######## block 1 ########
## src/rtl/alu_muldiv_if.sv

```systemverilog
// Operand/result handshake bundle for alu_muldiv.
interface alu_muldiv_if #(
   parameter int unsigned WIDTH = 32
) ();
   logic             in_valid;
   logic             in_ready;
   logic [3:0]       op;
   logic [WIDTH-1:0] a;
   logic [WIDTH-1:0] b;
   logic             out_valid;
   logic             out_ready;
   logic [WIDTH-1:0] result;
   logic             zero;

   // Requester side: presents operations, consumes results.
   modport master (
      output in_valid, op, a, b, out_ready,
      input  in_ready, out_valid, result, zero
   );

   // ALU side.
   modport slave (
      input  in_valid, op, a, b, out_ready,
      output in_ready, out_valid, result, zero
   );
endinterface

```

## src/rtl/alu_muldiv.sv

```systemverilog
// Integer ALU with single-cycle logic/arith ops and radix-2 iterative
// multiply (shift-add) and unsigned divide (restoring).
module alu_muldiv #(
   parameter int unsigned WIDTH = 32,
   parameter int unsigned CNT_W = $clog2(WIDTH) + 1
) (
   input logic         clk,
   input logic         rst_n,
   alu_muldiv_if.slave bus
);

   localparam int unsigned DW = 2 * WIDTH;

   localparam logic [3:0] OP_AND  = 4'b0000;
   localparam logic [3:0] OP_OR   = 4'b0001;
   localparam logic [3:0] OP_ADD  = 4'b0010;
   localparam logic [3:0] OP_SLTU = 4'b0011;
   localparam logic [3:0] OP_SUB  = 4'b0110;
   localparam logic [3:0] OP_SLT  = 4'b0111;

   typedef enum logic [1:0] {
      S_IDLE = 2'd0,
      S_BUSY = 2'd1,
      S_DONE = 2'd2
   } state_t;

   state_t           state_q, state_d;
   logic [CNT_W-1:0] cnt_q, cnt_d;
   // sel[1]: divide (else multiply); sel[0]: return high half (MULHU / REMU)
   logic [1:0]       sel_q, sel_d;
   // multiplicand for MUL/MULHU, divisor for DIVU/REMU
   logic [WIDTH-1:0] opnd_q, opnd_d;
   // {hi, lo}: product accumulator, or {remainder, dividend/quotient}
   logic [DW-1:0]    acc_q, acc_d;
   logic [WIDTH-1:0] result_q, result_d;
   logic             zero_q, zero_d;

   logic [WIDTH-1:0] alu_res;
   logic             is_iter;
   logic [WIDTH-1:0] acc_hi, acc_lo;
   logic [WIDTH:0]   mul_sum;
   logic [DW-1:0]    mul_next;
   logic [WIDTH:0]   div_shift;
   logic             div_ge;
   logic [WIDTH-1:0] div_rem;
   logic [DW-1:0]    div_next;
   logic [DW-1:0]    step_acc;
   logic [WIDTH-1:0] step_res;

   // Single-cycle operation result straight from the presented operands.
   always_comb begin
      alu_res = '0;
      case (bus.op)
         OP_ADD:  alu_res = bus.a + bus.b;
         OP_SUB:  alu_res = bus.a - bus.b;
         OP_AND:  alu_res = bus.a & bus.b;
         OP_OR:   alu_res = bus.a | bus.b;
         OP_SLT:  alu_res = WIDTH'($signed(bus.a) < $signed(bus.b));
         OP_SLTU: alu_res = WIDTH'(bus.a < bus.b);
         default: alu_res = '0;
      endcase
      is_iter = (bus.op[3:2] == 2'b10);
   end

   // One radix-2 step of the multiply and of the divide.
   always_comb begin
      acc_hi    = acc_q[DW-1:WIDTH];
      acc_lo    = acc_q[WIDTH-1:0];
      mul_sum   = {1'b0, acc_hi} + (acc_lo[0] ? {1'b0, opnd_q} : {(WIDTH+1){1'b0}});
      mul_next  = {mul_sum, acc_lo[WIDTH-1:1]};
      div_shift = {acc_hi, acc_lo[WIDTH-1]};
      div_ge    = (div_shift >= {1'b0, opnd_q});
      // when div_ge the difference is below the divisor, so WIDTH bits suffice
      div_rem   = div_ge ? WIDTH'(div_shift - {1'b0, opnd_q}) : div_shift[WIDTH-1:0];
      div_next  = {div_rem, acc_lo[WIDTH-2:0], div_ge};
      step_acc  = sel_q[1] ? div_next : mul_next;
      step_res  = sel_q[0] ? step_acc[DW-1:WIDTH] : step_acc[WIDTH-1:0];
   end

   // Next-state and datapath update.
   always_comb begin
      state_d  = state_q;
      cnt_d    = cnt_q;
      sel_d    = sel_q;
      opnd_d   = opnd_q;
      acc_d    = acc_q;
      result_d = result_q;
      zero_d   = zero_q;
      case (state_q)
         S_IDLE: begin
            if (bus.in_valid) begin
               cnt_d  = '0;
               sel_d  = bus.op[1:0];
               opnd_d = bus.op[1] ? bus.b : bus.a;
               acc_d  = bus.op[1] ? {WIDTH'(0), bus.a} : {WIDTH'(0), bus.b};
               if (is_iter) begin
                  state_d = S_BUSY;
               end else begin
                  result_d = alu_res;
                  zero_d   = (alu_res == '0);
                  state_d  = S_DONE;
               end
            end
         end
         S_BUSY: begin
            acc_d = step_acc;
            if (cnt_q == CNT_W'(WIDTH - 1)) begin
               result_d = step_res;
               zero_d   = (step_res == '0);
               cnt_d    = '0;
               state_d  = S_DONE;
            end else begin
               cnt_d = cnt_q + CNT_W'(1);
            end
         end
         S_DONE: begin
            if (bus.out_ready) state_d = S_IDLE;
         end
         default: state_d = S_IDLE;
      endcase
   end

   // State and datapath registers.
   always_ff @(posedge clk or negedge rst_n) begin
      if (!rst_n) begin
         state_q  <= S_IDLE;
         cnt_q    <= '0;
         sel_q    <= '0;
         opnd_q   <= '0;
         acc_q    <= '0;
         result_q <= '0;
         zero_q   <= 1'b1;
      end else begin
         state_q  <= state_d;
         cnt_q    <= cnt_d;
         sel_q    <= sel_d;
         opnd_q   <= opnd_d;
         acc_q    <= acc_d;
         result_q <= result_d;
         zero_q   <= zero_d;
      end
   end

   assign bus.in_ready  = (state_q == S_IDLE);
   assign bus.out_valid = (state_q == S_DONE);
   assign bus.result    = result_q;
   assign bus.zero      = zero_q;

endmodule

```

## src/flat_wrapper.sv

```systemverilog
// flat-port wrapper written by rule: the top's interface ports become plain ports
module alu_muldiv_flat 
#(
   parameter int unsigned WIDTH = 32,
   parameter int unsigned CNT_W = $clog2(WIDTH) + 1
)
  (clk, rst_n, bus_in_valid, bus_op, bus_a, bus_b, bus_out_ready, bus_in_ready, bus_out_valid, bus_result, bus_zero);
  alu_muldiv_if #(.WIDTH(WIDTH)) bus_i ();
  input logic clk;
  input logic rst_n;
  input wire logic [$bits(bus_i.in_valid)-1:0] bus_in_valid;
  input wire logic [$bits(bus_i.op)-1:0] bus_op;
  input wire logic [$bits(bus_i.a)-1:0] bus_a;
  input wire logic [$bits(bus_i.b)-1:0] bus_b;
  input wire logic [$bits(bus_i.out_ready)-1:0] bus_out_ready;
  output wire logic [$bits(bus_i.in_ready)-1:0] bus_in_ready;
  output wire logic [$bits(bus_i.out_valid)-1:0] bus_out_valid;
  output wire logic [$bits(bus_i.result)-1:0] bus_result;
  output wire logic [$bits(bus_i.zero)-1:0] bus_zero;
  assign bus_i.in_valid = bus_in_valid;
  assign bus_i.op = bus_op;
  assign bus_i.a = bus_a;
  assign bus_i.b = bus_b;
  assign bus_i.out_ready = bus_out_ready;
  assign bus_in_ready = bus_i.in_ready;
  assign bus_out_valid = bus_i.out_valid;
  assign bus_result = bus_i.result;
  assign bus_zero = bus_i.zero;
  alu_muldiv #(.WIDTH(WIDTH), .CNT_W(CNT_W)) u_core (.clk(clk), .rst_n(rst_n), .bus(bus_i));
endmodule
```

## config.mk

```make
export PLATFORM = sky130hd
export DESIGN_NAME = alu_muldiv_flat
export DESIGN_NICKNAME = d
export VERILOG_FILES = /design/src/rtl/alu_muldiv_if.sv /design/src/rtl/alu_muldiv.sv /design/src/flat_wrapper.sv
export SDC_FILE = /design/constraint.sdc
export NUM_CORES = 1
export LEC_CHECK = 0
export CORE_AREA = 8 8 216 218
export CTS_BUF_LIST = sky130_fd_sc_hd__clkbuf_8
export DETAILED_ROUTE_END_ITERATION = 6
export DIE_AREA = 0 0 224 226
export HOLD_SLACK_MARGIN = 0.02
export SKIP_CTS_REPAIR_TIMING = 1
export SYNTH_ARGS = -nofsm -noshare
export SYNTH_HDL_FRONTEND = slang
export SYNTH_SLANG_ARGS = --single-unit
```

## constraint.sdc

```tcl
create_clock -name clk -period 5.85 [get_ports clk]
set_clock_uncertainty 0.2 [all_clocks]
set_input_delay 1.17 -clock clk [delete_from_list [all_inputs] [get_ports clk]]
set_output_delay 1.17 -clock clk [all_outputs]
set_load 0.02 [all_outputs]
```

######## block 2 ########
## src/rtl/dvfs_pkg.sv

```systemverilog
`default_nettype none
// ============================================================================
// Module   : dvfs_pkg
// Purpose  : Shared power-mode constants, voltage/frequency encodings, the
//            request-arbiter FSM state encoding and level helper functions.
// Contents : MODE_*     - power mode / performance level codes
//            VOLTAGE_*  - voltage codes driven on force_voltage
//            FREQ_*     - frequency codes driven on force_freq
//            arb_state_e, sat_level(), level_to_freq(), level_to_voltage()
// Revision : 1.0 - initial release
// ============================================================================
package dvfs_pkg;

  localparam logic [1:0] MODE_DEEPSLEEP = 2'd0;
  localparam logic [1:0] MODE_STANDBY   = 2'd1;
  localparam logic [1:0] MODE_ACTIVE    = 2'd2;

  localparam logic [1:0] VOLTAGE_LOW    = 2'd0;
  localparam logic [1:0] VOLTAGE_MID    = 2'd1;
  localparam logic [1:0] VOLTAGE_HIGH   = 2'd2;

  localparam logic [1:0] FREQ_MIN       = 2'd0;
  localparam logic [1:0] FREQ_LOW       = 2'd1;
  localparam logic [1:0] FREQ_MAX       = 2'd3;

  typedef enum logic [1:0] {
    ST_IDLE       = 2'd0,
    ST_ISSUE      = 2'd1,
    ST_WAIT_START = 2'd2,
    ST_WAIT_DONE  = 2'd3
  } arb_state_e;

  // Code 3 is not a real mode; it is folded onto Active.
  function automatic logic [1:0] sat_level(input logic [1:0] level);
    return (level == 2'd3) ? MODE_ACTIVE : level;
  endfunction

  function automatic logic [1:0] level_to_freq(input logic [1:0] level);
    logic [1:0] freq;
    case (sat_level(level))
      MODE_ACTIVE:  freq = FREQ_MAX;
      MODE_STANDBY: freq = FREQ_LOW;
      default:      freq = FREQ_MIN;
    endcase
    return freq;
  endfunction

  function automatic logic [1:0] level_to_voltage(input logic [1:0] level);
    logic [1:0] volt;
    case (sat_level(level))
      MODE_ACTIVE:  volt = VOLTAGE_HIGH;
      MODE_STANDBY: volt = VOLTAGE_MID;
      default:      volt = VOLTAGE_LOW;
    endcase
    return volt;
  endfunction

endpackage
`default_nettype wire

```

## src/rtl/dvfs_vote_max.sv

```systemverilog
`default_nettype none
// ============================================================================
// Module   : dvfs_vote_max
// Purpose  : Combinational reducer returning the highest saturated vote among
//            the valid requesters and the lowest index holding that vote.
// Ports    : req_valid [NUM_REQ]   - requester i holds a vote
//            req_level [2*NUM_REQ] - vote i in bits [2i+1:2i]
//            agg_level [2]         - max saturated vote, 0 when none valid
//            max_idx   [3]         - lowest max-holder index, 0 when none valid
// Revision : 1.0 - initial release
// ============================================================================
module dvfs_vote_max
  import dvfs_pkg::*;
#(
  parameter int NUM_REQ = 4
) (
  input  logic [NUM_REQ-1:0]   req_valid,
  input  logic [2*NUM_REQ-1:0] req_level,
  output logic [1:0]           agg_level,
  output logic [2:0]           max_idx
);

  logic found;

  // Strict '>' after the first hit keeps the lowest index on ties; 'found'
  // lets an all-DeepSleep vote set still report its lowest valid holder.
  always_comb begin
    agg_level = MODE_DEEPSLEEP;
    max_idx   = 3'd0;
    found     = 1'b0;
    for (int i = 0; i < NUM_REQ; i++) begin
      if (req_valid[i] && (!found || (sat_level(req_level[2*i +: 2]) > agg_level))) begin
        agg_level = sat_level(req_level[2*i +: 2]);
        max_idx   = 3'(i);
        found     = 1'b1;
      end
    end
  end

endmodule
`default_nettype wire

```

## src/rtl/dvfs_request_arbiter.sv

```systemverilog
`default_nettype none
// ============================================================================
// Module   : dvfs_request_arbiter
// Purpose  : Aggregates requester performance votes into a single power mode,
//            drives the dvfs_controller force interface, enforces a dwell
//            time before downscaling and acknowledges satisfied votes.
// Ports    : clk, rst_n (async, active-low)
//            req_valid/req_level  - requester votes (in)
//            req_ack              - vote i currently satisfied (out)
//            force_mode_valid/force_voltage/force_freq - to controller (out)
//            dvfs_ready/irq_mode_changed/current_power_mode - from controller
//            applied_level, owner_id, busy, err_timeout (out), err_clear (in)
// Revision : 1.0 - initial release
// ============================================================================
module dvfs_request_arbiter
  import dvfs_pkg::*;
#(
  parameter int NUM_REQ            = 4,
  parameter int MIN_DWELL_CYCLES   = 1000,
  parameter int ACK_TIMEOUT_CYCLES = 4096
) (
  input  logic                 clk,
  input  logic                 rst_n,
  input  logic [NUM_REQ-1:0]   req_valid,
  input  logic [2*NUM_REQ-1:0] req_level,
  output logic [NUM_REQ-1:0]   req_ack,
  output logic                 force_mode_valid,
  output logic [1:0]           force_voltage,
  output logic [1:0]           force_freq,
  input  logic                 dvfs_ready,
  input  logic                 irq_mode_changed,
  input  logic [1:0]           current_power_mode,
  output logic [1:0]           applied_level,
  output logic [2:0]           owner_id,
  output logic                 busy,
  output logic                 err_timeout,
  input  logic                 err_clear
);

  localparam int DWELL_W = (MIN_DWELL_CYCLES > 0) ? $clog2(MIN_DWELL_CYCLES + 1) : 1;
  localparam int TMO_W   = (ACK_TIMEOUT_CYCLES > 0) ? $clog2(ACK_TIMEOUT_CYCLES + 1) : 1;

  logic [1:0] agg_level;
  logic [2:0] max_idx;

  dvfs_vote_max #(.NUM_REQ(NUM_REQ)) u_vote_max (
    .req_valid (req_valid),
    .req_level (req_level),
    .agg_level (agg_level),
    .max_idx   (max_idx)
  );

  arb_state_e         state_q, state_d;
  logic [1:0]         target_q, target_d;
  logic               force_valid_q, force_valid_d;
  logic [1:0]         force_voltage_q, force_voltage_d;
  logic [1:0]         force_freq_q, force_freq_d;
  logic [1:0]         applied_q, applied_d;
  logic [2:0]         owner_q, owner_d;
  logic [NUM_REQ-1:0] ack_q, ack_d;
  logic               busy_q, busy_d;
  logic               err_q, err_d;
  logic [DWELL_W-1:0] dwell_q, dwell_d;
  logic [TMO_W-1:0]   tmo_q, tmo_d;
  logic               done_hit, tmo_hit;

  always_comb begin
    state_d         = state_q;
    target_d        = target_q;
    force_valid_d   = force_valid_q;
    force_voltage_d = force_voltage_q;
    force_freq_d    = force_freq_q;
    applied_d       = applied_q;
    busy_d          = busy_q;
    tmo_d           = tmo_q;
    done_hit        = 1'b0;
    tmo_hit         = 1'b0;
    owner_d         = max_idx;
    dwell_d         = (dwell_q == '0) ? '0 : dwell_q - DWELL_W'(1);

    case (state_q)
      ST_IDLE: begin
        // Upscales go straight out; downscales wait for the dwell to drain.
        if ((agg_level > applied_q) || ((agg_level < applied_q) && (dwell_q == '0)))
          state_d = ST_ISSUE;
      end
      ST_ISSUE: begin
        target_d        = agg_level;
        force_voltage_d = level_to_voltage(agg_level);
        force_freq_d    = level_to_freq(agg_level);
        force_valid_d   = 1'b1;
        busy_d          = 1'b1;
        tmo_d           = TMO_W'(ACK_TIMEOUT_CYCLES);
        state_d         = ST_WAIT_START;
      end
      ST_WAIT_START: begin
        tmo_d = (tmo_q == '0) ? '0 : tmo_q - TMO_W'(1);
        if (!dvfs_ready)
          state_d = ST_WAIT_DONE;
        else if (tmo_q == '0)
          tmo_hit = 1'b1;
      end
      ST_WAIT_DONE: begin
        tmo_d = (tmo_q == '0) ? '0 : tmo_q - TMO_W'(1);
        if (irq_mode_changed && (current_power_mode == target_q))
          done_hit = 1'b1;
        else if (tmo_q == '0)
          tmo_hit = 1'b1;
      end
      default: state_d = ST_IDLE;
    endcase

    if (done_hit) begin
      applied_d = target_q;
      dwell_d   = DWELL_W'(MIN_DWELL_CYCLES);
      busy_d    = 1'b0;
      state_d   = ST_IDLE;
    end
    if (tmo_hit) begin
      // Resynchronise with whatever mode the controller actually reports.
      applied_d = current_power_mode;
      busy_d    = 1'b0;
      state_d   = ST_IDLE;
    end

    // A fresh timeout overrides a coincident clear.
    err_d = tmo_hit | (err_q & ~err_clear);

    for (int i = 0; i < NUM_REQ; i++)
      ack_d[i] = req_valid[i] && (sat_level(req_level[2*i +: 2]) <= applied_q)
                 && (state_q == ST_IDLE);
  end

  always_ff @(posedge clk or negedge rst_n) begin
    if (!rst_n) begin
      state_q         <= ST_IDLE;
      target_q        <= MODE_ACTIVE;
      force_valid_q   <= 1'b0;
      force_voltage_q <= VOLTAGE_HIGH;
      force_freq_q    <= FREQ_MAX;
      applied_q       <= MODE_ACTIVE;
      owner_q         <= 3'd0;
      ack_q           <= '0;
      busy_q          <= 1'b0;
      err_q           <= 1'b0;
      dwell_q         <= DWELL_W'(MIN_DWELL_CYCLES);
      tmo_q           <= '0;
    end else begin
      state_q         <= state_d;
      target_q        <= target_d;
      force_valid_q   <= force_valid_d;
      force_voltage_q <= force_voltage_d;
      force_freq_q    <= force_freq_d;
      applied_q       <= applied_d;
      owner_q         <= owner_d;
      ack_q           <= ack_d;
      busy_q          <= busy_d;
      err_q           <= err_d;
      dwell_q         <= dwell_d;
      tmo_q           <= tmo_d;
    end
  end

  assign req_ack          = ack_q;
  assign force_mode_valid = force_valid_q;
  assign force_voltage    = force_voltage_q;
  assign force_freq       = force_freq_q;
  assign applied_level    = applied_q;
  assign owner_id         = owner_q;
  assign busy             = busy_q;
  assign err_timeout      = err_q;

endmodule
`default_nettype wire

```

## config.mk

```make
export PLATFORM = sky130hd
export DESIGN_NAME = dvfs_request_arbiter
export DESIGN_NICKNAME = d
export VERILOG_FILES = /design/src/rtl/dvfs_pkg.sv /design/src/rtl/dvfs_vote_max.sv /design/src/rtl/dvfs_request_arbiter.sv
export SDC_FILE = /design/constraint.sdc
export NUM_CORES = 1
export LEC_CHECK = 0
export CORE_ASPECT_RATIO = 0.8
export CORE_MARGIN = 2
export CORE_UTILIZATION = 30
export CTS_CLUSTER_DIAMETER = 40
export DETAILED_ROUTE_END_ITERATION = 10
export GPL_TIMING_DRIVEN = 0
export PLACE_DENSITY_LB_ADDON = 0.12
export SLEW_MARGIN = 0
export SYNTH_ARGS = -nofsm -noshare
export SYNTH_HDL_FRONTEND = slang
export SYNTH_SLANG_ARGS = --single-unit
```

## constraint.sdc

```tcl
create_clock -name clk -period 2.39 [get_ports clk]
set_input_delay 0.478 -clock clk [delete_from_list [all_inputs] [get_ports clk]]
set_output_delay 0.478 -clock clk [all_outputs]
set_load 0.05 [all_outputs]
```

######## block 3 ########
File: src/rtl/echo_pkg.sv
// Shared types and widths for the echo_drain block.
// Latency: n/a (declarations only).
// Backpressure: n/a.
package echo_pkg;
    localparam int DATA_W  = 32;
    localparam int DELAY_W = 8;
    localparam int COUNT_W = 16;

    typedef enum logic [1:0] {
        IDLE = 2'd0,
        WAIT = 2'd1,
        SEND = 2'd2
    } state_t;
endpackage

File: src/rtl/echo_delay_timer.sv
// Loadable down-counter; tc flags the last cycle of a programmed wait.
// Latency: load/decrement take effect at the next clock edge.
// Backpressure: none; dec is ignored once the counter reaches zero.
module echo_delay_timer
    import echo_pkg::*;
(
    input  logic               CLK,
    input  logic               nRST,
    input  logic               load,
    input  logic [DELAY_W-1:0] load_val,
    input  logic               dec,
    output logic               tc
);

    logic [DELAY_W-1:0] timer_q;
    logic [DELAY_W-1:0] timer_d;

    // Load has priority over decrement; never wrap below zero.
    always_comb begin
        timer_d = timer_q;
        if (load) begin
            timer_d = load_val;
        end else if (dec && (timer_q != '0)) begin
            timer_d = timer_q - DELAY_W'(1);
        end
    end

    // Timer register, cleared by reset.
    always_ff @(posedge CLK or negedge nRST) begin
        if (!nRST) begin
            timer_q <= '0;
        end else begin
            timer_q <= timer_d;
        end
    end

    // Terminal count: this is the final wait cycle.
    assign tc = (timer_q == DELAY_W'(1));

endmodule

File: src/rtl/echo_drain.sv
// Drains words from an upstream Fifo and echoes each one on ind_heard after a programmable delay.
// Latency: Fifo head to ind_heard__ENA is 1 cycle + delay when downstream is ready.
// Backpressure: ind_heard__RDY low holds the word in SEND and stops further dequeues.
module echo_drain
    import echo_pkg::*;
(
    input  logic               CLK,
    input  logic               nRST,
    input  logic [DATA_W-1:0]  fifo_first,
    input  logic               fifo_first__RDY,
    input  logic               fifo_deq__RDY,
    output logic               fifo_deq__ENA,
    input  logic               setDelay__ENA,
    input  logic [DELAY_W-1:0] setDelay_v,
    output logic               setDelay__RDY,
    output logic               ind_heard__ENA,
    output logic [DATA_W-1:0]  ind_heard_v,
    input  logic               ind_heard__RDY,
    output logic [COUNT_W-1:0] count,
    output logic               count__RDY
);

    state_t             state_q, state_d;
    logic [DATA_W-1:0]  data_q, data_d;
    logic [DELAY_W-1:0] delay_q, delay_d;
    logic [COUNT_W-1:0] count_q, count_d;

    logic word_avail;
    logic timer_load;
    logic timer_dec;
    logic timer_tc;
    logic deq_ena;
    logic heard_ena;

    // Gating with nRST keeps a capture from happening while reset is still held.
    assign word_avail = fifo_first__RDY & fifo_deq__RDY & nRST;

    echo_delay_timer u_timer (
        .CLK      (CLK),
        .nRST     (nRST),
        .load     (timer_load),
        .load_val (delay_q),
        .dec      (timer_dec),
        .tc       (timer_tc)
    );

    // Next-state, datapath and strobe decode; captures always use the delay already registered.
    always_comb begin
        state_d    = state_q;
        data_d     = data_q;
        delay_d    = delay_q;
        count_d    = count_q;
        deq_ena    = 1'b0;
        heard_ena  = 1'b0;
        timer_load = 1'b0;
        timer_dec  = 1'b0;

        if (setDelay__ENA && (state_q == IDLE)) begin
            delay_d = setDelay_v;
        end

        case (state_q)
            IDLE: begin
                if (word_avail) begin
                    deq_ena    = 1'b1;
                    data_d     = fifo_first;
                    timer_load = 1'b1;
                    state_d    = (delay_q != '0) ? WAIT : SEND;
                end
            end
            WAIT: begin
                timer_dec = 1'b1;
                if (timer_tc) begin
                    state_d = SEND;
                end
            end
            SEND: begin
                heard_ena = ind_heard__RDY;
                if (ind_heard__RDY) begin
                    count_d = count_q + COUNT_W'(1);
                    if (word_avail) begin
                        deq_ena    = 1'b1;
                        data_d     = fifo_first;
                        timer_load = 1'b1;
                        state_d    = (delay_q != '0) ? WAIT : SEND;
                    end else begin
                        state_d = IDLE;
                    end
                end
            end
            default: begin
                state_d = IDLE;
            end
        endcase
    end

    // State and datapath registers; reset drops any in-flight word.
    always_ff @(posedge CLK or negedge nRST) begin
        if (!nRST) begin
            state_q <= IDLE;
            data_q  <= '0;
            delay_q <= '0;
            count_q <= '0;
        end else begin
            state_q <= state_d;
            data_q  <= data_d;
            delay_q <= delay_d;
            count_q <= count_d;
        end
    end

    assign fifo_deq__ENA  = deq_ena;
    assign ind_heard__ENA = heard_ena;
    assign ind_heard_v    = data_q;
    assign setDelay__RDY  = (state_q == IDLE);
    assign count          = count_q;
    assign count__RDY     = 1'b1;

endmodule

File: config.mk
export PLATFORM = sky130hd
export DESIGN_NAME = echo_drain
export DESIGN_NICKNAME = d
export VERILOG_FILES = /design/src/rtl/echo_pkg.sv /design/src/rtl/echo_delay_timer.sv /design/src/rtl/echo_drain.sv
export SDC_FILE = /design/constraint.sdc
export NUM_CORES = 1
export LEC_CHECK = 0
export CAP_MARGIN = 10
export CORE_ASPECT_RATIO = 0.6
export CORE_MARGIN = 1.5
export CORE_UTILIZATION = 30
export CTS_BUF_LIST = sky130_fd_sc_hd__clkbuf_4
export DETAILED_ROUTE_END_ITERATION = 10
export DONT_BUFFER_PORTS = 1
export PLACE_DENSITY = 0.46
export RECOVER_POWER = 25
export SLEW_MARGIN = 20
export SYNTH_ARGS = -nofsm -noshare
export SYNTH_HDL_FRONTEND = slang
export SYNTH_SLANG_ARGS = --single-unit
export TNS_END_PERCENT = 5
File: constraint.sdc
create_clock -name CLK -period 3.7 [get_ports CLK]
set_clock_uncertainty 0.15 [all_clocks]
set_input_delay 0.37 -clock CLK [delete_from_list [all_inputs] [get_ports CLK]]
set_output_delay 0.37 -clock CLK [all_outputs]
set_load 0.03 [all_outputs]
Figure 1. Cell classes on the final placement (block 2).
The bar under the picture is 20 um long.
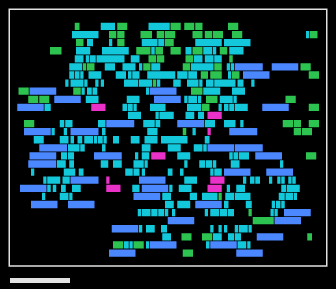
blue -> registers  # cells 40, share of their area 30%
magenta -> clock drivers and dummy loads  # cells 8, share of their area 2.7%
green -> remaining buffers and delay cells  # cells 66, share of their area 17%
cyan -> remaining logic cells  # cells 222, share of their area 50%

==> metrics.cfg, block 2 <==
[outcome]
status = finished, violations left
violations = negative setup slack

[critical_path]
cp_num_buf_inv = 3
worstReg2RegEnd = state_q[1]
critPathLaunch = req_level[1]
worstSetupEndpointType = register

[layout]
layout_top_cells = nor2_1, dfrtp_1, clkdlybuf4s50_1
final_nets = 377
clockNetworkAreaShare_pct = 2.568
ff_count = 40
fillers = 761
buffer_area_share_pct = 16.37

[global_route]
grt_usage_pct = 14.59

[final_timing]
setup_viol = 8
setup_ws_ns = -2.394

[yosys]
synth_cell_types = 51
ys.flops = 40

[clock_network]
tritoncts = done

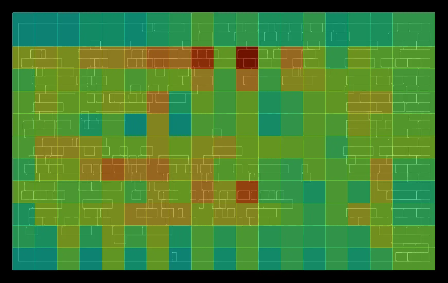
Figure 2: block 3, track usage over the die.
GR Util met2: 16.74%
met1 Usage GRT: 18.91%
GRT busiest layer: met1
drt wl/cell: 16.30 um
GR Layer Usage met3: 6.702%

==> metrics.cfg, block 3 <==
[outcome]
status = finished, violations left
violations = max-capacitance violations, max-slew violations

[run]
cap_violations = 1

[final_timing]
report.final.slew_viol_count = 67
fin_crit_sh_pct = 63.79

[clock_network]
clk_pin_slew_ns = 0.11
clockBufferDepth = 2
holdBufCountCts = 43

[layout]
seq_share_pct = 46.74
final_core_util_pct = 37.90
layout_top_cells = dfrtp_1, dlygate4sd3_1, mux2_1
nNonClkBuffers = 43

[route]
ant_nets = 0

[global_route]
grt_pass1_vias = 1918

[yosys]
ys_sh_simple_pct = 11.95

Figure 3. Track usage over the die (block 1).
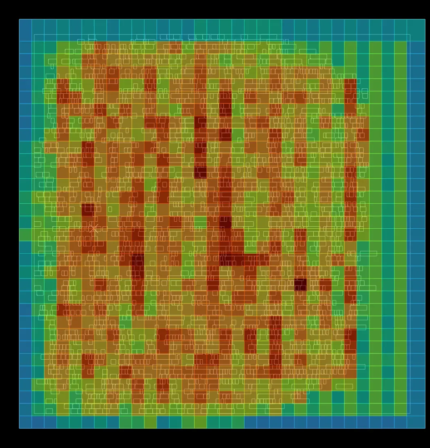
post-layout util: 44.47%
GR Util met2: 40.77%
met1 Usage GRT: 35.10%
GR Layer Usage met3: 2.597%

==> metrics.cfg, block 1 <==
[clock_network]
clock_latency_ns = 0.49
clock_sinks = 139
numCtsBuffers = 17
htreeDepth = 4

[layout]
layout_top_cells = nand2_1, nor2_1, a21oi_1
fillers = 4474
final-seq-area_um2 = 3485
sh_comb_area_pct = 64.49

[yosys]
avgSynthCellArea_um2 = 7.431
postSynthCellCount = 2294
ys_top_logic_family = AND-OR/OR-AND gates
yosysMostFrequentCell = nand2_1

[global_route]
grt_busiest_layer = met2

[critical_path]
critPathMaxStageDelay_ns = 0.57
r2r_start = u_core.acc_q[59]
worstSetupEndpointType = register
crit_chain = clkdlybuf4s50_1 > inv_1 > ha_1 > nor3_1 > nor4b_1 > a2111oi_0 > o21ai_0 > buf_4 > a211oi_1 > nor2_1 > a2111oi_0 > o2bb2ai_1 > nand2_1 > nor4_1 > buf_4 > a22oi_1 > o41ai_2

[route]
wl_met1_um = 30720
drc = 2
vias = 17600

[worst_hold_path]
whs_endpoint = u_core.bus.result[0]

[power]
power.density_nw_per_um2 = 461.5

[die]
core_area_um2 = 43450

[final_timing]
layout_min_cycle_time_ns = 5.300
hold_violations = 0
setup_ws_ns = 0.5499

[outcome]
violations = design-rule violations
status = finished, violations left

[run]
tool_warnings = 97


######## block 4 ########
Figure 4. Logic cells by family (block 4).
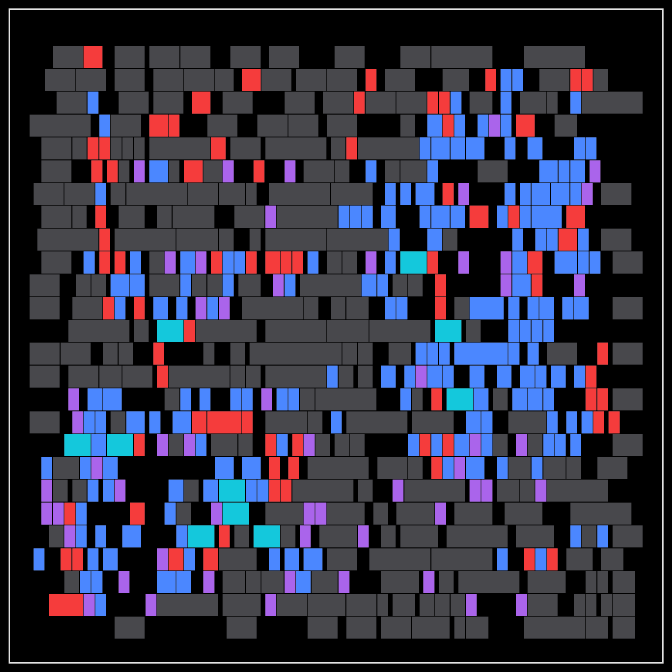

$ cat src/rtl/ball_pkg.sv
// Shared defaults and FSM encoding for the bouncing-ball motion block.
package ball_pkg;

  localparam int unsigned H_ACTIVE_DEF  = 640;
  localparam int unsigned V_ACTIVE_DEF  = 480;
  localparam int unsigned BALL_SIZE_DEF = 20;
  localparam int unsigned INIT_X_DEF    = 320;
  localparam int unsigned INIT_Y_DEF    = 240;

  typedef enum logic [1:0] {
    IDLE   = 2'd0,
    CALC   = 2'd1,
    COMMIT = 2'd2
  } ball_state_e;

endpackage

$ cat src/rtl/ball_axis.sv
// One-axis step, clamp and bounce. Arithmetic is 11 bits wide so pos+step
// and MIN+step never wrap.
module ball_axis #(
  parameter int unsigned MIN_POS = 20,
  parameter int unsigned MAX_POS = 619
) (
  input  logic [9:0] pos_i,
  input  logic       dir_i,
  input  logic [2:0] step_i,
  output logic [9:0] pos_o,
  output logic       dir_o,
  output logic       bounce_o
);

  logic [10:0] pos_w;
  logic [10:0] step_w;
  logic [10:0] sum_w;
  logic [10:0] lim_lo_w;

  always_comb begin
    pos_w    = {1'b0, pos_i};
    step_w   = {8'b0, step_i};
    sum_w    = pos_w + step_w;
    lim_lo_w = 11'(MIN_POS) + step_w;
    pos_o    = pos_i;
    dir_o    = dir_i;
    bounce_o = 1'b0;
    if (dir_i) begin
      if (sum_w >= 11'(MAX_POS)) begin
        pos_o    = 10'(MAX_POS);
        dir_o    = 1'b0;
        bounce_o = 1'b1;
      end else begin
        pos_o = sum_w[9:0];
      end
    end else begin
      if (pos_w <= lim_lo_w) begin
        pos_o    = 10'(MIN_POS);
        dir_o    = 1'b1;
        bounce_o = 1'b1;
      end else begin
        pos_o = 10'(pos_w - step_w);
      end
    end
  end

endmodule

$ cat src/rtl/ball_motion.sv
// Frame-rate ball position update with bounce detection.
// Optional saturating bounce counter: define BALL_MOTION_BOUNCE_CNT_EN.
module ball_motion
  import ball_pkg::*;
#(
  parameter int unsigned BALL_SIZE = BALL_SIZE_DEF,
  parameter int unsigned H_ACTIVE  = H_ACTIVE_DEF,
  parameter int unsigned V_ACTIVE  = V_ACTIVE_DEF,
  parameter int unsigned INIT_X    = INIT_X_DEF,
  parameter int unsigned INIT_Y    = INIT_Y_DEF
) (
  input  logic       clk,
  input  logic       reset,
  input  logic [9:0] hpos,
  input  logic [9:0] vpos,
  input  logic [1:0] speed,
  input  logic       pause,
  input  logic       load,
  input  logic [9:0] load_x,
  input  logic [9:0] load_y,
  output logic [9:0] ball_x,
  output logic [9:0] ball_y,
  output logic       x_dir,
  output logic       y_dir,
  output logic       bounce_x,
  output logic       bounce_y,
  output logic       corner,
  output logic [7:0] bounce_count,
  output logic [1:0] dbg_state_o
);

  localparam int unsigned MIN_POS = BALL_SIZE;
  localparam int unsigned MAX_X   = H_ACTIVE - 1 - BALL_SIZE;
  localparam int unsigned MAX_Y   = V_ACTIVE - 1 - BALL_SIZE;

  ball_state_e state_q;
  logic        origin_q;
  logic [2:0]  step_q;
  logic [9:0]  ball_x_q, ball_y_q;
  logic        x_dir_q, y_dir_q;
  logic        bounce_x_q, bounce_y_q, corner_q;

  logic [9:0]  x_pos_d, y_pos_d;
  logic        x_dir_d, y_dir_d;
  logic        x_bounce_d, y_bounce_d;
  logic        origin_w, tick_w;

  // Tick fires on the rising edge of "beam at origin", so a held origin
  // produces exactly one tick.
  assign origin_w = (hpos == 10'd0) && (vpos == 10'd0);
  assign tick_w   = origin_w && !origin_q;

  ball_axis #(.MIN_POS(MIN_POS), .MAX_POS(MAX_X)) u_axis_x (
    .pos_i   (ball_x_q),
    .dir_i   (x_dir_q),
    .step_i  (step_q),
    .pos_o   (x_pos_d),
    .dir_o   (x_dir_d),
    .bounce_o(x_bounce_d)
  );

  ball_axis #(.MIN_POS(MIN_POS), .MAX_POS(MAX_Y)) u_axis_y (
    .pos_i   (ball_y_q),
    .dir_i   (y_dir_q),
    .step_i  (step_q),
    .pos_o   (y_pos_d),
    .dir_o   (y_dir_d),
    .bounce_o(y_bounce_d)
  );

  // The CALC->COMMIT edge registers the axis results, so positions and
  // pulses are visible exactly while the FSM sits in COMMIT.
  always_ff @(posedge clk) begin
    if (reset) begin
      state_q    <= IDLE;
      origin_q   <= 1'b0;
      step_q     <= 3'd1;
      ball_x_q   <= 10'(INIT_X);
      ball_y_q   <= 10'(INIT_Y);
      x_dir_q    <= 1'b1;
      y_dir_q    <= 1'b1;
      bounce_x_q <= 1'b0;
      bounce_y_q <= 1'b0;
      corner_q   <= 1'b0;
    end else begin
      origin_q   <= origin_w;
      bounce_x_q <= 1'b0;
      bounce_y_q <= 1'b0;
      corner_q   <= 1'b0;
      case (state_q)
        IDLE: begin
          if (load) begin
            ball_x_q <= load_x;
            ball_y_q <= load_y;
          end else if (tick_w && !pause) begin
            step_q  <= {1'b0, speed} + 3'd1;
            state_q <= CALC;
          end
        end
        CALC: begin
          ball_x_q   <= x_pos_d;
          ball_y_q   <= y_pos_d;
          x_dir_q    <= x_dir_d;
          y_dir_q    <= y_dir_d;
          bounce_x_q <= x_bounce_d;
          bounce_y_q <= y_bounce_d;
          corner_q   <= x_bounce_d && y_bounce_d;
          state_q    <= COMMIT;
        end
        COMMIT:  state_q <= IDLE;
        default: state_q <= IDLE;
      endcase
    end
  end

`ifdef BALL_MOTION_BOUNCE_CNT_EN
  logic [7:0] bounce_cnt_q;
  logic [8:0] cnt_sum_d;

  always_comb begin
    cnt_sum_d = {1'b0, bounce_cnt_q} + 9'(x_bounce_d) + 9'(y_bounce_d);
  end

  always_ff @(posedge clk) begin
    if (reset) begin
      bounce_cnt_q <= 8'd0;
    end else if (state_q == CALC) begin
      bounce_cnt_q <= cnt_sum_d[8] ? 8'hFF : cnt_sum_d[7:0];
    end
  end

  assign bounce_count = bounce_cnt_q;
`else
  assign bounce_count = 8'd0;
`endif

  assign ball_x      = ball_x_q;
  assign ball_y      = ball_y_q;
  assign x_dir       = x_dir_q;
  assign y_dir       = y_dir_q;
  assign bounce_x    = bounce_x_q;
  assign bounce_y    = bounce_y_q;
  assign corner      = corner_q;
  assign dbg_state_o = state_q;

endmodule

$ cat config.mk
export PLATFORM = sky130hd
export DESIGN_NAME = ball_motion
export DESIGN_NICKNAME = d
export VERILOG_FILES = /design/src/rtl/ball_pkg.sv /design/src/rtl/ball_axis.sv /design/src/rtl/ball_motion.sv
export SDC_FILE = /design/constraint.sdc
export NUM_CORES = 1
export LEC_CHECK = 0
export ABC_AREA = 1
export CORE_MARGIN = 2
export CORE_UTILIZATION = 53
export CTS_CLUSTER_SIZE = 12
export DETAILED_ROUTE_END_ITERATION = 7
export GPL_TIMING_DRIVEN = 0
export HOLD_SLACK_MARGIN = 0.1
export PLACE_DENSITY = 0.87
export SYNTH_ARGS = -nofsm -noshare
export SYNTH_HDL_FRONTEND = slang
export SYNTH_SLANG_ARGS = --single-unit
$ cat constraint.sdc
create_clock -name clk -period 3.2 [get_ports clk]
set_input_delay 0.64 -clock clk [delete_from_list [all_inputs] [get_ports clk]]
set_output_delay 0.64 -clock clk [all_outputs]
set_load 0.01 [all_outputs]
######## block 5 ########
File: src/rtl/pipe_pkg.sv
`default_nettype none
// ============================================================================
//  Module   : pipe_pkg
//  Purpose  : Shared types for the generic pipeline-stage buffer.
//             occ_e encodes how many payloads the stage currently holds.
//  Ports    : (package, no ports)
//  Revision : 1.0  initial release
// ============================================================================
package pipe_pkg;

  // Occupancy of the stage: the encoding equals the number of held entries.
  typedef enum logic [1:0] {
    OCC_EMPTY = 2'd0,
    OCC_ONE   = 2'd1,
    OCC_TWO   = 2'd2
  } occ_e;

  // True when the skid variant can still take another payload.
  function automatic logic occ_has_room(input occ_e occ);
    return (occ != OCC_TWO);
  endfunction

  // True when the stage presents a payload downstream.
  function automatic logic occ_has_data(input occ_e occ);
    return (occ != OCC_EMPTY);
  endfunction

endpackage
`default_nettype wire

File: src/rtl/pipe_sat_counter.sv
`default_nettype none
// ============================================================================
//  Module   : pipe_sat_counter
//  Purpose  : Saturating event counter. Counts cycles with inc=1, sticks at
//             all-ones, and is cleared synchronously by clr (clr beats inc).
//  Ports    : clk   in   clock, rising edge
//             rst   in   asynchronous reset, active-low
//             inc   in   count this cycle
//             clr   in   synchronous clear
//             count out  CNT_WIDTH current count
//  Revision : 1.0  initial release
// ============================================================================
module pipe_sat_counter #(
  parameter int CNT_WIDTH = 16
) (
  input  logic                 clk,
  input  logic                 rst,
  input  logic                 inc,
  input  logic                 clr,
  output logic [CNT_WIDTH-1:0] count
);

  localparam logic [CNT_WIDTH-1:0] CNT_MAX = {CNT_WIDTH{1'b1}};
  localparam logic [CNT_WIDTH-1:0] CNT_ONE = {{(CNT_WIDTH-1){1'b0}}, 1'b1};

  logic [CNT_WIDTH-1:0] count_q;
  logic [CNT_WIDTH-1:0] count_d;

  always_comb begin
    count_d = count_q;
    if (clr) begin
      count_d = '0;
    end else if (inc && (count_q != CNT_MAX)) begin
      // Stop at all-ones so a long stall never wraps back to a small value.
      count_d = count_q + CNT_ONE;
    end
  end

  always_ff @(posedge clk or negedge rst) begin
    if (!rst) begin
      count_q <= '0;
    end else begin
      count_q <= count_d;
    end
  end

  assign count = count_q;

endmodule
`default_nettype wire

File: src/rtl/pipe_stage_buf.sv
`default_nettype none
// ============================================================================
//  Module   : pipe_stage_buf
//  Purpose  : Generic pipeline-stage register with valid/ready flow control.
//             SKID=1 : two-entry skid buffer, in_ready comes from a flop.
//             SKID=0 : single register, in_ready = !out_valid | out_ready.
//             flush drops every held payload and presents an all-zero
//             bubble; stall_cnt counts out_valid & !out_ready cycles.
//  Ports    : clk        in   clock, rising edge
//             rst        in   asynchronous reset, active-low
//             flush      in   synchronous flush (highest priority)
//             in_valid   in   upstream payload valid
//             in_ready   out  stage accepts payload this cycle
//             in_data    in   DATA_WIDTH upstream payload
//             out_valid  out  payload presented downstream
//             out_ready  in   downstream accepts payload this cycle
//             out_data   out  DATA_WIDTH payload (main register)
//             clr_stats  in   synchronous clear of stall_cnt
//             stall_cnt  out  CNT_WIDTH saturating stall-cycle count
//  Revision : 1.0  initial release
// ============================================================================
module pipe_stage_buf
  import pipe_pkg::*;
#(
  parameter int DATA_WIDTH = 32,
  parameter int SKID       = 1,
  parameter int CNT_WIDTH  = 16
) (
  input  logic                  clk,
  input  logic                  rst,
  input  logic                  flush,
  input  logic                  in_valid,
  output logic                  in_ready,
  input  logic [DATA_WIDTH-1:0] in_data,
  output logic                  out_valid,
  input  logic                  out_ready,
  output logic [DATA_WIDTH-1:0] out_data,
  input  logic                  clr_stats,
  output logic [CNT_WIDTH-1:0]  stall_cnt
);

  logic in_fire;
  logic out_fire;

  assign in_fire  = in_valid  & in_ready;
  assign out_fire = out_valid & out_ready;

  generate
    if (SKID != 0) begin : g_skid
      // ----------------------------------------------------------------
      // Two-entry variant. main_q is always the head of the queue; skid_q
      // only holds a payload while in OCC_TWO. Because in_ready depends
      // only on the state flop, the upstream ready path is fully
      // registered and the stage can absorb one extra beat after the
      // downstream stalls.
      // ----------------------------------------------------------------
      occ_e                  state_q;
      occ_e                  state_d;
      logic [DATA_WIDTH-1:0] main_q;
      logic [DATA_WIDTH-1:0] main_d;
      logic [DATA_WIDTH-1:0] skid_q;
      logic [DATA_WIDTH-1:0] skid_d;

      always_comb begin
        state_d = state_q;
        main_d  = main_q;
        skid_d  = skid_q;
        if (flush) begin
          // Bubble: all-zero payload so downstream control decodes as a no-op;
          // a payload accepted in the same cycle is dropped on purpose.
          state_d = OCC_EMPTY;
          main_d  = '0;
          skid_d  = '0;
        end else begin
          case (state_q)
            OCC_EMPTY: begin
              if (in_fire) begin
                state_d = OCC_ONE;
                main_d  = in_data;
              end
            end
            OCC_ONE: begin
              if (in_fire && out_fire) begin
                main_d = in_data;
              end else if (in_fire) begin
                state_d = OCC_TWO;
                skid_d  = in_data;
              end else if (out_fire) begin
                state_d = OCC_EMPTY;
              end
            end
            OCC_TWO: begin
              // in_ready is low here, so only the drain path can move.
              if (out_fire) begin
                state_d = OCC_ONE;
                main_d  = skid_q;
              end
            end
            default: begin
              state_d = OCC_EMPTY;
            end
          endcase
        end
      end

      always_ff @(posedge clk or negedge rst) begin
        if (!rst) begin
          state_q <= OCC_EMPTY;
          main_q  <= '0;
          skid_q  <= '0;
        end else begin
          state_q <= state_d;
          main_q  <= main_d;
          skid_q  <= skid_d;
        end
      end

      assign in_ready  = occ_has_room(state_q);
      assign out_valid = occ_has_data(state_q);
      assign out_data  = main_q;

    end else begin : g_single
      // ----------------------------------------------------------------
      // Single-register variant. Ready is combinational so the stage can
      // accept a new beat in the same cycle the held one leaves.
      // ----------------------------------------------------------------
      logic                  valid_q;
      logic                  valid_d;
      logic [DATA_WIDTH-1:0] main_q;
      logic [DATA_WIDTH-1:0] main_d;

      always_comb begin
        valid_d = valid_q;
        main_d  = main_q;
        if (flush) begin
          valid_d = 1'b0;
          main_d  = '0;
        end else if (in_fire) begin
          valid_d = 1'b1;
          main_d  = in_data;
        end else if (out_fire) begin
          valid_d = 1'b0;
        end
      end

      always_ff @(posedge clk or negedge rst) begin
        if (!rst) begin
          valid_q <= 1'b0;
          main_q  <= '0;
        end else begin
          valid_q <= valid_d;
          main_q  <= main_d;
        end
      end

      assign in_ready  = ~valid_q | out_ready;
      assign out_valid = valid_q;
      assign out_data  = main_q;
    end
  endgenerate

  // Stall accounting is shared by both variants and ignores flush.
  pipe_sat_counter #(
    .CNT_WIDTH (CNT_WIDTH)
  ) u_stall_cnt (
    .clk   (clk),
    .rst   (rst),
    .inc   (out_valid & ~out_ready),
    .clr   (clr_stats),
    .count (stall_cnt)
  );

endmodule
`default_nettype wire

File: config.mk
export PLATFORM = sky130hd
export DESIGN_NAME = pipe_stage_buf
export DESIGN_NICKNAME = d
export VERILOG_FILES = /design/src/rtl/pipe_pkg.sv /design/src/rtl/pipe_sat_counter.sv /design/src/rtl/pipe_stage_buf.sv
export SDC_FILE = /design/constraint.sdc
export NUM_CORES = 1
export LEC_CHECK = 0
export CORE_ASPECT_RATIO = 0.8
export CORE_UTILIZATION = 25
export CTS_CLUSTER_DIAMETER = 30
export CTS_CLUSTER_SIZE = 24
export DETAILED_ROUTE_END_ITERATION = 7
export SLEW_MARGIN = 20
export SYNTH_ARGS = -nofsm -noshare
export SYNTH_HDL_FRONTEND = slang
export SYNTH_SLANG_ARGS = --single-unit
export TNS_END_PERCENT = 20
File: constraint.sdc
create_clock -name clk -period 5.2 [get_ports clk]
set_input_delay 0.78 -clock clk [delete_from_list [all_inputs] [get_ports clk]]
set_output_delay 0.78 -clock clk [all_outputs]
set_load 0.01 [all_outputs]
######## block 6 ########
===== config.mk =====
export PLATFORM = sky130hd
export DESIGN_NAME = apb_master
export DESIGN_NICKNAME = d
export VERILOG_FILES = /design/src/rtl/apb_master.sv
export SDC_FILE = /design/constraint.sdc
export NUM_CORES = 1
export LEC_CHECK = 0
export CAP_MARGIN = 5
export CORE_UTILIZATION = 28
export CTS_BUF_LIST = sky130_fd_sc_hd__clkbuf_8 sky130_fd_sc_hd__clkbuf_16
export DETAILED_ROUTE_END_ITERATION = 10
export GPL_TIMING_DRIVEN = 0
export PLACE_DENSITY_LB_ADDON = 0.08
export REMOVE_ABC_BUFFERS = 1
export SLEW_MARGIN = 15
export SYNTH_ARGS = -nofsm -noshare
export SYNTH_HDL_FRONTEND = slang
export SYNTH_SLANG_ARGS = --single-unit
export TNS_END_PERCENT = 1

===== constraint.sdc =====
create_clock -name clk -period 1.4 [get_ports clk]
set_input_delay 0.28 -clock clk [delete_from_list [all_inputs] [get_ports clk]]
set_output_delay 0.28 -clock clk [all_outputs]
set_load 0.005 [all_outputs]

===== src/rtl/apb_master.sv =====
// rtl/apb_master.sv - APB requester for single-beat client commands; optional ACCESS timeout via APB_MASTER_TIMEOUT_EN
module apb_master #(
  parameter int addrWidth     = 32,
  parameter int dataWidth     = 8,
  parameter int timeoutCycles = 16
) (
  input  logic                 clk,
  input  logic                 reset,
  input  logic                 req_valid,
  output logic                 req_ready,
  input  logic                 req_write,
  input  logic [addrWidth-1:0] req_addr,
  input  logic [dataWidth-1:0] req_wdata,
  output logic                 rsp_valid,
  output logic [dataWidth-1:0] rsp_rdata,
  output logic                 rsp_err,
  output logic                 sel,
  output logic                 enable,
  output logic                 write,
  output logic [addrWidth-1:0] addr,
  output logic [dataWidth-1:0] wdata,
  input  logic [dataWidth-1:0] rdata,
  input  logic                 ready,
  input  logic                 slverr
);

  typedef enum logic [1:0] {IDLE, SETUP, ACCESS} state_t;

  state_t state, state_next;
  logic   accept;
  logic   done;
  logic   timeout_hit;

`ifdef APB_MASTER_TIMEOUT_EN
  localparam int CntWidth = $clog2(timeoutCycles);
  localparam logic [CntWidth-1:0] CntLast = CntWidth'(timeoutCycles - 1);

  logic [CntWidth-1:0] wait_cnt;

  // Count ACCESS cycles spent waiting; cleared while in SETUP so it starts at 0 in ACCESS
  always_ff @(posedge clk or negedge reset) begin
    if (!reset) begin
      wait_cnt <= '0;
    end else if (state == SETUP) begin
      wait_cnt <= '0;
    end else if (state == ACCESS && !ready) begin
      wait_cnt <= wait_cnt + CntWidth'(1);
    end
  end

  assign timeout_hit = (state == ACCESS) && (wait_cnt == CntLast);
`else
  localparam int unused_timeout_cycles = timeoutCycles;

  assign timeout_hit = 1'b0;
`endif

  // State register
  always_ff @(posedge clk or negedge reset) begin
    if (!reset) begin
      state <= IDLE;
    end else begin
      state <= state_next;
    end
  end

  // Next-state logic: accept in IDLE, fixed one-cycle SETUP, ACCESS until ready (or timeout)
  always_comb begin
    state_next = state;
    accept     = 1'b0;
    done       = 1'b0;
    case (state)
      IDLE: begin
        if (req_valid) begin
          accept     = 1'b1;
          state_next = SETUP;
        end
      end
      SETUP: begin
        state_next = ACCESS;
      end
      ACCESS: begin
        if (ready || timeout_hit) begin
          done       = 1'b1;
          state_next = IDLE;
        end
      end
      default: begin
        state_next = IDLE;
      end
    endcase
  end

  assign req_ready = (state == IDLE);
  assign sel       = (state != IDLE);
  assign enable    = (state == ACCESS);

  // Command capture on accept and response capture on completion; ready wins over timeout
  always_ff @(posedge clk or negedge reset) begin
    if (!reset) begin
      write     <= 1'b0;
      addr      <= '0;
      wdata     <= '0;
      rsp_valid <= 1'b0;
      rsp_rdata <= '0;
      rsp_err   <= 1'b0;
    end else begin
      rsp_valid <= done;
      if (accept) begin
        write <= req_write;
        addr  <= req_addr;
        if (req_write) begin
          wdata <= req_wdata;
        end
      end
      if (done) begin
        if (ready) begin
          rsp_rdata <= write ? '0 : rdata;
          rsp_err   <= slverr;
        end else begin
          rsp_rdata <= '0;
          rsp_err   <= 1'b1;
        end
      end
    end
  end

endmodule


######## block 7 ########
[src/rtl/io_pkg.sv]
// Shared definitions for the memory-mapped IO port controller.
//   - Byte offsets of the three register words relative to IO_BASE
//   - Bit positions inside the STATUS word
//   - Debounce FSM state type
package io_pkg;

   localparam logic [31:0] OFFSET_OUT    = 32'd0;
   localparam logic [31:0] OFFSET_IN     = 32'd4;
   localparam logic [31:0] OFFSET_STATUS = 32'd8;

   localparam int unsigned STATUS_CHANGED_BIT = 0;
   localparam int unsigned STATUS_BUSY_BIT    = 1;

   typedef enum logic {
      IDLE  = 1'b0,
      COUNT = 1'b1
   } debounceState_t;

endpackage : io_pkg

[src/rtl/input_debouncer.sv]
// Two-flop synchroniser followed by a debounce FSM for an 8-bit input bus.
// A new synchronised value must hold for DEBOUNCE_CYCLES consecutive cycles
// before it is committed to 'stable'.
// Ports:
//   clk     in   system clock, rising edge
//   reset   in   synchronous, active-low reset
//   din     in   8-bit asynchronous input pins
//   stable  out  debounced value
//   commit  out  high in the cycle whose closing edge updates 'stable'
//   busy    out  FSM is in COUNT (a candidate value is being qualified)
module input_debouncer
   import io_pkg::*;
#(
   parameter int unsigned DEBOUNCE_CYCLES = 4
) (
   input  logic       clk,
   input  logic       reset,
   input  logic [7:0] din,
   output logic [7:0] stable,
   output logic       commit,
   output logic       busy
);

   localparam int unsigned CNT_W = $clog2(DEBOUNCE_CYCLES + 1);
   localparam logic [CNT_W-1:0] CNT_LAST = CNT_W'(DEBOUNCE_CYCLES - 1);

   logic [7:0]       sync1;
   logic [7:0]       sync2;
   logic [7:0]       candidate;
   logic [CNT_W-1:0] cnt;
   debounceState_t   state;

   logic [7:0]       candidateNext;
   logic [CNT_W-1:0] cntNext;
   logic [7:0]       stableNext;
   debounceState_t   stateNext;

   always_ff @(posedge clk) begin
      if (!reset) begin
         sync1     <= '0;
         sync2     <= '0;
         candidate <= '0;
         cnt       <= '0;
         stable    <= '0;
         state     <= IDLE;
      end else begin
         sync1     <= din;
         sync2     <= sync1;
         candidate <= candidateNext;
         cnt       <= cntNext;
         stable    <= stableNext;
         state     <= stateNext;
      end
   end

   always_comb begin
      stateNext     = state;
      candidateNext = candidate;
      cntNext       = cnt;
      stableNext    = stable;
      commit        = 1'b0;
      case (state)
         IDLE: begin
            if (sync2 != stable) begin
               candidateNext = sync2;
               cntNext       = '0;
               stateNext     = COUNT;
            end
         end
         COUNT: begin
            if (sync2 == candidate) begin
               if (cnt == CNT_LAST) begin
                  stableNext = candidate;
                  commit     = 1'b1;
                  stateNext  = IDLE;
               end else begin
                  cntNext = cnt + CNT_W'(1);
               end
            end else if (sync2 == stable) begin
               // Input bounced back to the committed value: drop the candidate.
               stateNext = IDLE;
            end else begin
               candidateNext = sync2;
               cntNext       = '0;
            end
         end
         default: stateNext = IDLE;
      endcase
   end

   assign busy = (state == COUNT);

endmodule : input_debouncer

[src/rtl/io_port_controller.sv]
// Memory-mapped IO stage behind the single-cycle MIPS datapath.
// Three-word window at IO_BASE: OUT (+0, R/W), IN (+4, R), STATUS (+8, R,
// reading clears the sticky 'changed' bit).
// Ports:
//   clk        in   system clock, rising edge
//   reset      in   synchronous, active-low reset
//   Address    in   byte address from the ALU result
//   WriteData  in   store data (rt register)
//   MemWrite   in   store strobe
//   MemRead    in   load strobe
//   PortIn     in   8-bit asynchronous input pins
//   ReadData   out  combinational load data for the MemtoReg mux
//   IOHit      out  Address falls inside the IO window
//   PortOut    out  registered 32-bit output port
module io_port_controller
   import io_pkg::*;
#(
   parameter logic [31:0] IO_BASE         = 32'h1001_0024,
   parameter int unsigned DEBOUNCE_CYCLES = 4
) (
   input  logic        clk,
   input  logic        reset,
   input  logic [31:0] Address,
   input  logic [31:0] WriteData,
   input  logic        MemWrite,
   input  logic        MemRead,
   input  logic [7:0]  PortIn,
   output logic [31:0] ReadData,
   output logic        IOHit,
   output logic [31:0] PortOut
);

   localparam logic [31:0] ADDR_OUT    = IO_BASE + OFFSET_OUT;
   localparam logic [31:0] ADDR_IN     = IO_BASE + OFFSET_IN;
   localparam logic [31:0] ADDR_STATUS = IO_BASE + OFFSET_STATUS;

   logic       hitOut;
   logic       hitIn;
   logic       hitStatus;
   logic       changed;
   logic       commit;
   logic       busy;
   logic [7:0] stable;
   logic [31:0] statusWord;
   logic       unusedAddrBits;

   input_debouncer #(
      .DEBOUNCE_CYCLES(DEBOUNCE_CYCLES)
   ) uDebouncer (
      .clk   (clk),
      .reset (reset),
      .din   (PortIn),
      .stable(stable),
      .commit(commit),
      .busy  (busy)
   );

   // Byte lane bits are irrelevant: the window is decoded on word addresses.
   assign unusedAddrBits = ^Address[1:0];
   assign hitOut    = (Address[31:2] == ADDR_OUT[31:2]);
   assign hitIn     = (Address[31:2] == ADDR_IN[31:2]);
   assign hitStatus = (Address[31:2] == ADDR_STATUS[31:2]);
   assign IOHit     = hitOut | hitIn | hitStatus;

   always_ff @(posedge clk) begin
      if (!reset) begin
         PortOut <= '0;
      end else if (MemWrite && hitOut) begin
         PortOut <= WriteData;
      end
   end

   // Set has priority over the clear-on-read so a commit is never lost.
   always_ff @(posedge clk) begin
      if (!reset) begin
         changed <= 1'b0;
      end else if (commit) begin
         changed <= 1'b1;
      end else if (MemRead && hitStatus) begin
         changed <= 1'b0;
      end
   end

   always_comb begin
      statusWord                     = '0;
      statusWord[STATUS_BUSY_BIT]    = busy;
      statusWord[STATUS_CHANGED_BIT] = changed;
   end

   always_comb begin
      ReadData = '0;
      if (hitOut) begin
         ReadData = PortOut;
      end else if (hitIn) begin
         ReadData = {24'b0, stable};
      end else if (hitStatus) begin
         ReadData = statusWord;
      end
   end

endmodule : io_port_controller

[config.mk]
export PLATFORM = sky130hd
export DESIGN_NAME = io_port_controller
export DESIGN_NICKNAME = d
export VERILOG_FILES = /design/src/rtl/io_pkg.sv /design/src/rtl/input_debouncer.sv /design/src/rtl/io_port_controller.sv
export SDC_FILE = /design/constraint.sdc
export NUM_CORES = 1
export LEC_CHECK = 0
export CORE_AREA = 4 4 83 105
export DETAILED_ROUTE_END_ITERATION = 8
export DIE_AREA = 0 0 87 109
export PLACE_DENSITY = 0.79
export SKIP_LAST_GASP = 1
export SYNTH_ARGS = -nofsm -noshare
export SYNTH_HDL_FRONTEND = slang
export SYNTH_HIERARCHICAL = 1
export SYNTH_SLANG_ARGS = --single-unit
[constraint.sdc]
create_clock -name clk -period 2.44 [get_ports clk]
set_input_delay 0.488 -clock clk [delete_from_list [all_inputs] [get_ports clk]]
set_output_delay 0.488 -clock clk [all_outputs]
set_load 0.01 [all_outputs]
Figure 5. Routed clock nets over the placement (block 4).
The bar under the picture is 20 um long.
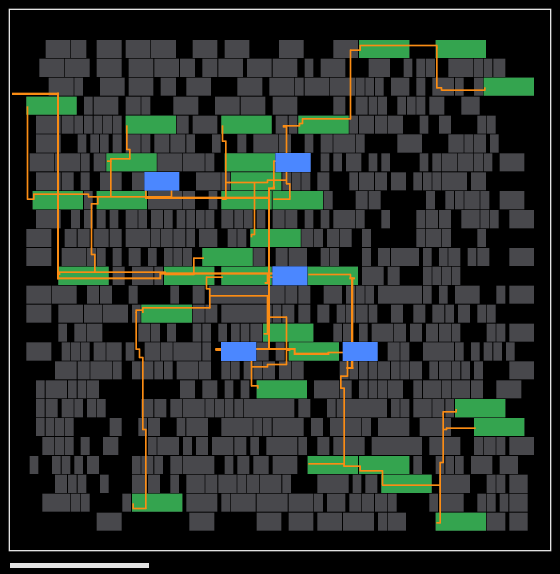
green -> flip-flops  # count 31
blue -> clock-net drivers  # count 5
orange -> clock wires  # length 493 um
flops lie = all over the die
P_clk: 0.415 mW
final setup skew: 0.002025 ns
Clk Latency, worst-skew pair: 0.29 ns
clock group share of total power: 35.8%

Figure 6. Sequential cells grouped by signal name (block 4).
The bar under the picture is 20 um long. Other sequential cells in the stronger grey, the rest of the logic in the fainter grey.
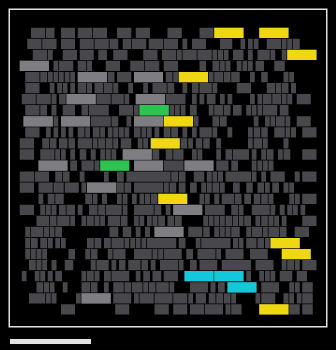
green -> `dbg_state_o`  # placed flops 2
cyan -> `step_q`  # placed flops 3
yellow -> `ball_x`  # placed flops 10
not coloured = 16

About Figure 4:
blue -> nand cells  # cells 174
cyan -> xor and xnor cells  # cells 10
red -> nor cells  # cells 76, where all over the die
purple -> inv cells  # cells 55
fin cells: 626
most common logic cell in the routed design: nand2_1
fraction of area in multi-input gates: 50.80%

==> metrics.cfg, block 4 <==
[layout]
logic_gates = 367
fillers = 450
mi_logic_area_um2 = 1946

[place]
post_dp_cell_area_um2 = 3712
post-dp-hpwl_um = 7248
place_congestion = 0.9559

[clock_network]
cts-resized-gates = 0
clk_pin_slew_ns = 0.07
htreeDepth = 2

[power]
ir_drop_mv = 0.2390

[worst_hold_path]
whs_endpoint = ball_y[8]
hold_start = ball_y[8]

[yosys]
ys.flops = 31

[critical_path]
crit_family = simple AND/OR/NAND/NOR gates
crit_end = ball_y[6]
r2r_start = ball_y[1]

[final_timing]
fmax_ghz = 0.3763

[outcome]
status = complete, no violations

[global_route]
grt_usage_pct = 31.70

[route]
wl_met1_um = 3931
via_per_inst = 5.484

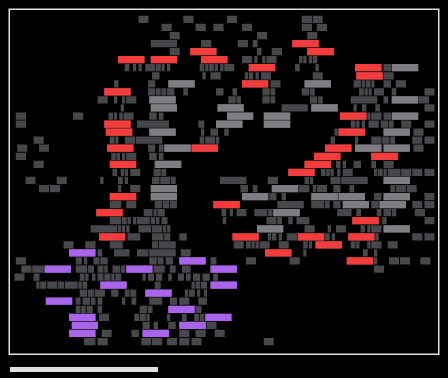
Figure 7: block 5, flops by top-level scope.
The bar under the picture is 50 um long. Other sequential cells in the stronger grey, the rest of the logic in the fainter grey.
purple -> `u_stall_cnt`  # placed flops 16
red -> `g_skid`  # placed flops 34
fin cells: 708
Die Size: 16780 um^2
post-layout util: 34.06%

==> metrics.cfg, block 5 <==
[yosys]
fp_nets = 463
yosys-top-cells-area = dfrtp_1, mux2i_1, nand2_1, a21oi_1, a211oi_1
ys_sh_xor_pct = 0
netlist_area_um2 = 4065
common_cells = dfrtp_1, nand2_1, a21oi_1, nor3_1, mux2i_1

[layout]
ff_count = 82
buffer_area_share_pct = 16.62
synthToLayoutAreaGrowth_pct = 32.81
mi_logic_area_um2 = 1853
final_nets = 533
layout_top_cells = clkdlybuf4s50_1, dfrtp_1, nand2_1
logic_gates = 296
nNonClkInverters = 9
final_area_um2 = 5399
nNonClkBuffers = 91

[die]
core_area_um2 = 15850
fp.dieW_um = 144.6

[power]
power.switching_mw = 0.7553
seq_power_share_pct = 37.6
ir_drop_mv = 0.1461
power.density_nw_per_um2 = 422.8

[final_timing]
max_slew_margin_pct = 28.90
setup_ws_ns = 1.923
hold_violations = 0

[critical_path]
crit_family = adder cells
cp_num_buf_inv = 3

[outcome]
status = complete, no violations

Figure 8. Logic cells by family (block 6).
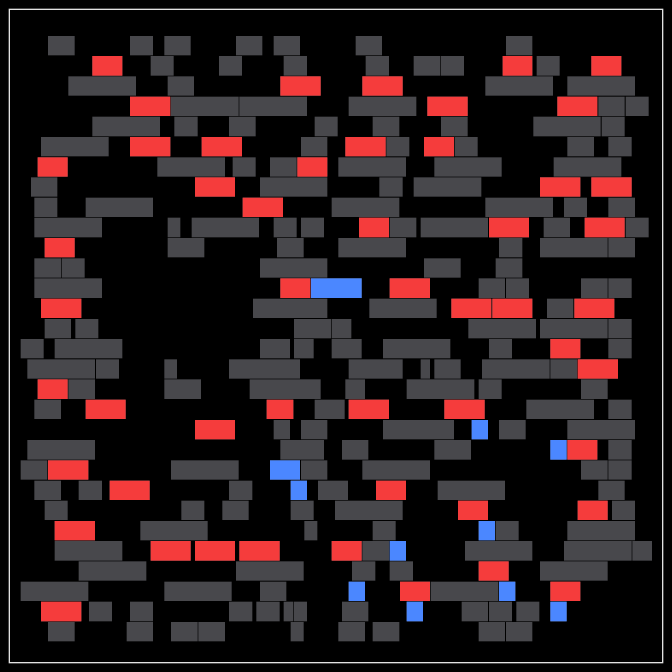
red -> mux cells  # cells 51, where all over the die
blue -> nor cells  # cells 11
fin cells: 340
fraction of area in multi-input gates: 23.26%

==> metrics.cfg, block 6 <==
[power]
power.density_nw_per_um2 = 1882
power-top-group = combinational logic

[final_timing]
max_slew_margin_pct = 55.53
layout_min_cycle_time_ns = 1.536
hold_violations = 0
setup_ws_ns = -0.1355
fmax_ghz = 0.6513
setup_viol = 41

[critical_path]
cp_num_buf_inv = 2
reg2reg_setup_slack_ns = -0.14

[layout]
largest_register_ffs = 32
final_nets = 297
ff_count = 53

[global_route]
grt_usage_pct = 12.21

[yosys]
ys_sh_xor_pct = 0
async_reset_ff_share_pct = 100.0

[outcome]
violations = negative setup slack
status = finished, violations left

[clock_network]
tritoncts = done
cts-root-buf = clkbuf_8
cts-resized-gates = 69

[route]
wl_met1_um = 2111

[place]
post-dp-hpwl_um = 3202

[die]
rows = 30

[run]
cap_violations = 0

Figure 9. Cell classes on the final placement (block 7).
The bar under the picture is 20 um long.
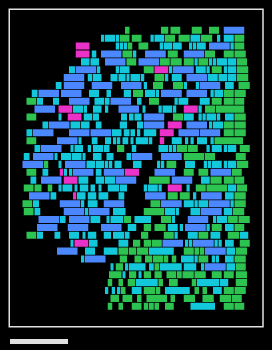
cyan -> remaining logic cells  # cells 261, share of their area 37%
green -> remaining buffers and delay cells  # cells 163, share of their area 32%
magenta -> clock drivers and dummy loads  # cells 15, share of their area 3.6%
blue -> registers  # cells 69, share of their area 28%

==> metrics.cfg, block 7 <==
[final_timing]
fin_crit_sh_pct = 99.74
layout_min_cycle_time_ns = 2.434
rsz0062_at_grt = yes
report.final.slew_viol_count = 0

[place]
placed_cells = 576
io_buffers = 138
place_congestion = 0.8491

[layout]
final_area_um2 = 5101
clockNetworkAreaShare_pct = 3.483
buffer_area_share_pct = 31.10

[route]
ant_nets = 0
drt_iter0_markers = 122

[critical_path]
critPathMaxStageDelay_ns = 0.25
worstReg2RegEnd = uDebouncer/stable[2]

[yosys]
synth_warnings = 6
synth-edff-count = 0
adder_share_pct = 0.7846
yosys-top-cells-area = dfxtp_1, mux2i_1, nand2_1, and2_1, xnor2_1
async_reset_ff_share_pct = 0

[clock_network]
postCtsSetupRepairBufs = 9

[outcome]
status = complete, no violations


==> layout pictures side by side <==
Track usage over the die.
panel A
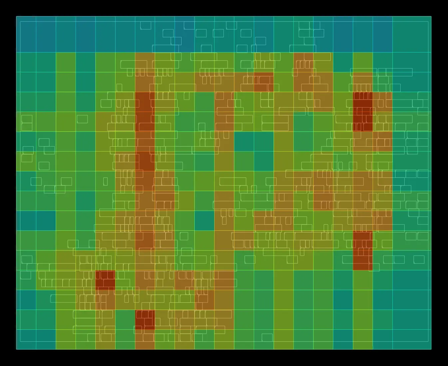
panel B
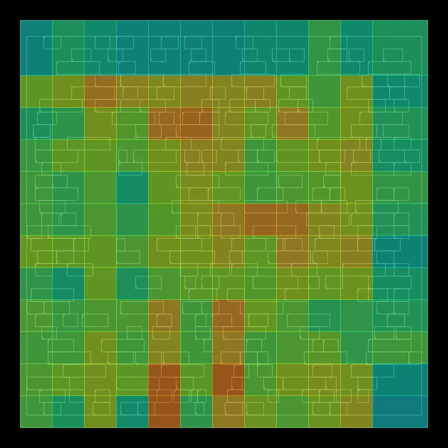
panel C
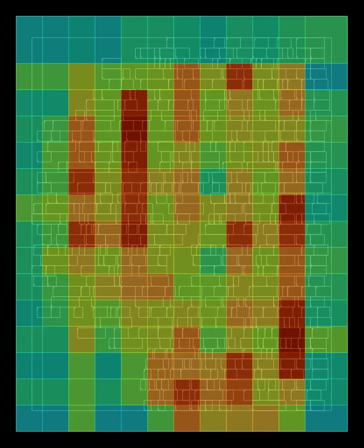
panel D
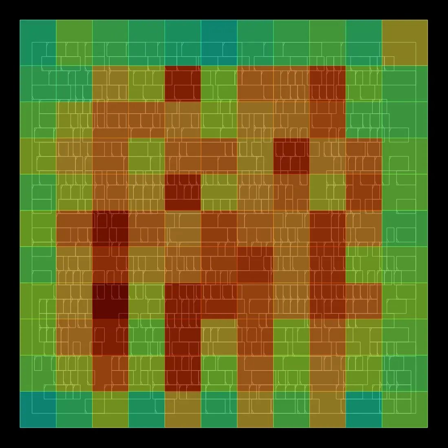
panel D -> block 4
panel A -> block 5
panel B -> block 6
panel C -> block 7
Of these, highest track usage: panel D
Of these, lowest utilization: panel A


######## block 8 ########
### src/rtl/conv_pkg.sv
// Definitions shared by the scope window generator and the 3x3 convolver.
package conv_pkg;

  localparam int unsigned PIX_W    = 8;
  localparam int unsigned WIN_TAPS = 9;
  localparam int unsigned WIN_W    = PIX_W * WIN_TAPS;
  localparam int unsigned COORD_W  = 10;

  typedef enum logic {
    FILL   = 1'b0,
    STREAM = 1'b1
  } win_state_t;

  typedef logic [PIX_W-1:0] pix_t;
  typedef logic [WIN_W-1:0] scope_t;

  // Window taps; tap k = row*3 + col, row 0 is the oldest line, col 0 the leftmost.
  typedef pix_t [WIN_TAPS-1:0] win_taps_t;

  // Bit offset of a window element inside a scope word.
  function automatic int unsigned scope_off(input int unsigned row, input int unsigned col);
    return (row * 3 + col) * PIX_W;
  endfunction

endpackage

### src/rtl/scope_window_gen_if.sv
// Pixel-in / scope-out handshake bundle between the pixel source, the window
// generator and the convolver. Build option WIN_COORD_EN adds win_x/win_y.
interface scope_window_gen_if;
  import conv_pkg::*;

  pix_t   in_pix;
  logic   in_sof;
  logic   in_valid;
  logic   in_ready;
  scope_t scope;
  logic   scope_valid;
  logic   scope_ready;
  logic   frame_done;
  logic   frame_err;
`ifdef WIN_COORD_EN
  logic [COORD_W-1:0] win_x;
  logic [COORD_W-1:0] win_y;
`endif

  modport master (
    output in_pix, in_sof, in_valid, scope_ready,
    input  in_ready, scope, scope_valid, frame_done, frame_err
`ifdef WIN_COORD_EN
    , win_x, win_y
`endif
  );

  modport slave (
    input  in_pix, in_sof, in_valid, scope_ready,
    output in_ready, scope, scope_valid, frame_done, frame_err
`ifdef WIN_COORD_EN
    , win_x, win_y
`endif
  );

endinterface

### src/rtl/line_buffer.sv
// One image line of delay: dout_c is the pixel written DEPTH shift-enables ago.
module line_buffer
  import conv_pkg::*;
#(
  parameter int unsigned DEPTH = 32
) (
  input  logic clk,
  input  logic rst,
  input  logic en,
  input  pix_t din,
  output pix_t dout_c
);

  localparam int unsigned AW = (DEPTH > 1) ? $clog2(DEPTH) : 1;

  pix_t           mem [DEPTH];
  logic [AW-1:0]  ptr_q;

  // Circular pointer: the slot about to be overwritten holds the oldest pixel.
  always_ff @(posedge clk) begin
    if (rst) begin
      ptr_q <= '0;
    end else if (en) begin
      ptr_q <= (ptr_q == AW'(DEPTH - 1)) ? '0 : ptr_q + AW'(1);
    end
  end

  always_ff @(posedge clk) begin
    if (en) begin
      mem[ptr_q] <= din;
    end
  end

  assign dout_c = mem[ptr_q];

endmodule

### src/rtl/scope_window_gen.sv
// Raster pixel stream to fully-interior 3x3 scope words for the convolver.
// Build option WIN_COORD_EN adds registered window-centre coordinates.
module scope_window_gen
  import conv_pkg::*;
#(
  parameter int unsigned IMG_W = 32,
  parameter int unsigned IMG_H = 32
) (
  input  logic              clk,
  input  logic              rst,
  scope_window_gen_if.slave sif
);

  localparam int unsigned COL_W = $clog2(IMG_W);
  localparam int unsigned ROW_W = $clog2(IMG_H);

  win_state_t       state_q, state_d;
  logic [COL_W-1:0] col_q, col_d;
  logic [ROW_W-1:0] row_q, row_d;
  win_taps_t        win_q, win_d;
  scope_t           scope_q, scope_d;
  logic             scope_valid_q, scope_valid_d;
  logic             frame_done_q, frame_done_d;
  logic             frame_err_q, frame_err_d;

  logic             in_ready_c;
  logic             accept_c;
  logic             resync_c;
  logic             last_col_c;
  logic             last_row_c;
  logic             emit_c;
  pix_t             buf0_c;
  pix_t             buf1_c;

  // Single output slot; a window may be replaced in the cycle it is taken.
  assign in_ready_c = !scope_valid_q || sif.scope_ready;
  assign accept_c   = sif.in_valid && in_ready_c;

  // buf1 delivers the pixel one line up, buf0 the pixel two lines up.
  line_buffer #(.DEPTH(IMG_W)) u_buf1 (
    .clk    (clk),
    .rst    (rst),
    .en     (accept_c),
    .din    (sif.in_pix),
    .dout_c (buf1_c)
  );

  line_buffer #(.DEPTH(IMG_W)) u_buf0 (
    .clk    (clk),
    .rst    (rst),
    .en     (accept_c),
    .din    (buf1_c),
    .dout_c (buf0_c)
  );

  always_ff @(posedge clk) begin
    if (rst) begin
      state_q       <= FILL;
      col_q         <= '0;
      row_q         <= '0;
      win_q         <= '0;
      scope_q       <= '0;
      scope_valid_q <= 1'b0;
      frame_done_q  <= 1'b0;
      frame_err_q   <= 1'b0;
    end else begin
      state_q       <= state_d;
      col_q         <= col_d;
      row_q         <= row_d;
      win_q         <= win_d;
      scope_q       <= scope_d;
      scope_valid_q <= scope_valid_d;
      frame_done_q  <= frame_done_d;
      frame_err_q   <= frame_err_d;
    end
  end

  // Raster position tracking, window shift and output slot control.
  always_comb begin
    state_d       = state_q;
    col_d         = col_q;
    row_d         = row_q;
    win_d         = win_q;
    scope_d       = scope_q;
    scope_valid_d = scope_valid_q;
    frame_done_d  = 1'b0;
    frame_err_d   = 1'b0;
    emit_c        = 1'b0;
    resync_c      = sif.in_sof && ((col_q != '0) || (row_q != '0));
    last_col_c    = (col_q == COL_W'(IMG_W - 1));
    last_row_c    = (row_q == ROW_W'(IMG_H - 1));

    if (scope_valid_q && sif.scope_ready) begin
      scope_valid_d = 1'b0;
    end

    if (accept_c) begin
      win_d[0] = win_q[1];
      win_d[1] = win_q[2];
      win_d[2] = buf0_c;
      win_d[3] = win_q[4];
      win_d[4] = win_q[5];
      win_d[5] = buf1_c;
      win_d[6] = win_q[7];
      win_d[7] = win_q[8];
      win_d[8] = sif.in_pix;

      if (resync_c) begin
        // Misplaced start-of-frame: this pixel becomes (0,0) of a fresh frame.
        win_d       = '0;
        win_d[8]    = sif.in_pix;
        frame_err_d = 1'b1;
        col_d       = COL_W'(1);
        row_d       = '0;
        state_d     = FILL;
      end else begin
        emit_c = (state_q == STREAM) && (col_q >= COL_W'(2));
        if (last_col_c) begin
          col_d = '0;
          if (last_row_c) begin
            row_d        = '0;
            state_d      = FILL;
            frame_done_d = 1'b1;
          end else begin
            row_d = row_q + ROW_W'(1);
            if (row_q >= ROW_W'(1)) begin
              state_d = STREAM;
            end
          end
        end else begin
          col_d = col_q + COL_W'(1);
        end
      end
    end

    if (emit_c) begin
      scope_valid_d = 1'b1;
      scope_d       = scope_t'(win_d);
    end
  end

  assign sif.in_ready    = in_ready_c;
  assign sif.scope       = scope_q;
  assign sif.scope_valid = scope_valid_q;
  assign sif.frame_done  = frame_done_q;
  assign sif.frame_err   = frame_err_q;

`ifdef WIN_COORD_EN
  logic [COORD_W-1:0] win_x_q, win_x_d;
  logic [COORD_W-1:0] win_y_q, win_y_d;

  // Centre of the emitted window is one column left and one line up of the trigger pixel.
  always_comb begin
    win_x_d = win_x_q;
    win_y_d = win_y_q;
    if (emit_c) begin
      win_x_d = COORD_W'(col_q) - COORD_W'(1);
      win_y_d = COORD_W'(row_q) - COORD_W'(1);
    end
  end

  always_ff @(posedge clk) begin
    if (rst) begin
      win_x_q <= '0;
      win_y_q <= '0;
    end else begin
      win_x_q <= win_x_d;
      win_y_q <= win_y_d;
    end
  end

  assign sif.win_x = win_x_q;
  assign sif.win_y = win_y_q;
`endif

endmodule

### src/flat_wrapper.sv
// flat-port wrapper written by rule: the top's interface ports become plain ports
module scope_window_gen_flat import conv_pkg::*;
#(
  parameter int unsigned IMG_W = 32,
  parameter int unsigned IMG_H = 32
)
  (clk, rst, sif_in_pix, sif_in_sof, sif_in_valid, sif_scope_ready, sif_in_ready, sif_scope, sif_scope_valid, sif_frame_done, sif_frame_err);
  scope_window_gen_if sif_i ();
  input  logic clk;
  input  logic rst;
  input wire logic [$bits(sif_i.in_pix)-1:0] sif_in_pix;
  input wire logic [$bits(sif_i.in_sof)-1:0] sif_in_sof;
  input wire logic [$bits(sif_i.in_valid)-1:0] sif_in_valid;
  input wire logic [$bits(sif_i.scope_ready)-1:0] sif_scope_ready;
  output wire logic [$bits(sif_i.in_ready)-1:0] sif_in_ready;
  output wire logic [$bits(sif_i.scope)-1:0] sif_scope;
  output wire logic [$bits(sif_i.scope_valid)-1:0] sif_scope_valid;
  output wire logic [$bits(sif_i.frame_done)-1:0] sif_frame_done;
  output wire logic [$bits(sif_i.frame_err)-1:0] sif_frame_err;
  assign sif_i.in_pix = sif_in_pix;
  assign sif_i.in_sof = sif_in_sof;
  assign sif_i.in_valid = sif_in_valid;
  assign sif_i.scope_ready = sif_scope_ready;
  assign sif_in_ready = sif_i.in_ready;
  assign sif_scope = sif_i.scope;
  assign sif_scope_valid = sif_i.scope_valid;
  assign sif_frame_done = sif_i.frame_done;
  assign sif_frame_err = sif_i.frame_err;
  scope_window_gen #(.IMG_W(IMG_W), .IMG_H(IMG_H)) u_core (.clk(clk), .rst(rst), .sif(sif_i));
endmodule
### config.mk
export PLATFORM = sky130hd
export DESIGN_NAME = scope_window_gen_flat
export DESIGN_NICKNAME = d
export VERILOG_FILES = /design/src/rtl/conv_pkg.sv /design/src/rtl/scope_window_gen_if.sv /design/src/rtl/line_buffer.sv /design/src/rtl/scope_window_gen.sv /design/src/flat_wrapper.sv
export SDC_FILE = /design/constraint.sdc
export NUM_CORES = 1
export LEC_CHECK = 0
export CORE_ASPECT_RATIO = 2
export CORE_MARGIN = 2
export CORE_UTILIZATION = 30
export CTS_BUF_LIST = sky130_fd_sc_hd__clkbuf_8
export DETAILED_ROUTE_END_ITERATION = 6
export GPL_ROUTABILITY_DRIVEN = 1
export PLACE_DENSITY = 0.46
export RECOVER_POWER = 100
export SKIP_CTS_REPAIR_TIMING = 1
export SYNTH_ARGS = -nofsm -noshare
export SYNTH_HDL_FRONTEND = slang
export SYNTH_SLANG_ARGS = --single-unit
### constraint.sdc
create_clock -name clk -period 2.5 [get_ports clk]
set_input_delay 0.5 -clock clk [delete_from_list [all_inputs] [get_ports clk]]
set_output_delay 0.5 -clock clk [all_outputs]
set_load 0.005 [all_outputs]
######## block 9 ########
==> config.mk <==
export PLATFORM = sky130hd
export DESIGN_NAME = arb2_rr_arbiter_flat
export DESIGN_NICKNAME = d
export VERILOG_FILES = /design/src/rtl/arb_pkg.sv /design/src/rtl/arb2_rr_arbiter_if.sv /design/src/rtl/arb_hold_ctr.sv /design/src/rtl/arb2_rr_arbiter.sv /design/src/flat_wrapper.sv
export SDC_FILE = /design/constraint.sdc
export NUM_CORES = 1
export LEC_CHECK = 0
export CELL_PAD_IN_SITES_DETAIL_PLACEMENT = 0
export CELL_PAD_IN_SITES_GLOBAL_PLACEMENT = 1
export CORE_MARGIN = 4
export CORE_UTILIZATION = 41
export DETAILED_ROUTE_END_ITERATION = 6
export GPL_TIMING_DRIVEN = 0
export PLACE_DENSITY_LB_ADDON = 0.1
export SETUP_SLACK_MARGIN = 0.3
export SLEW_MARGIN = 20
export SYNTH_ARGS = -nofsm -noshare
export SYNTH_HDL_FRONTEND = slang
export SYNTH_SLANG_ARGS = --single-unit
==> constraint.sdc <==
create_clock -name clk -period 3.1 [get_ports clk]
set_input_delay 0.465 -clock clk [delete_from_list [all_inputs] [get_ports clk]]
set_output_delay 0.465 -clock clk [all_outputs]
set_load 0.005 [all_outputs]
==> src/rtl/arb_pkg.sv <==
`default_nettype none
// ============================================================================
// Module      : arb_pkg
// Description : Shared types and defaults for the two-way round-robin arbiter.
// Revision    : 1.0 - initial release
// ============================================================================
package arb_pkg;

    typedef enum logic [1:0] {
        ARB_IDLE = 2'd0,
        ARB_GNT0 = 2'd1,
        ARB_GNT1 = 2'd2
    } arb_state_e;

    localparam int ARB_MAX_HOLD_DEFAULT = 8;

endpackage : arb_pkg
`default_nettype wire

==> src/rtl/arb2_rr_arbiter_if.sv <==
`default_nettype none
// ============================================================================
// Module      : arb2_rr_arbiter_if
// Description : req/gnt bundle between the two clients and the arbiter.
// Revision    : 1.0 - initial release
// ============================================================================
interface arb2_rr_arbiter_if #(
    parameter int CNT_W = 4
);
    logic             req_0;
    logic             req_1;
    logic             gnt_0;
    logic             gnt_1;
    logic             preempt;
    logic [CNT_W-1:0] hold_cnt;

    // Client side: drives requests, observes grants.
    modport master (
        output req_0, req_1,
        input  gnt_0, gnt_1, preempt, hold_cnt
    );

    // Arbiter side: observes requests, drives grants.
    modport slave (
        input  req_0, req_1,
        output gnt_0, gnt_1, preempt, hold_cnt
    );
endinterface : arb2_rr_arbiter_if
`default_nettype wire

==> src/rtl/arb_hold_ctr.sv <==
`default_nettype none
// ============================================================================
// Module      : arb_hold_ctr
// Description : Saturating hold-time counter (load-to-1, clear, increment).
// Revision    : 1.0 - initial release
// ============================================================================
module arb_hold_ctr #(
    parameter int MAX_HOLD = 8,
    parameter int CNT_W    = $clog2(MAX_HOLD + 1)
) (
    input  wire logic             clk,
    input  wire logic             reset,
    input  wire logic             load1,
    input  wire logic             clr,
    input  wire logic             en,
    output logic      [CNT_W-1:0] cnt,
    output logic                  sat
);
    localparam logic [CNT_W-1:0] C_MAX = CNT_W'(MAX_HOLD);
    localparam logic [CNT_W-1:0] C_ONE = CNT_W'(1);

    logic [CNT_W-1:0] r_cnt;

    always_ff @(posedge clk or posedge reset) begin
        if (reset) begin
            r_cnt <= '0;
        end else if (load1) begin
            r_cnt <= C_ONE;
        end else if (clr) begin
            r_cnt <= '0;
        end else if (en && (r_cnt != C_MAX)) begin
            r_cnt <= r_cnt + C_ONE;
        end
    end

    assign cnt = r_cnt;
    assign sat = (r_cnt == C_MAX);

endmodule : arb_hold_ctr
`default_nettype wire

==> src/rtl/arb2_rr_arbiter.sv <==
`default_nettype none
// ============================================================================
// Module      : arb2_rr_arbiter
// Description : Two-requester round-robin arbiter, registered exclusive grants
//               with timeout pre-emption under contention.
// Revision    : 1.0 - initial release
// ============================================================================
module arb2_rr_arbiter
    import arb_pkg::*;
#(
    parameter int MAX_HOLD = ARB_MAX_HOLD_DEFAULT,
    parameter int CNT_W    = $clog2(MAX_HOLD + 1)
) (
    input  wire logic   clk,
    input  wire logic   reset,
    arb2_rr_arbiter_if.slave bus
);
    localparam logic [1:0] S_IDLE = ARB_IDLE;
    localparam logic [1:0] S_GNT0 = ARB_GNT0;
    localparam logic [1:0] S_GNT1 = ARB_GNT1;

    logic [1:0]       r_state;
    logic [1:0]       w_next;
    logic             r_last_owner;
    logic             r_gnt_0;
    logic             r_gnt_1;
    logic             r_preempt;
    logic             w_preempt;
    logic             w_load1;
    logic             w_clr;
    logic             w_en;
    logic             w_sat;
    logic [CNT_W-1:0] w_cnt;

    always_comb begin
        w_next = r_state;
        case (r_state)
            S_IDLE: begin
                if (bus.req_0 && bus.req_1) begin
                    w_next = r_last_owner ? S_GNT0 : S_GNT1;
                end else if (bus.req_0) begin
                    w_next = S_GNT0;
                end else if (bus.req_1) begin
                    w_next = S_GNT1;
                end
            end
            S_GNT0: begin
                if (!bus.req_0) begin
                    w_next = bus.req_1 ? S_GNT1 : S_IDLE;
                end else if (bus.req_1 && w_sat) begin
                    w_next = S_GNT1;
                end
            end
            S_GNT1: begin
                if (!bus.req_1) begin
                    w_next = bus.req_0 ? S_GNT0 : S_IDLE;
                end else if (bus.req_0 && w_sat) begin
                    w_next = S_GNT0;
                end
            end
            default: w_next = S_IDLE;
        endcase
    end

    // A switch while the current owner still requests can only be a timeout.
    assign w_preempt = ((r_state == S_GNT0) && (w_next == S_GNT1) && bus.req_0) ||
                       ((r_state == S_GNT1) && (w_next == S_GNT0) && bus.req_1);

    assign w_load1 = (w_next != S_IDLE) && (w_next != r_state);
    assign w_clr   = (w_next == S_IDLE);
    assign w_en    = (w_next != S_IDLE) && (w_next == r_state);

    always_ff @(posedge clk or posedge reset) begin
        if (reset) begin
            r_state      <= S_IDLE;
            r_last_owner <= 1'b1;
            r_gnt_0      <= 1'b0;
            r_gnt_1      <= 1'b0;
            r_preempt    <= 1'b0;
        end else begin
            r_state   <= w_next;
            r_gnt_0   <= (w_next == S_GNT0);
            r_gnt_1   <= (w_next == S_GNT1);
            r_preempt <= w_preempt;
            if (w_load1) begin
                r_last_owner <= (w_next == S_GNT1);
            end
        end
    end

    arb_hold_ctr #(
        .MAX_HOLD (MAX_HOLD),
        .CNT_W    (CNT_W)
    ) u_hold_ctr (
        .clk   (clk),
        .reset (reset),
        .load1 (w_load1),
        .clr   (w_clr),
        .en    (w_en),
        .cnt   (w_cnt),
        .sat   (w_sat)
    );

    assign bus.gnt_0    = r_gnt_0;
    assign bus.gnt_1    = r_gnt_1;
    assign bus.preempt  = r_preempt;
    assign bus.hold_cnt = w_cnt;

endmodule : arb2_rr_arbiter
`default_nettype wire
==> src/flat_wrapper.sv <==
// flat-port wrapper written by rule: the top's interface ports become plain ports
module arb2_rr_arbiter_flat import arb_pkg::*;
#(
    parameter int MAX_HOLD = ARB_MAX_HOLD_DEFAULT,
    parameter int CNT_W    = $clog2(MAX_HOLD + 1)
)
  (clk, reset, bus_req_0, bus_req_1, bus_gnt_0, bus_gnt_1, bus_preempt, bus_hold_cnt);
  arb2_rr_arbiter_if #(.CNT_W(CNT_W)) bus_i ();
  input  wire logic clk;
  input  wire logic reset;
  input wire logic [$bits(bus_i.req_0)-1:0] bus_req_0;
  input wire logic [$bits(bus_i.req_1)-1:0] bus_req_1;
  output wire logic [$bits(bus_i.gnt_0)-1:0] bus_gnt_0;
  output wire logic [$bits(bus_i.gnt_1)-1:0] bus_gnt_1;
  output wire logic [$bits(bus_i.preempt)-1:0] bus_preempt;
  output wire logic [$bits(bus_i.hold_cnt)-1:0] bus_hold_cnt;
  assign bus_i.req_0 = bus_req_0;
  assign bus_i.req_1 = bus_req_1;
  assign bus_gnt_0 = bus_i.gnt_0;
  assign bus_gnt_1 = bus_i.gnt_1;
  assign bus_preempt = bus_i.preempt;
  assign bus_hold_cnt = bus_i.hold_cnt;
  arb2_rr_arbiter #(.MAX_HOLD(MAX_HOLD), .CNT_W(CNT_W)) u_core (.clk(clk), .reset(reset), .bus(bus_i));
endmodule
######## block 10 ########
### config.mk
export PLATFORM = sky130hd
export DESIGN_NAME = chunked_add_sequencer
export DESIGN_NICKNAME = d
export VERILOG_FILES = /design/src/rtl/chunked_add_pkg.sv /design/src/rtl/FastAdder2.sv /design/src/rtl/chunked_add_sequencer.sv
export SDC_FILE = /design/constraint.sdc
export NUM_CORES = 1
export LEC_CHECK = 0
export CAP_MARGIN = 15
export CORE_ASPECT_RATIO = 1.1
export CORE_MARGIN = 2
export CORE_UTILIZATION = 30
export DETAILED_ROUTE_END_ITERATION = 7
export PLACE_DENSITY_LB_ADDON = 0.1
export SLEW_MARGIN = 20
export SYNTH_ARGS = -nofsm -noshare
export SYNTH_HDL_FRONTEND = slang
export SYNTH_SLANG_ARGS = --single-unit
### constraint.sdc
create_clock -name clk_in -period 4.22 [get_ports clk_in]
set_input_delay 1.266 -clock clk_in [delete_from_list [all_inputs] [get_ports clk_in]]
set_output_delay 1.266 -clock clk_in [all_outputs]
set_load 0.05 [all_outputs]
### src/rtl/chunked_add_pkg.sv
// Shared types and helpers for the chunked add/subtract sequencer.
package chunked_add_pkg;

  typedef enum logic [1:0] {
    IDLE = 2'd0,
    RUN  = 2'd1,
    DONE = 2'd2
  } add_state_t;

  // A single-chunk configuration still needs a 1-bit index.
  function automatic int idx_width(input int n);
    return (n <= 1) ? 1 : $clog2(n);
  endfunction

endpackage

### src/rtl/FastAdder2.sv
// Two-level carry-lookahead adder: HEIGHT groups of WIDTH bits, group-level
// generate/propagate exported so a caller can chain chunks through a carry FF.
module FastAdder2 #(
  parameter int WIDTH  = 2,
  parameter int HEIGHT = 2
) (
  input  logic [WIDTH*HEIGHT-1:0] a_in,
  input  logic [WIDTH*HEIGHT-1:0] b_in,
  input  logic                    c_in,
  output logic [WIDTH*HEIGHT-1:0] sum_out,
  output logic                    gg_out,
  output logic                    pg_out
);

  logic [WIDTH*HEIGHT-1:0] bit_g;
  logic [WIDTH*HEIGHT-1:0] bit_p;

  assign bit_g = a_in & b_in;
  assign bit_p = a_in ^ b_in;

  always_comb begin : adder_tree
    logic group_cy;
    logic ripple_cy;
    logic grp_g;
    logic grp_p;
    sum_out  = '0;
    gg_out   = 1'b0;
    pg_out   = 1'b1;
    group_cy = c_in;
    for (int h = 0; h < HEIGHT; h++) begin
      grp_g = 1'b0;
      grp_p = 1'b1;
      for (int w = 0; w < WIDTH; w++) begin
        grp_g = bit_g[h*WIDTH+w] | (bit_p[h*WIDTH+w] & grp_g);
        grp_p = grp_p & bit_p[h*WIDTH+w];
      end
      ripple_cy = group_cy;
      for (int w = 0; w < WIDTH; w++) begin
        sum_out[h*WIDTH+w] = bit_p[h*WIDTH+w] ^ ripple_cy;
        ripple_cy = bit_g[h*WIDTH+w] | (bit_p[h*WIDTH+w] & ripple_cy);
      end
      // Group carry comes from lookahead terms, not from the ripple above.
      group_cy = grp_g | (grp_p & group_cy);
      gg_out   = grp_g | (grp_p & gg_out);
      pg_out   = pg_out & grp_p;
    end
  end

endmodule

### src/rtl/chunked_add_sequencer.sv
// Multi-cycle add/subtract: one FastAdder2 reused across CHUNKS slices of the
// operands, carry held in a flip-flop between slices.
module chunked_add_sequencer
  import chunked_add_pkg::*;
#(
  parameter int ADDER_WIDTH  = 2,
  parameter int ADDER_HEIGHT = 2,
  parameter int CHUNK_BITS   = 4,
  parameter int CHUNKS       = 4,
  parameter int TOTAL_BITS   = CHUNK_BITS * CHUNKS
) (
  input  logic                  clk_in,
  input  logic                  reset_in,
  input  logic                  start_in,
  input  logic                  sub_in,
  input  logic [TOTAL_BITS-1:0] a_in,
  input  logic [TOTAL_BITS-1:0] b_in,
  input  logic                  c_in,
  output logic                  ready_out,
  output logic                  done_out,
  output logic [TOTAL_BITS-1:0] sum_out,
  output logic                  c_out,
  output logic                  v_out,
  output logic                  z_out
);

  localparam int IDX_W = idx_width(CHUNKS);
  localparam int MSB   = TOTAL_BITS - 1;

  if (CHUNK_BITS != ADDER_WIDTH * ADDER_HEIGHT) begin : g_cfg_check
    $error("CHUNK_BITS must equal ADDER_WIDTH*ADDER_HEIGHT");
  end

  add_state_t            state_q, state_d;
  logic [TOTAL_BITS-1:0] a_q, b_q, work_q, work_d;
  logic [IDX_W-1:0]      idx_q;
  logic                  carry_q, carry_d;
  logic [CHUNK_BITS-1:0] a_chunk, b_chunk, chunk_sum;
  logic                  chunk_gg, chunk_pg;
  logic                  last_chunk, accept, msb_carry_in;

  assign a_chunk = a_q[idx_q*CHUNK_BITS +: CHUNK_BITS];
  assign b_chunk = b_q[idx_q*CHUNK_BITS +: CHUNK_BITS];

  FastAdder2 #(
    .WIDTH  (ADDER_WIDTH),
    .HEIGHT (ADDER_HEIGHT)
  ) u_adder (
    .a_in    (a_chunk),
    .b_in    (b_chunk),
    .c_in    (carry_q),
    .sum_out (chunk_sum),
    .gg_out  (chunk_gg),
    .pg_out  (chunk_pg)
  );

  assign last_chunk = (idx_q == IDX_W'(CHUNKS - 1));
  assign accept     = start_in & ready_out;

  // Registers: reset covers control and visible results only.
  always_ff @(posedge clk_in) begin
    if (reset_in) begin
      state_q <= IDLE;
      idx_q   <= '0;
      carry_q <= 1'b0;
      sum_out <= '0;
      c_out   <= 1'b0;
      v_out   <= 1'b0;
      z_out   <= 1'b0;
    end else begin
      state_q <= state_d;
      if (accept) begin
        a_q     <= a_in;
        b_q     <= sub_in ? ~b_in : b_in;
        carry_q <= c_in ^ sub_in;
        idx_q   <= '0;
      end else if (state_q == RUN) begin
        work_q  <= work_d;
        carry_q <= carry_d;
        idx_q   <= last_chunk ? '0 : idx_q + 1'b1;
        // Results are taken straight from the final slice so DONE shows them.
        if (last_chunk) begin
          sum_out <= work_d;
          c_out   <= carry_d;
          v_out   <= carry_d ^ msb_carry_in;
          z_out   <= (work_d == '0);
        end
      end
    end
  end

  // Next state and datapath next values.
  always_comb begin
    state_d = state_q;
    unique case (state_q)
      IDLE:    if (start_in) state_d = RUN;
      RUN:     if (last_chunk) state_d = DONE;
      DONE:    state_d = start_in ? RUN : IDLE;
      default: state_d = IDLE;
    endcase

    carry_d = chunk_gg | (chunk_pg & carry_q);
    work_d  = work_q;
    work_d[idx_q*CHUNK_BITS +: CHUNK_BITS] = chunk_sum;
    msb_carry_in = a_q[MSB] ^ b_q[MSB] ^ work_d[MSB];
  end

  // Handshake outputs.
  always_comb begin
    ready_out = (state_q != RUN);
    done_out  = (state_q == DONE);
  end

endmodule

######## block 11 ########
===== src/rtl/hive_power_pkg.sv =====
// Shared power-management constants (mV/10 units) and the voltage sequencer state encoding.
package hive_power_pkg;

   localparam logic [7:0] VOLTAGE_DEEPSLEEP = 8'd40;
   localparam logic [7:0] VOLTAGE_STANDBY   = 8'd60;
   localparam logic [7:0] VOLTAGE_ACTIVE    = 8'd100;

   typedef enum logic [2:0] {
      SEQ_IDLE   = 3'd0,
      SEQ_RAMP   = 3'd1,
      SEQ_SETTLE = 3'd2,
      SEQ_STABLE = 3'd3,
      SEQ_FAULT  = 3'd4
   } seq_state_e;

   // Clamp a requested voltage into the legal window [lo, hi].
   function automatic logic [7:0] clamp_mv10(input logic [7:0] v,
                                             input logic [7:0] lo,
                                             input logic [7:0] hi);
      if (v < lo) return lo;
      if (v > hi) return hi;
      return v;
   endfunction

endpackage


===== src/rtl/pmu_voltage_sequencer.sv =====
// Slew-limited regulator voltage sequencer: ramps the DAC code toward a clamped
// target, waits for settle and power-good, and latches a fault on timeout or pgood loss.
module pmu_voltage_sequencer
   import hive_power_pkg::*;
#(
   parameter int unsigned STEP_MV10      = 2,
   parameter int unsigned STEP_CYCLES    = 100,
   parameter int unsigned SETTLE_CYCLES  = 500,
   parameter int unsigned TIMEOUT_CYCLES = 2000,
   parameter int unsigned VMIN           = 40,
   parameter int unsigned VMAX           = 110
) (
   input  logic        clk,
   input  logic        rst_n,
   input  logic        voltage_request,
   input  logic [7:0]  voltage_target,
   input  logic        pgood,
   input  logic        fault_clear,
   output logic        voltage_stable,
   output logic [7:0]  dac_code,
   output logic        dac_update,
   output logic        ramping,
   output logic        fault,
   output logic        irq_fault,
   output logic [15:0] ramp_count
);

   localparam int unsigned MAX_A   = (STEP_CYCLES > SETTLE_CYCLES) ? STEP_CYCLES : SETTLE_CYCLES;
   localparam int unsigned MAX_CYC = (MAX_A > TIMEOUT_CYCLES) ? MAX_A : TIMEOUT_CYCLES;
   localparam int unsigned TW      = $clog2(MAX_CYC + 1);

   seq_state_e       r_state;
   logic [7:0]       r_tgt;
   logic [7:0]       r_dac;
   logic [TW-1:0]    r_timer;
   logic             r_to_phase;
   logic             r_stable;
   logic             r_dac_update;
   logic             r_ramping;
   logic             r_fault;
   logic             r_irq;
   logic [15:0]      r_ramp_count;

   logic [7:0]        w_tgt_clamped;
   logic signed [8:0] w_diff;
   logic [8:0]        w_mag;
   logic [7:0]        w_step;
   logic [7:0]        w_dac_next;

   // Next DAC code: move toward the target by at most STEP_MV10, never past it.
   assign w_tgt_clamped = clamp_mv10(voltage_target, 8'(VMIN), 8'(VMAX));
   assign w_diff        = $signed({1'b0, r_tgt}) - $signed({1'b0, r_dac});
   assign w_mag         = w_diff[8] ? 9'(-w_diff) : 9'(w_diff);
   assign w_step        = (w_mag > 9'(STEP_MV10)) ? 8'(STEP_MV10) : w_mag[7:0];
   assign w_dac_next    = w_diff[8] ? (r_dac - w_step) : (r_dac + w_step);

   always_ff @(posedge clk or negedge rst_n) begin
      if (!rst_n) begin
         r_state      <= SEQ_IDLE;
         r_tgt        <= VOLTAGE_ACTIVE;
         r_dac        <= VOLTAGE_ACTIVE;
         r_timer      <= '0;
         r_to_phase   <= 1'b0;
         r_stable     <= 1'b0;
         r_dac_update <= 1'b0;
         r_ramping    <= 1'b0;
         r_fault      <= 1'b0;
         r_irq        <= 1'b0;
         r_ramp_count <= '0;
      end else begin
         r_dac_update <= 1'b0;
         r_irq        <= 1'b0;
         case (r_state)
            SEQ_IDLE: begin
               if (voltage_request) begin
                  r_tgt      <= w_tgt_clamped;
                  r_timer    <= '0;
                  r_to_phase <= 1'b0;
                  r_ramping  <= 1'b1;
                  r_state    <= (w_tgt_clamped != r_dac) ? SEQ_RAMP : SEQ_SETTLE;
               end
            end
            SEQ_RAMP, SEQ_SETTLE: begin
               if (!voltage_request) begin
                  r_state   <= SEQ_IDLE;
                  r_ramping <= 1'b0;
               end else if (w_tgt_clamped != r_tgt) begin
                  // Retarget mid-flight: restart from the present code with a fresh step period.
                  r_tgt      <= w_tgt_clamped;
                  r_timer    <= '0;
                  r_to_phase <= 1'b0;
                  r_state    <= (w_tgt_clamped != r_dac) ? SEQ_RAMP : SEQ_SETTLE;
               end else if (r_state == SEQ_RAMP) begin
                  if (r_timer == TW'(STEP_CYCLES - 1)) begin
                     r_timer      <= '0;
                     r_dac        <= w_dac_next;
                     r_dac_update <= 1'b1;
                     if (w_dac_next == r_tgt) r_state <= SEQ_SETTLE;
                  end else begin
                     r_timer <= r_timer + TW'(1);
                  end
               end else if (!r_to_phase) begin
                  if (r_timer == TW'(SETTLE_CYCLES - 1)) begin
                     r_timer <= '0;
                     if (pgood) begin
                        r_state   <= SEQ_STABLE;
                        r_stable  <= 1'b1;
                        r_ramping <= 1'b0;
                        if (r_ramp_count != 16'hFFFF) r_ramp_count <= r_ramp_count + 16'd1;
                     end else begin
                        r_to_phase <= 1'b1;
                     end
                  end else begin
                     r_timer <= r_timer + TW'(1);
                  end
               end else begin
                  // Settled but pgood still low: bounded wait before declaring a fault.
                  if (pgood) begin
                     r_state   <= SEQ_STABLE;
                     r_stable  <= 1'b1;
                     r_ramping <= 1'b0;
                     if (r_ramp_count != 16'hFFFF) r_ramp_count <= r_ramp_count + 16'd1;
                  end else if (r_timer == TW'(TIMEOUT_CYCLES - 1)) begin
                     r_state   <= SEQ_FAULT;
                     r_fault   <= 1'b1;
                     r_irq     <= 1'b1;
                     r_ramping <= 1'b0;
                  end else begin
                     r_timer <= r_timer + TW'(1);
                  end
               end
            end
            SEQ_STABLE: begin
               if (!voltage_request) begin
                  r_state  <= SEQ_IDLE;
                  r_stable <= 1'b0;
               end else if (!pgood) begin
                  r_state  <= SEQ_FAULT;
                  r_stable <= 1'b0;
                  r_fault  <= 1'b1;
                  r_irq    <= 1'b1;
               end
            end
            SEQ_FAULT: begin
               if (fault_clear) begin
                  r_state <= SEQ_IDLE;
                  r_fault <= 1'b0;
               end
            end
            default: begin
               r_state   <= SEQ_IDLE;
               r_stable  <= 1'b0;
               r_ramping <= 1'b0;
               r_fault   <= 1'b0;
            end
         endcase
      end
   end

   assign voltage_stable = r_stable;
   assign dac_code       = r_dac;
   assign dac_update     = r_dac_update;
   assign ramping        = r_ramping;
   assign fault          = r_fault;
   assign irq_fault      = r_irq;
   assign ramp_count     = r_ramp_count;

endmodule


===== config.mk =====
export PLATFORM = sky130hd
export DESIGN_NAME = pmu_voltage_sequencer
export DESIGN_NICKNAME = d
export VERILOG_FILES = /design/src/rtl/hive_power_pkg.sv /design/src/rtl/pmu_voltage_sequencer.sv
export SDC_FILE = /design/constraint.sdc
export NUM_CORES = 1
export LEC_CHECK = 0
export ABC_CLOCK_PERIOD_IN_PS = 5300
export CAP_MARGIN = 0
export CORE_MARGIN = 5
export CORE_UTILIZATION = 52
export CTS_CLUSTER_DIAMETER = 30
export DETAILED_ROUTE_END_ITERATION = 8
export GPL_ROUTABILITY_DRIVEN = 0
export GPL_TIMING_DRIVEN = 1
export PLACE_DENSITY = 0.87
export SLEW_MARGIN = 40
export SYNTH_ARGS = -nofsm -noshare
export SYNTH_HDL_FRONTEND = slang
export SYNTH_SLANG_ARGS = --single-unit
export TNS_END_PERCENT = 1

===== constraint.sdc =====
create_clock -name clk -period 5.3 [get_ports clk]
set_input_delay 1.325 -clock clk [delete_from_list [all_inputs] [get_ports clk]]
set_output_delay 1.325 -clock clk [all_outputs]
set_load 0.005 [all_outputs]

Figure 10. Track usage over the die (block 10).
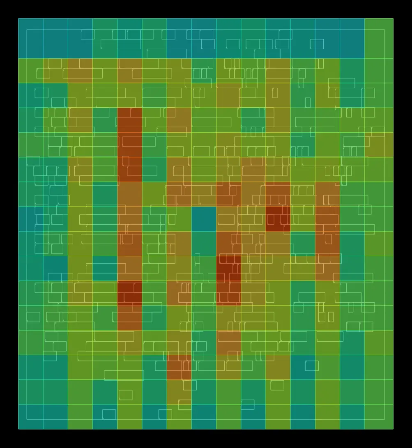
post-layout util: 39.82%
met1 Usage GRT: 13.79%

==> metrics.cfg, block 10 <==
[outcome]
status = complete, no violations

[layout]
final-seq-area_um2 = 1922
ff_count = 72
clockNetworkAreaShare_pct = 6.047

[critical_path]
worstSetupPathType = register to register
cp-start-kind = register
worstRegToRegCells = 11
crit_slowest_cell = mux4_2
worstReg2RegEnd = v_out

[power]
power.switching_mw = 0.4161
p_comb_share_pct = 13.7

[yosys]
yosysChipArea_um2 = 3337
top_area_cell = edfxtp_1
fp_nets = 317
avgSynthCellArea_um2 = 12.45
yosysCellCount = 268
ys_sh_simple_pct = 11.55
common_cells = edfxtp_1, nor2_1, dfxtp_1, xor2_1, nand2_1
netlist_area_um2 = 3337

[clock_network]
postCtsSetupRepairBufs = 0
clk_pin_slew_ns = 0.06

[route]
top_layer = met4
wl_met1_um = 2921
wl_per_cell_um = 14.05

[place]
placed_cells = 462
post_dp_cell_area_um2 = 4063

[die]
boundaryPins = 58
fp.dieW_um = 104.6

[worst_hold_path]
min_path_cells = 2

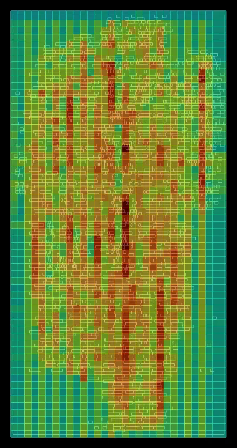
Figure 11: block 8, track usage over the die.
GR Util met2: 33.09%
post-layout util: 36.44%
GR Layer Usage met3: 2.707%
met1 Usage GRT: 16.22%

Figure 12. Cell classes on the final placement (block 8).
The bar under the picture is 50 um long.
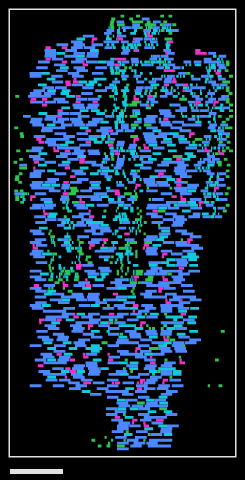
magenta -> clock drivers and dummy loads  # cells 183, share of their area 6.4%
cyan -> remaining logic cells  # cells 736, share of their area 23%
green -> remaining buffers and delay cells  # cells 258, share of their area 7.8%
blue -> registers  # cells 690, share of their area 63%
post-route cell area: 31740 um^2
Core Box Area: 87100 um^2
Seq/total area: 59.69%
row cnt: 153

==> metrics.cfg, block 8 <==
[power]
seq_power_share_pct = 55.0
p_clk_mw = 8.88
power.density_nw_per_um2 = 720.2
ir_drop_mv = 0.3590
pg_seq_mw = 12.6

[final_timing]
holdWs_ns = 0.1179
report.final.slew_viol_count = 102
fin_crit_sh_pct = 102.3
rsz0062_at_grt = yes
setup_ws_ns = -0.05773
setup_viol = 129

[outcome]
violations = max-capacitance violations, max-slew violations, negative setup slack
status = finished, violations left

[critical_path]
critPathMaxFanout = 32
cp-start-kind = register
worstReg2RegEnd = u_core.u_buf0.mem[22][1]

[route]
first_pass_iters = 4
via_per_inst = 4.731

[yosys]
ys.flops = 690
yosysChipArea_um2 = 26380
aoi_share_pct = 4.321
common_cells = edfxtp_1, nor2_1, dfxtp_1, mux4_2, a21oi_1

[worst_hold_path]
hold_start = rst

[run]
cap_violations = 3

[layout]
antenna_cells = 1

[place]
post-dp-hpwl_um = 50660

[die]
boundaryPins = 89

[clock_network]
htreeDepth = 3

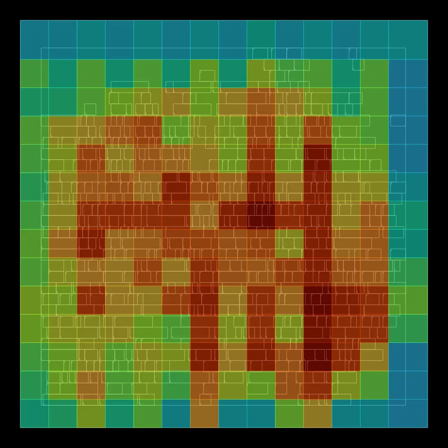
Figure 13: block 11, track usage over the die.
GR Layer Usage met3: 4.208%
drt wl/cell: 18.20 um
GR Util met2: 38.48%
Total GRT Usage: 23.24%

Figure 14. Routed clock nets over the placement (block 11).
The bar under the picture is 20 um long.
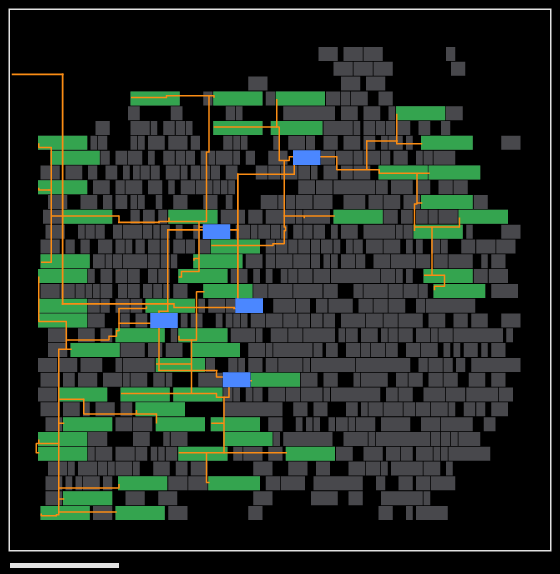
green -> flip-flops  # count 52
blue -> clock-net drivers  # count 5
orange -> clock wires  # length 691 um
routed clock nets = 6
Clk Latency, worst-skew pair: 0.32 ns
final setup skew: 0.01632 ns
P_clk: 0.295 mW
clock group share of total power: 14.7%

==> metrics.cfg, block 11 <==
[outcome]
status = finished, violations left
violations = negative setup slack

[yosys]
adder_share_pct = 6.955
ys_sh_simple_pct = 24.86
yosys_most_used_dff = dfrtp_1
fp_nets = 529

[clock_network]
clockBufferDepth = 2
clk_pin_slew_ns = 0.11
clock_sinks = 52
postCtsSetupRepairBufs = 3

[final_timing]
setup_viol = 1
setup_ws_ns = -0.02599
hold_violations = 0

[layout]
dominant_cells = multi-input combinational cells

[critical_path]
critPathLaunch = r_tgt[0]
path_depth = 24
worstSetupPathType = register to register

[power]
pg_seq_mw = 0.492
power-top-group = combinational logic

Figure 15. Routed clock nets over the placement (block 9).
The bar under the picture is 10 um long.
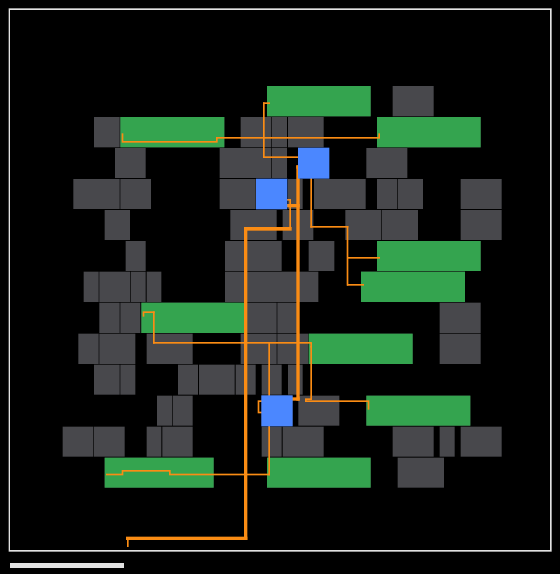
green -> flip-flops  # count 10
blue -> clock-net drivers  # count 3
orange -> clock wires  # length 190 um
routed clock nets = 4
clock group share of total power: 26.3%
P_clk: 0.0990 mW

==> metrics.cfg, block 9 <==
[outcome]
status = complete, no violations

[yosys]
yosys_most_used_dff = dfrtp_1
ys_sh_simple_pct = 19.61
synth_warnings = 0
ys.flops = 10
yosysChipArea_um2 = 638.1

[power]
seq_power_share_pct = 44.8
power-top-group = registers
power.density_nw_per_um2 = 492.6
pg_seq_mw = 0.168

[final_timing]
layout_min_cycle_time_ns = 1.717
finalSetupTns_ns = 0
max_slew.worst_pin.slew_ns = 0.3897
setup_ws_ns = 1.383

[run]
tool_warnings = 27

[global_route]
grt_use_met3_pct = 2.632
grt_busiest_layer = met2
use_met1_pct = 17.36

[layout]
largest_register_ffs = 4
final_core_util_pct = 55.20
ff_count = 10

[critical_path]
worstRegToRegCells = 5
critPathLaunch = u_core.u_hold_ctr.cnt[0]
cp.arrival_ns = 1.25

[route]
ant_nets = 0
via_per_inst = 5.571

[die]
core_area_um2 = 1383
die-area_um2 = 2252

[clock_network]
clock_sinks = 10


==> layout pictures side by side <==
Sequential cells grouped by signal name.
picture 1
The bar under the picture is 50 um long. Other sequential cells in the stronger grey, the rest of the logic in the fainter grey.
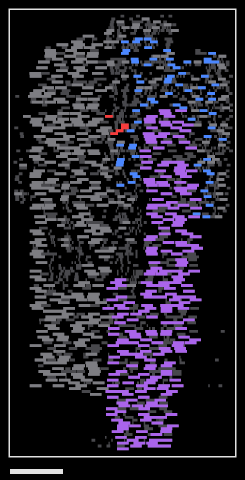
picture 2
The bar under the picture is 10 um long. Other sequential cells in the stronger grey, the rest of the logic in the fainter grey.
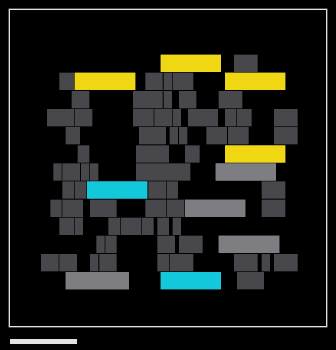
picture 3
The bar under the picture is 20 um long. Other sequential cells in the stronger grey, the rest of the logic in the fainter grey.
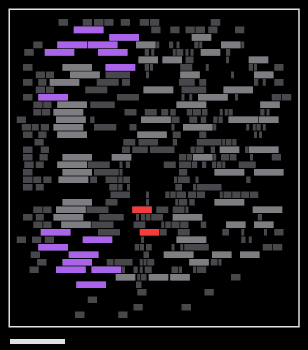
picture 4
The bar under the picture is 20 um long. Other sequential cells in the stronger grey, the rest of the logic in the fainter grey.
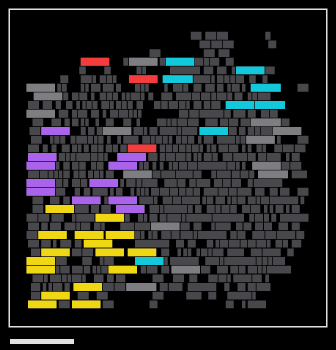
Of these, most cells: picture 1
block 11 -> picture 4
block 8 -> picture 1
block 10 -> picture 3
block 9 -> picture 2

Key to picture 1:
blue -> `u_core.win_q`  # placed flops 72
purple -> `u_core.u_buf1.mem`  # placed flops 256
red -> `u_core.col_q`  # placed flops 5, where top middle



==> layout pictures side by side <==
Routed clock nets over the placement.
image #1
The bar under the picture is 50 um long.
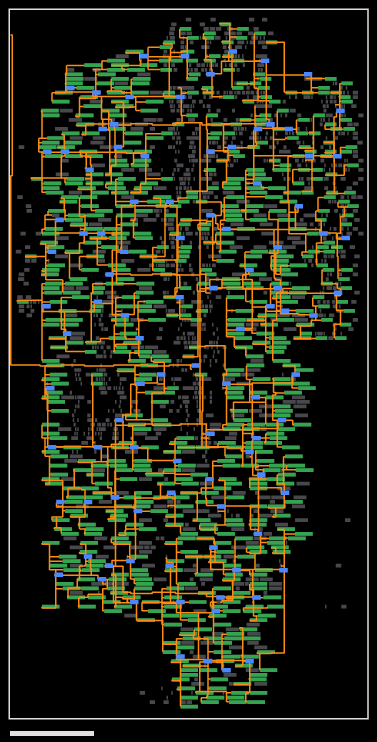
image #2
The bar under the picture is 50 um long.
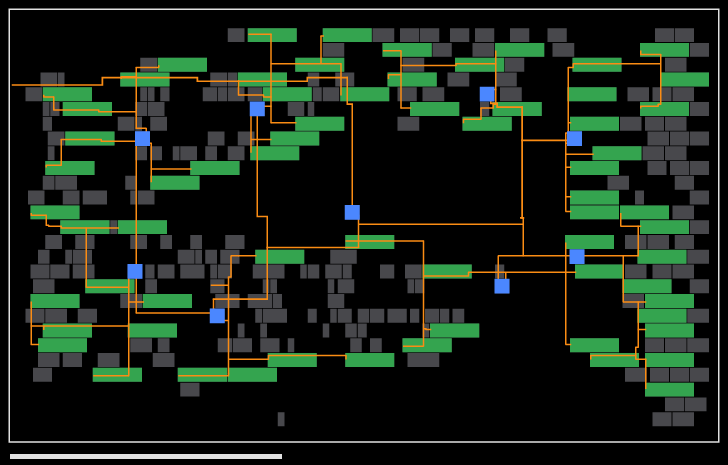
image #3
The bar under the picture is 20 um long.
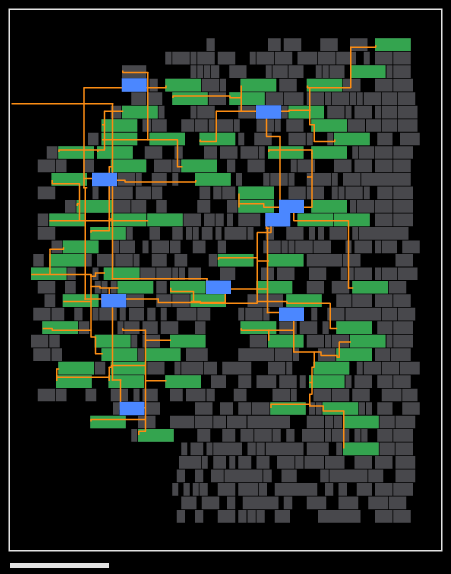
image #4
The bar under the picture is 20 um long.
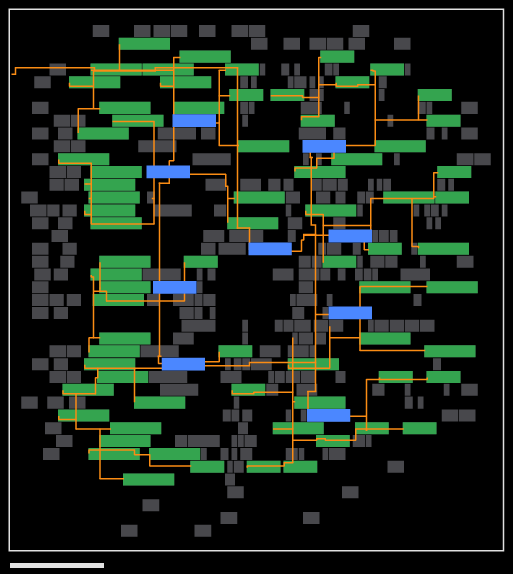
image #5
The bar under the picture is 20 um long.
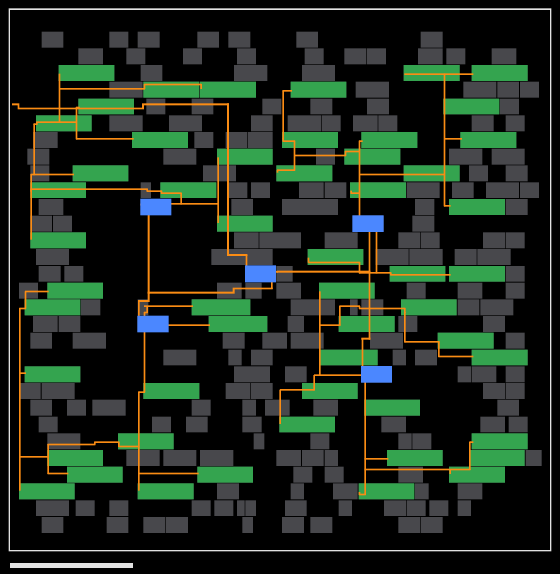
image #6
The bar under the picture is 50 um long.
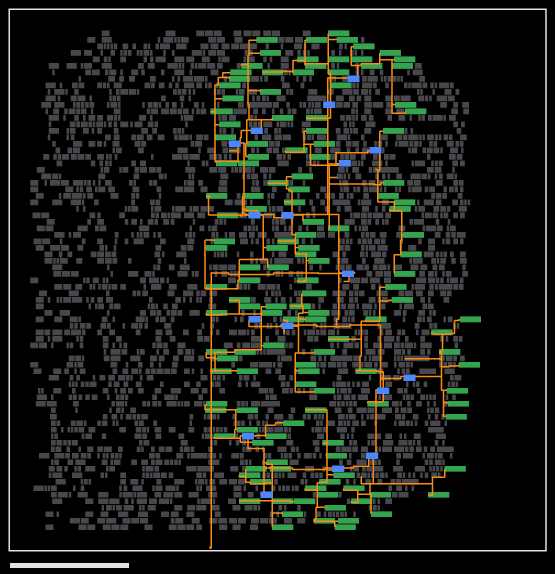
Image #4 is block 10.
Image #6 is block 1.
Image #1 is block 8.
Image #2 is block 3.
Image #3 is block 7.
Image #5 is block 6.
The one with the most sequential cells is image #1.
The one with the largest die is image #1.

Key to image #6:
green -> flip-flops  # count 139
orange -> clock wires  # length 2090 um
blue -> clock-net drivers  # count 17
routed clock nets = 18


==> notes/layouts.md <==
Pictures saved along the way, in no particular order.

Sequential cells grouped by signal name.
shot_01.png
The bar under the picture is 20 um long. Other sequential cells in the stronger grey, the rest of the logic in the fainter grey.
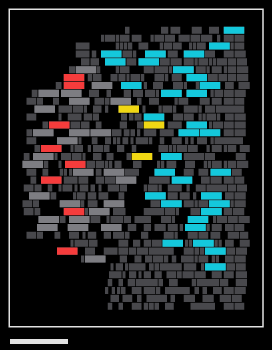
shot_02.png
The bar under the picture is 20 um long. Other sequential cells in the stronger grey, the rest of the logic in the fainter grey.
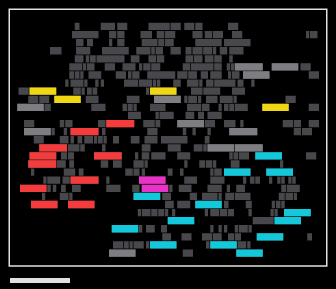
shot_03.png
The bar under the picture is 50 um long. Other sequential cells in the stronger grey, the rest of the logic in the fainter grey.
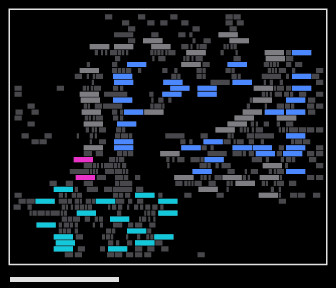
shot_04.png
The bar under the picture is 20 um long. Other sequential cells in the stronger grey, the rest of the logic in the fainter grey.
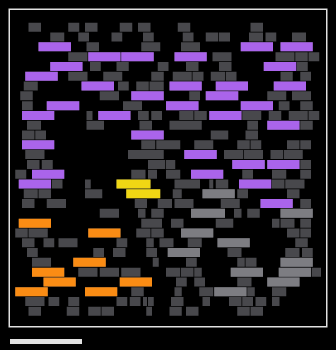
shot_05.png
The bar under the picture is 50 um long. Other sequential cells in the stronger grey, the rest of the logic in the fainter grey.
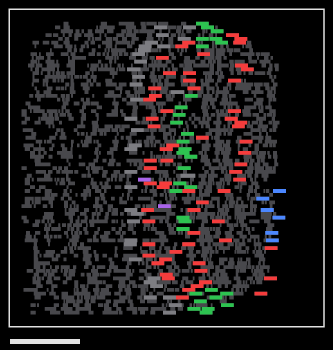
shot_06.png
The bar under the picture is 50 um long. Other sequential cells in the stronger grey, the rest of the logic in the fainter grey.
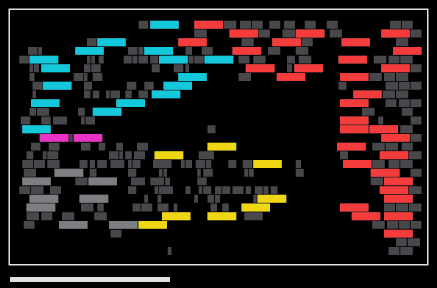
The one with the largest die is shot_05.png.
Block 2 is shot_02.png.
Block 6 is shot_04.png.
Block 1 is shot_05.png.
Block 5 is shot_03.png.
Block 3 is shot_06.png.
Block 7 is shot_01.png.

Key to shot_03.png:
magenta -> `g_skid.state_q`  # placed flops 2
blue -> `out_data`  # placed flops 32
cyan -> `u_stall_cnt.count`  # placed flops 16
not coloured = 32

No activity file was given, so power comes from the tool's default toggle rates.
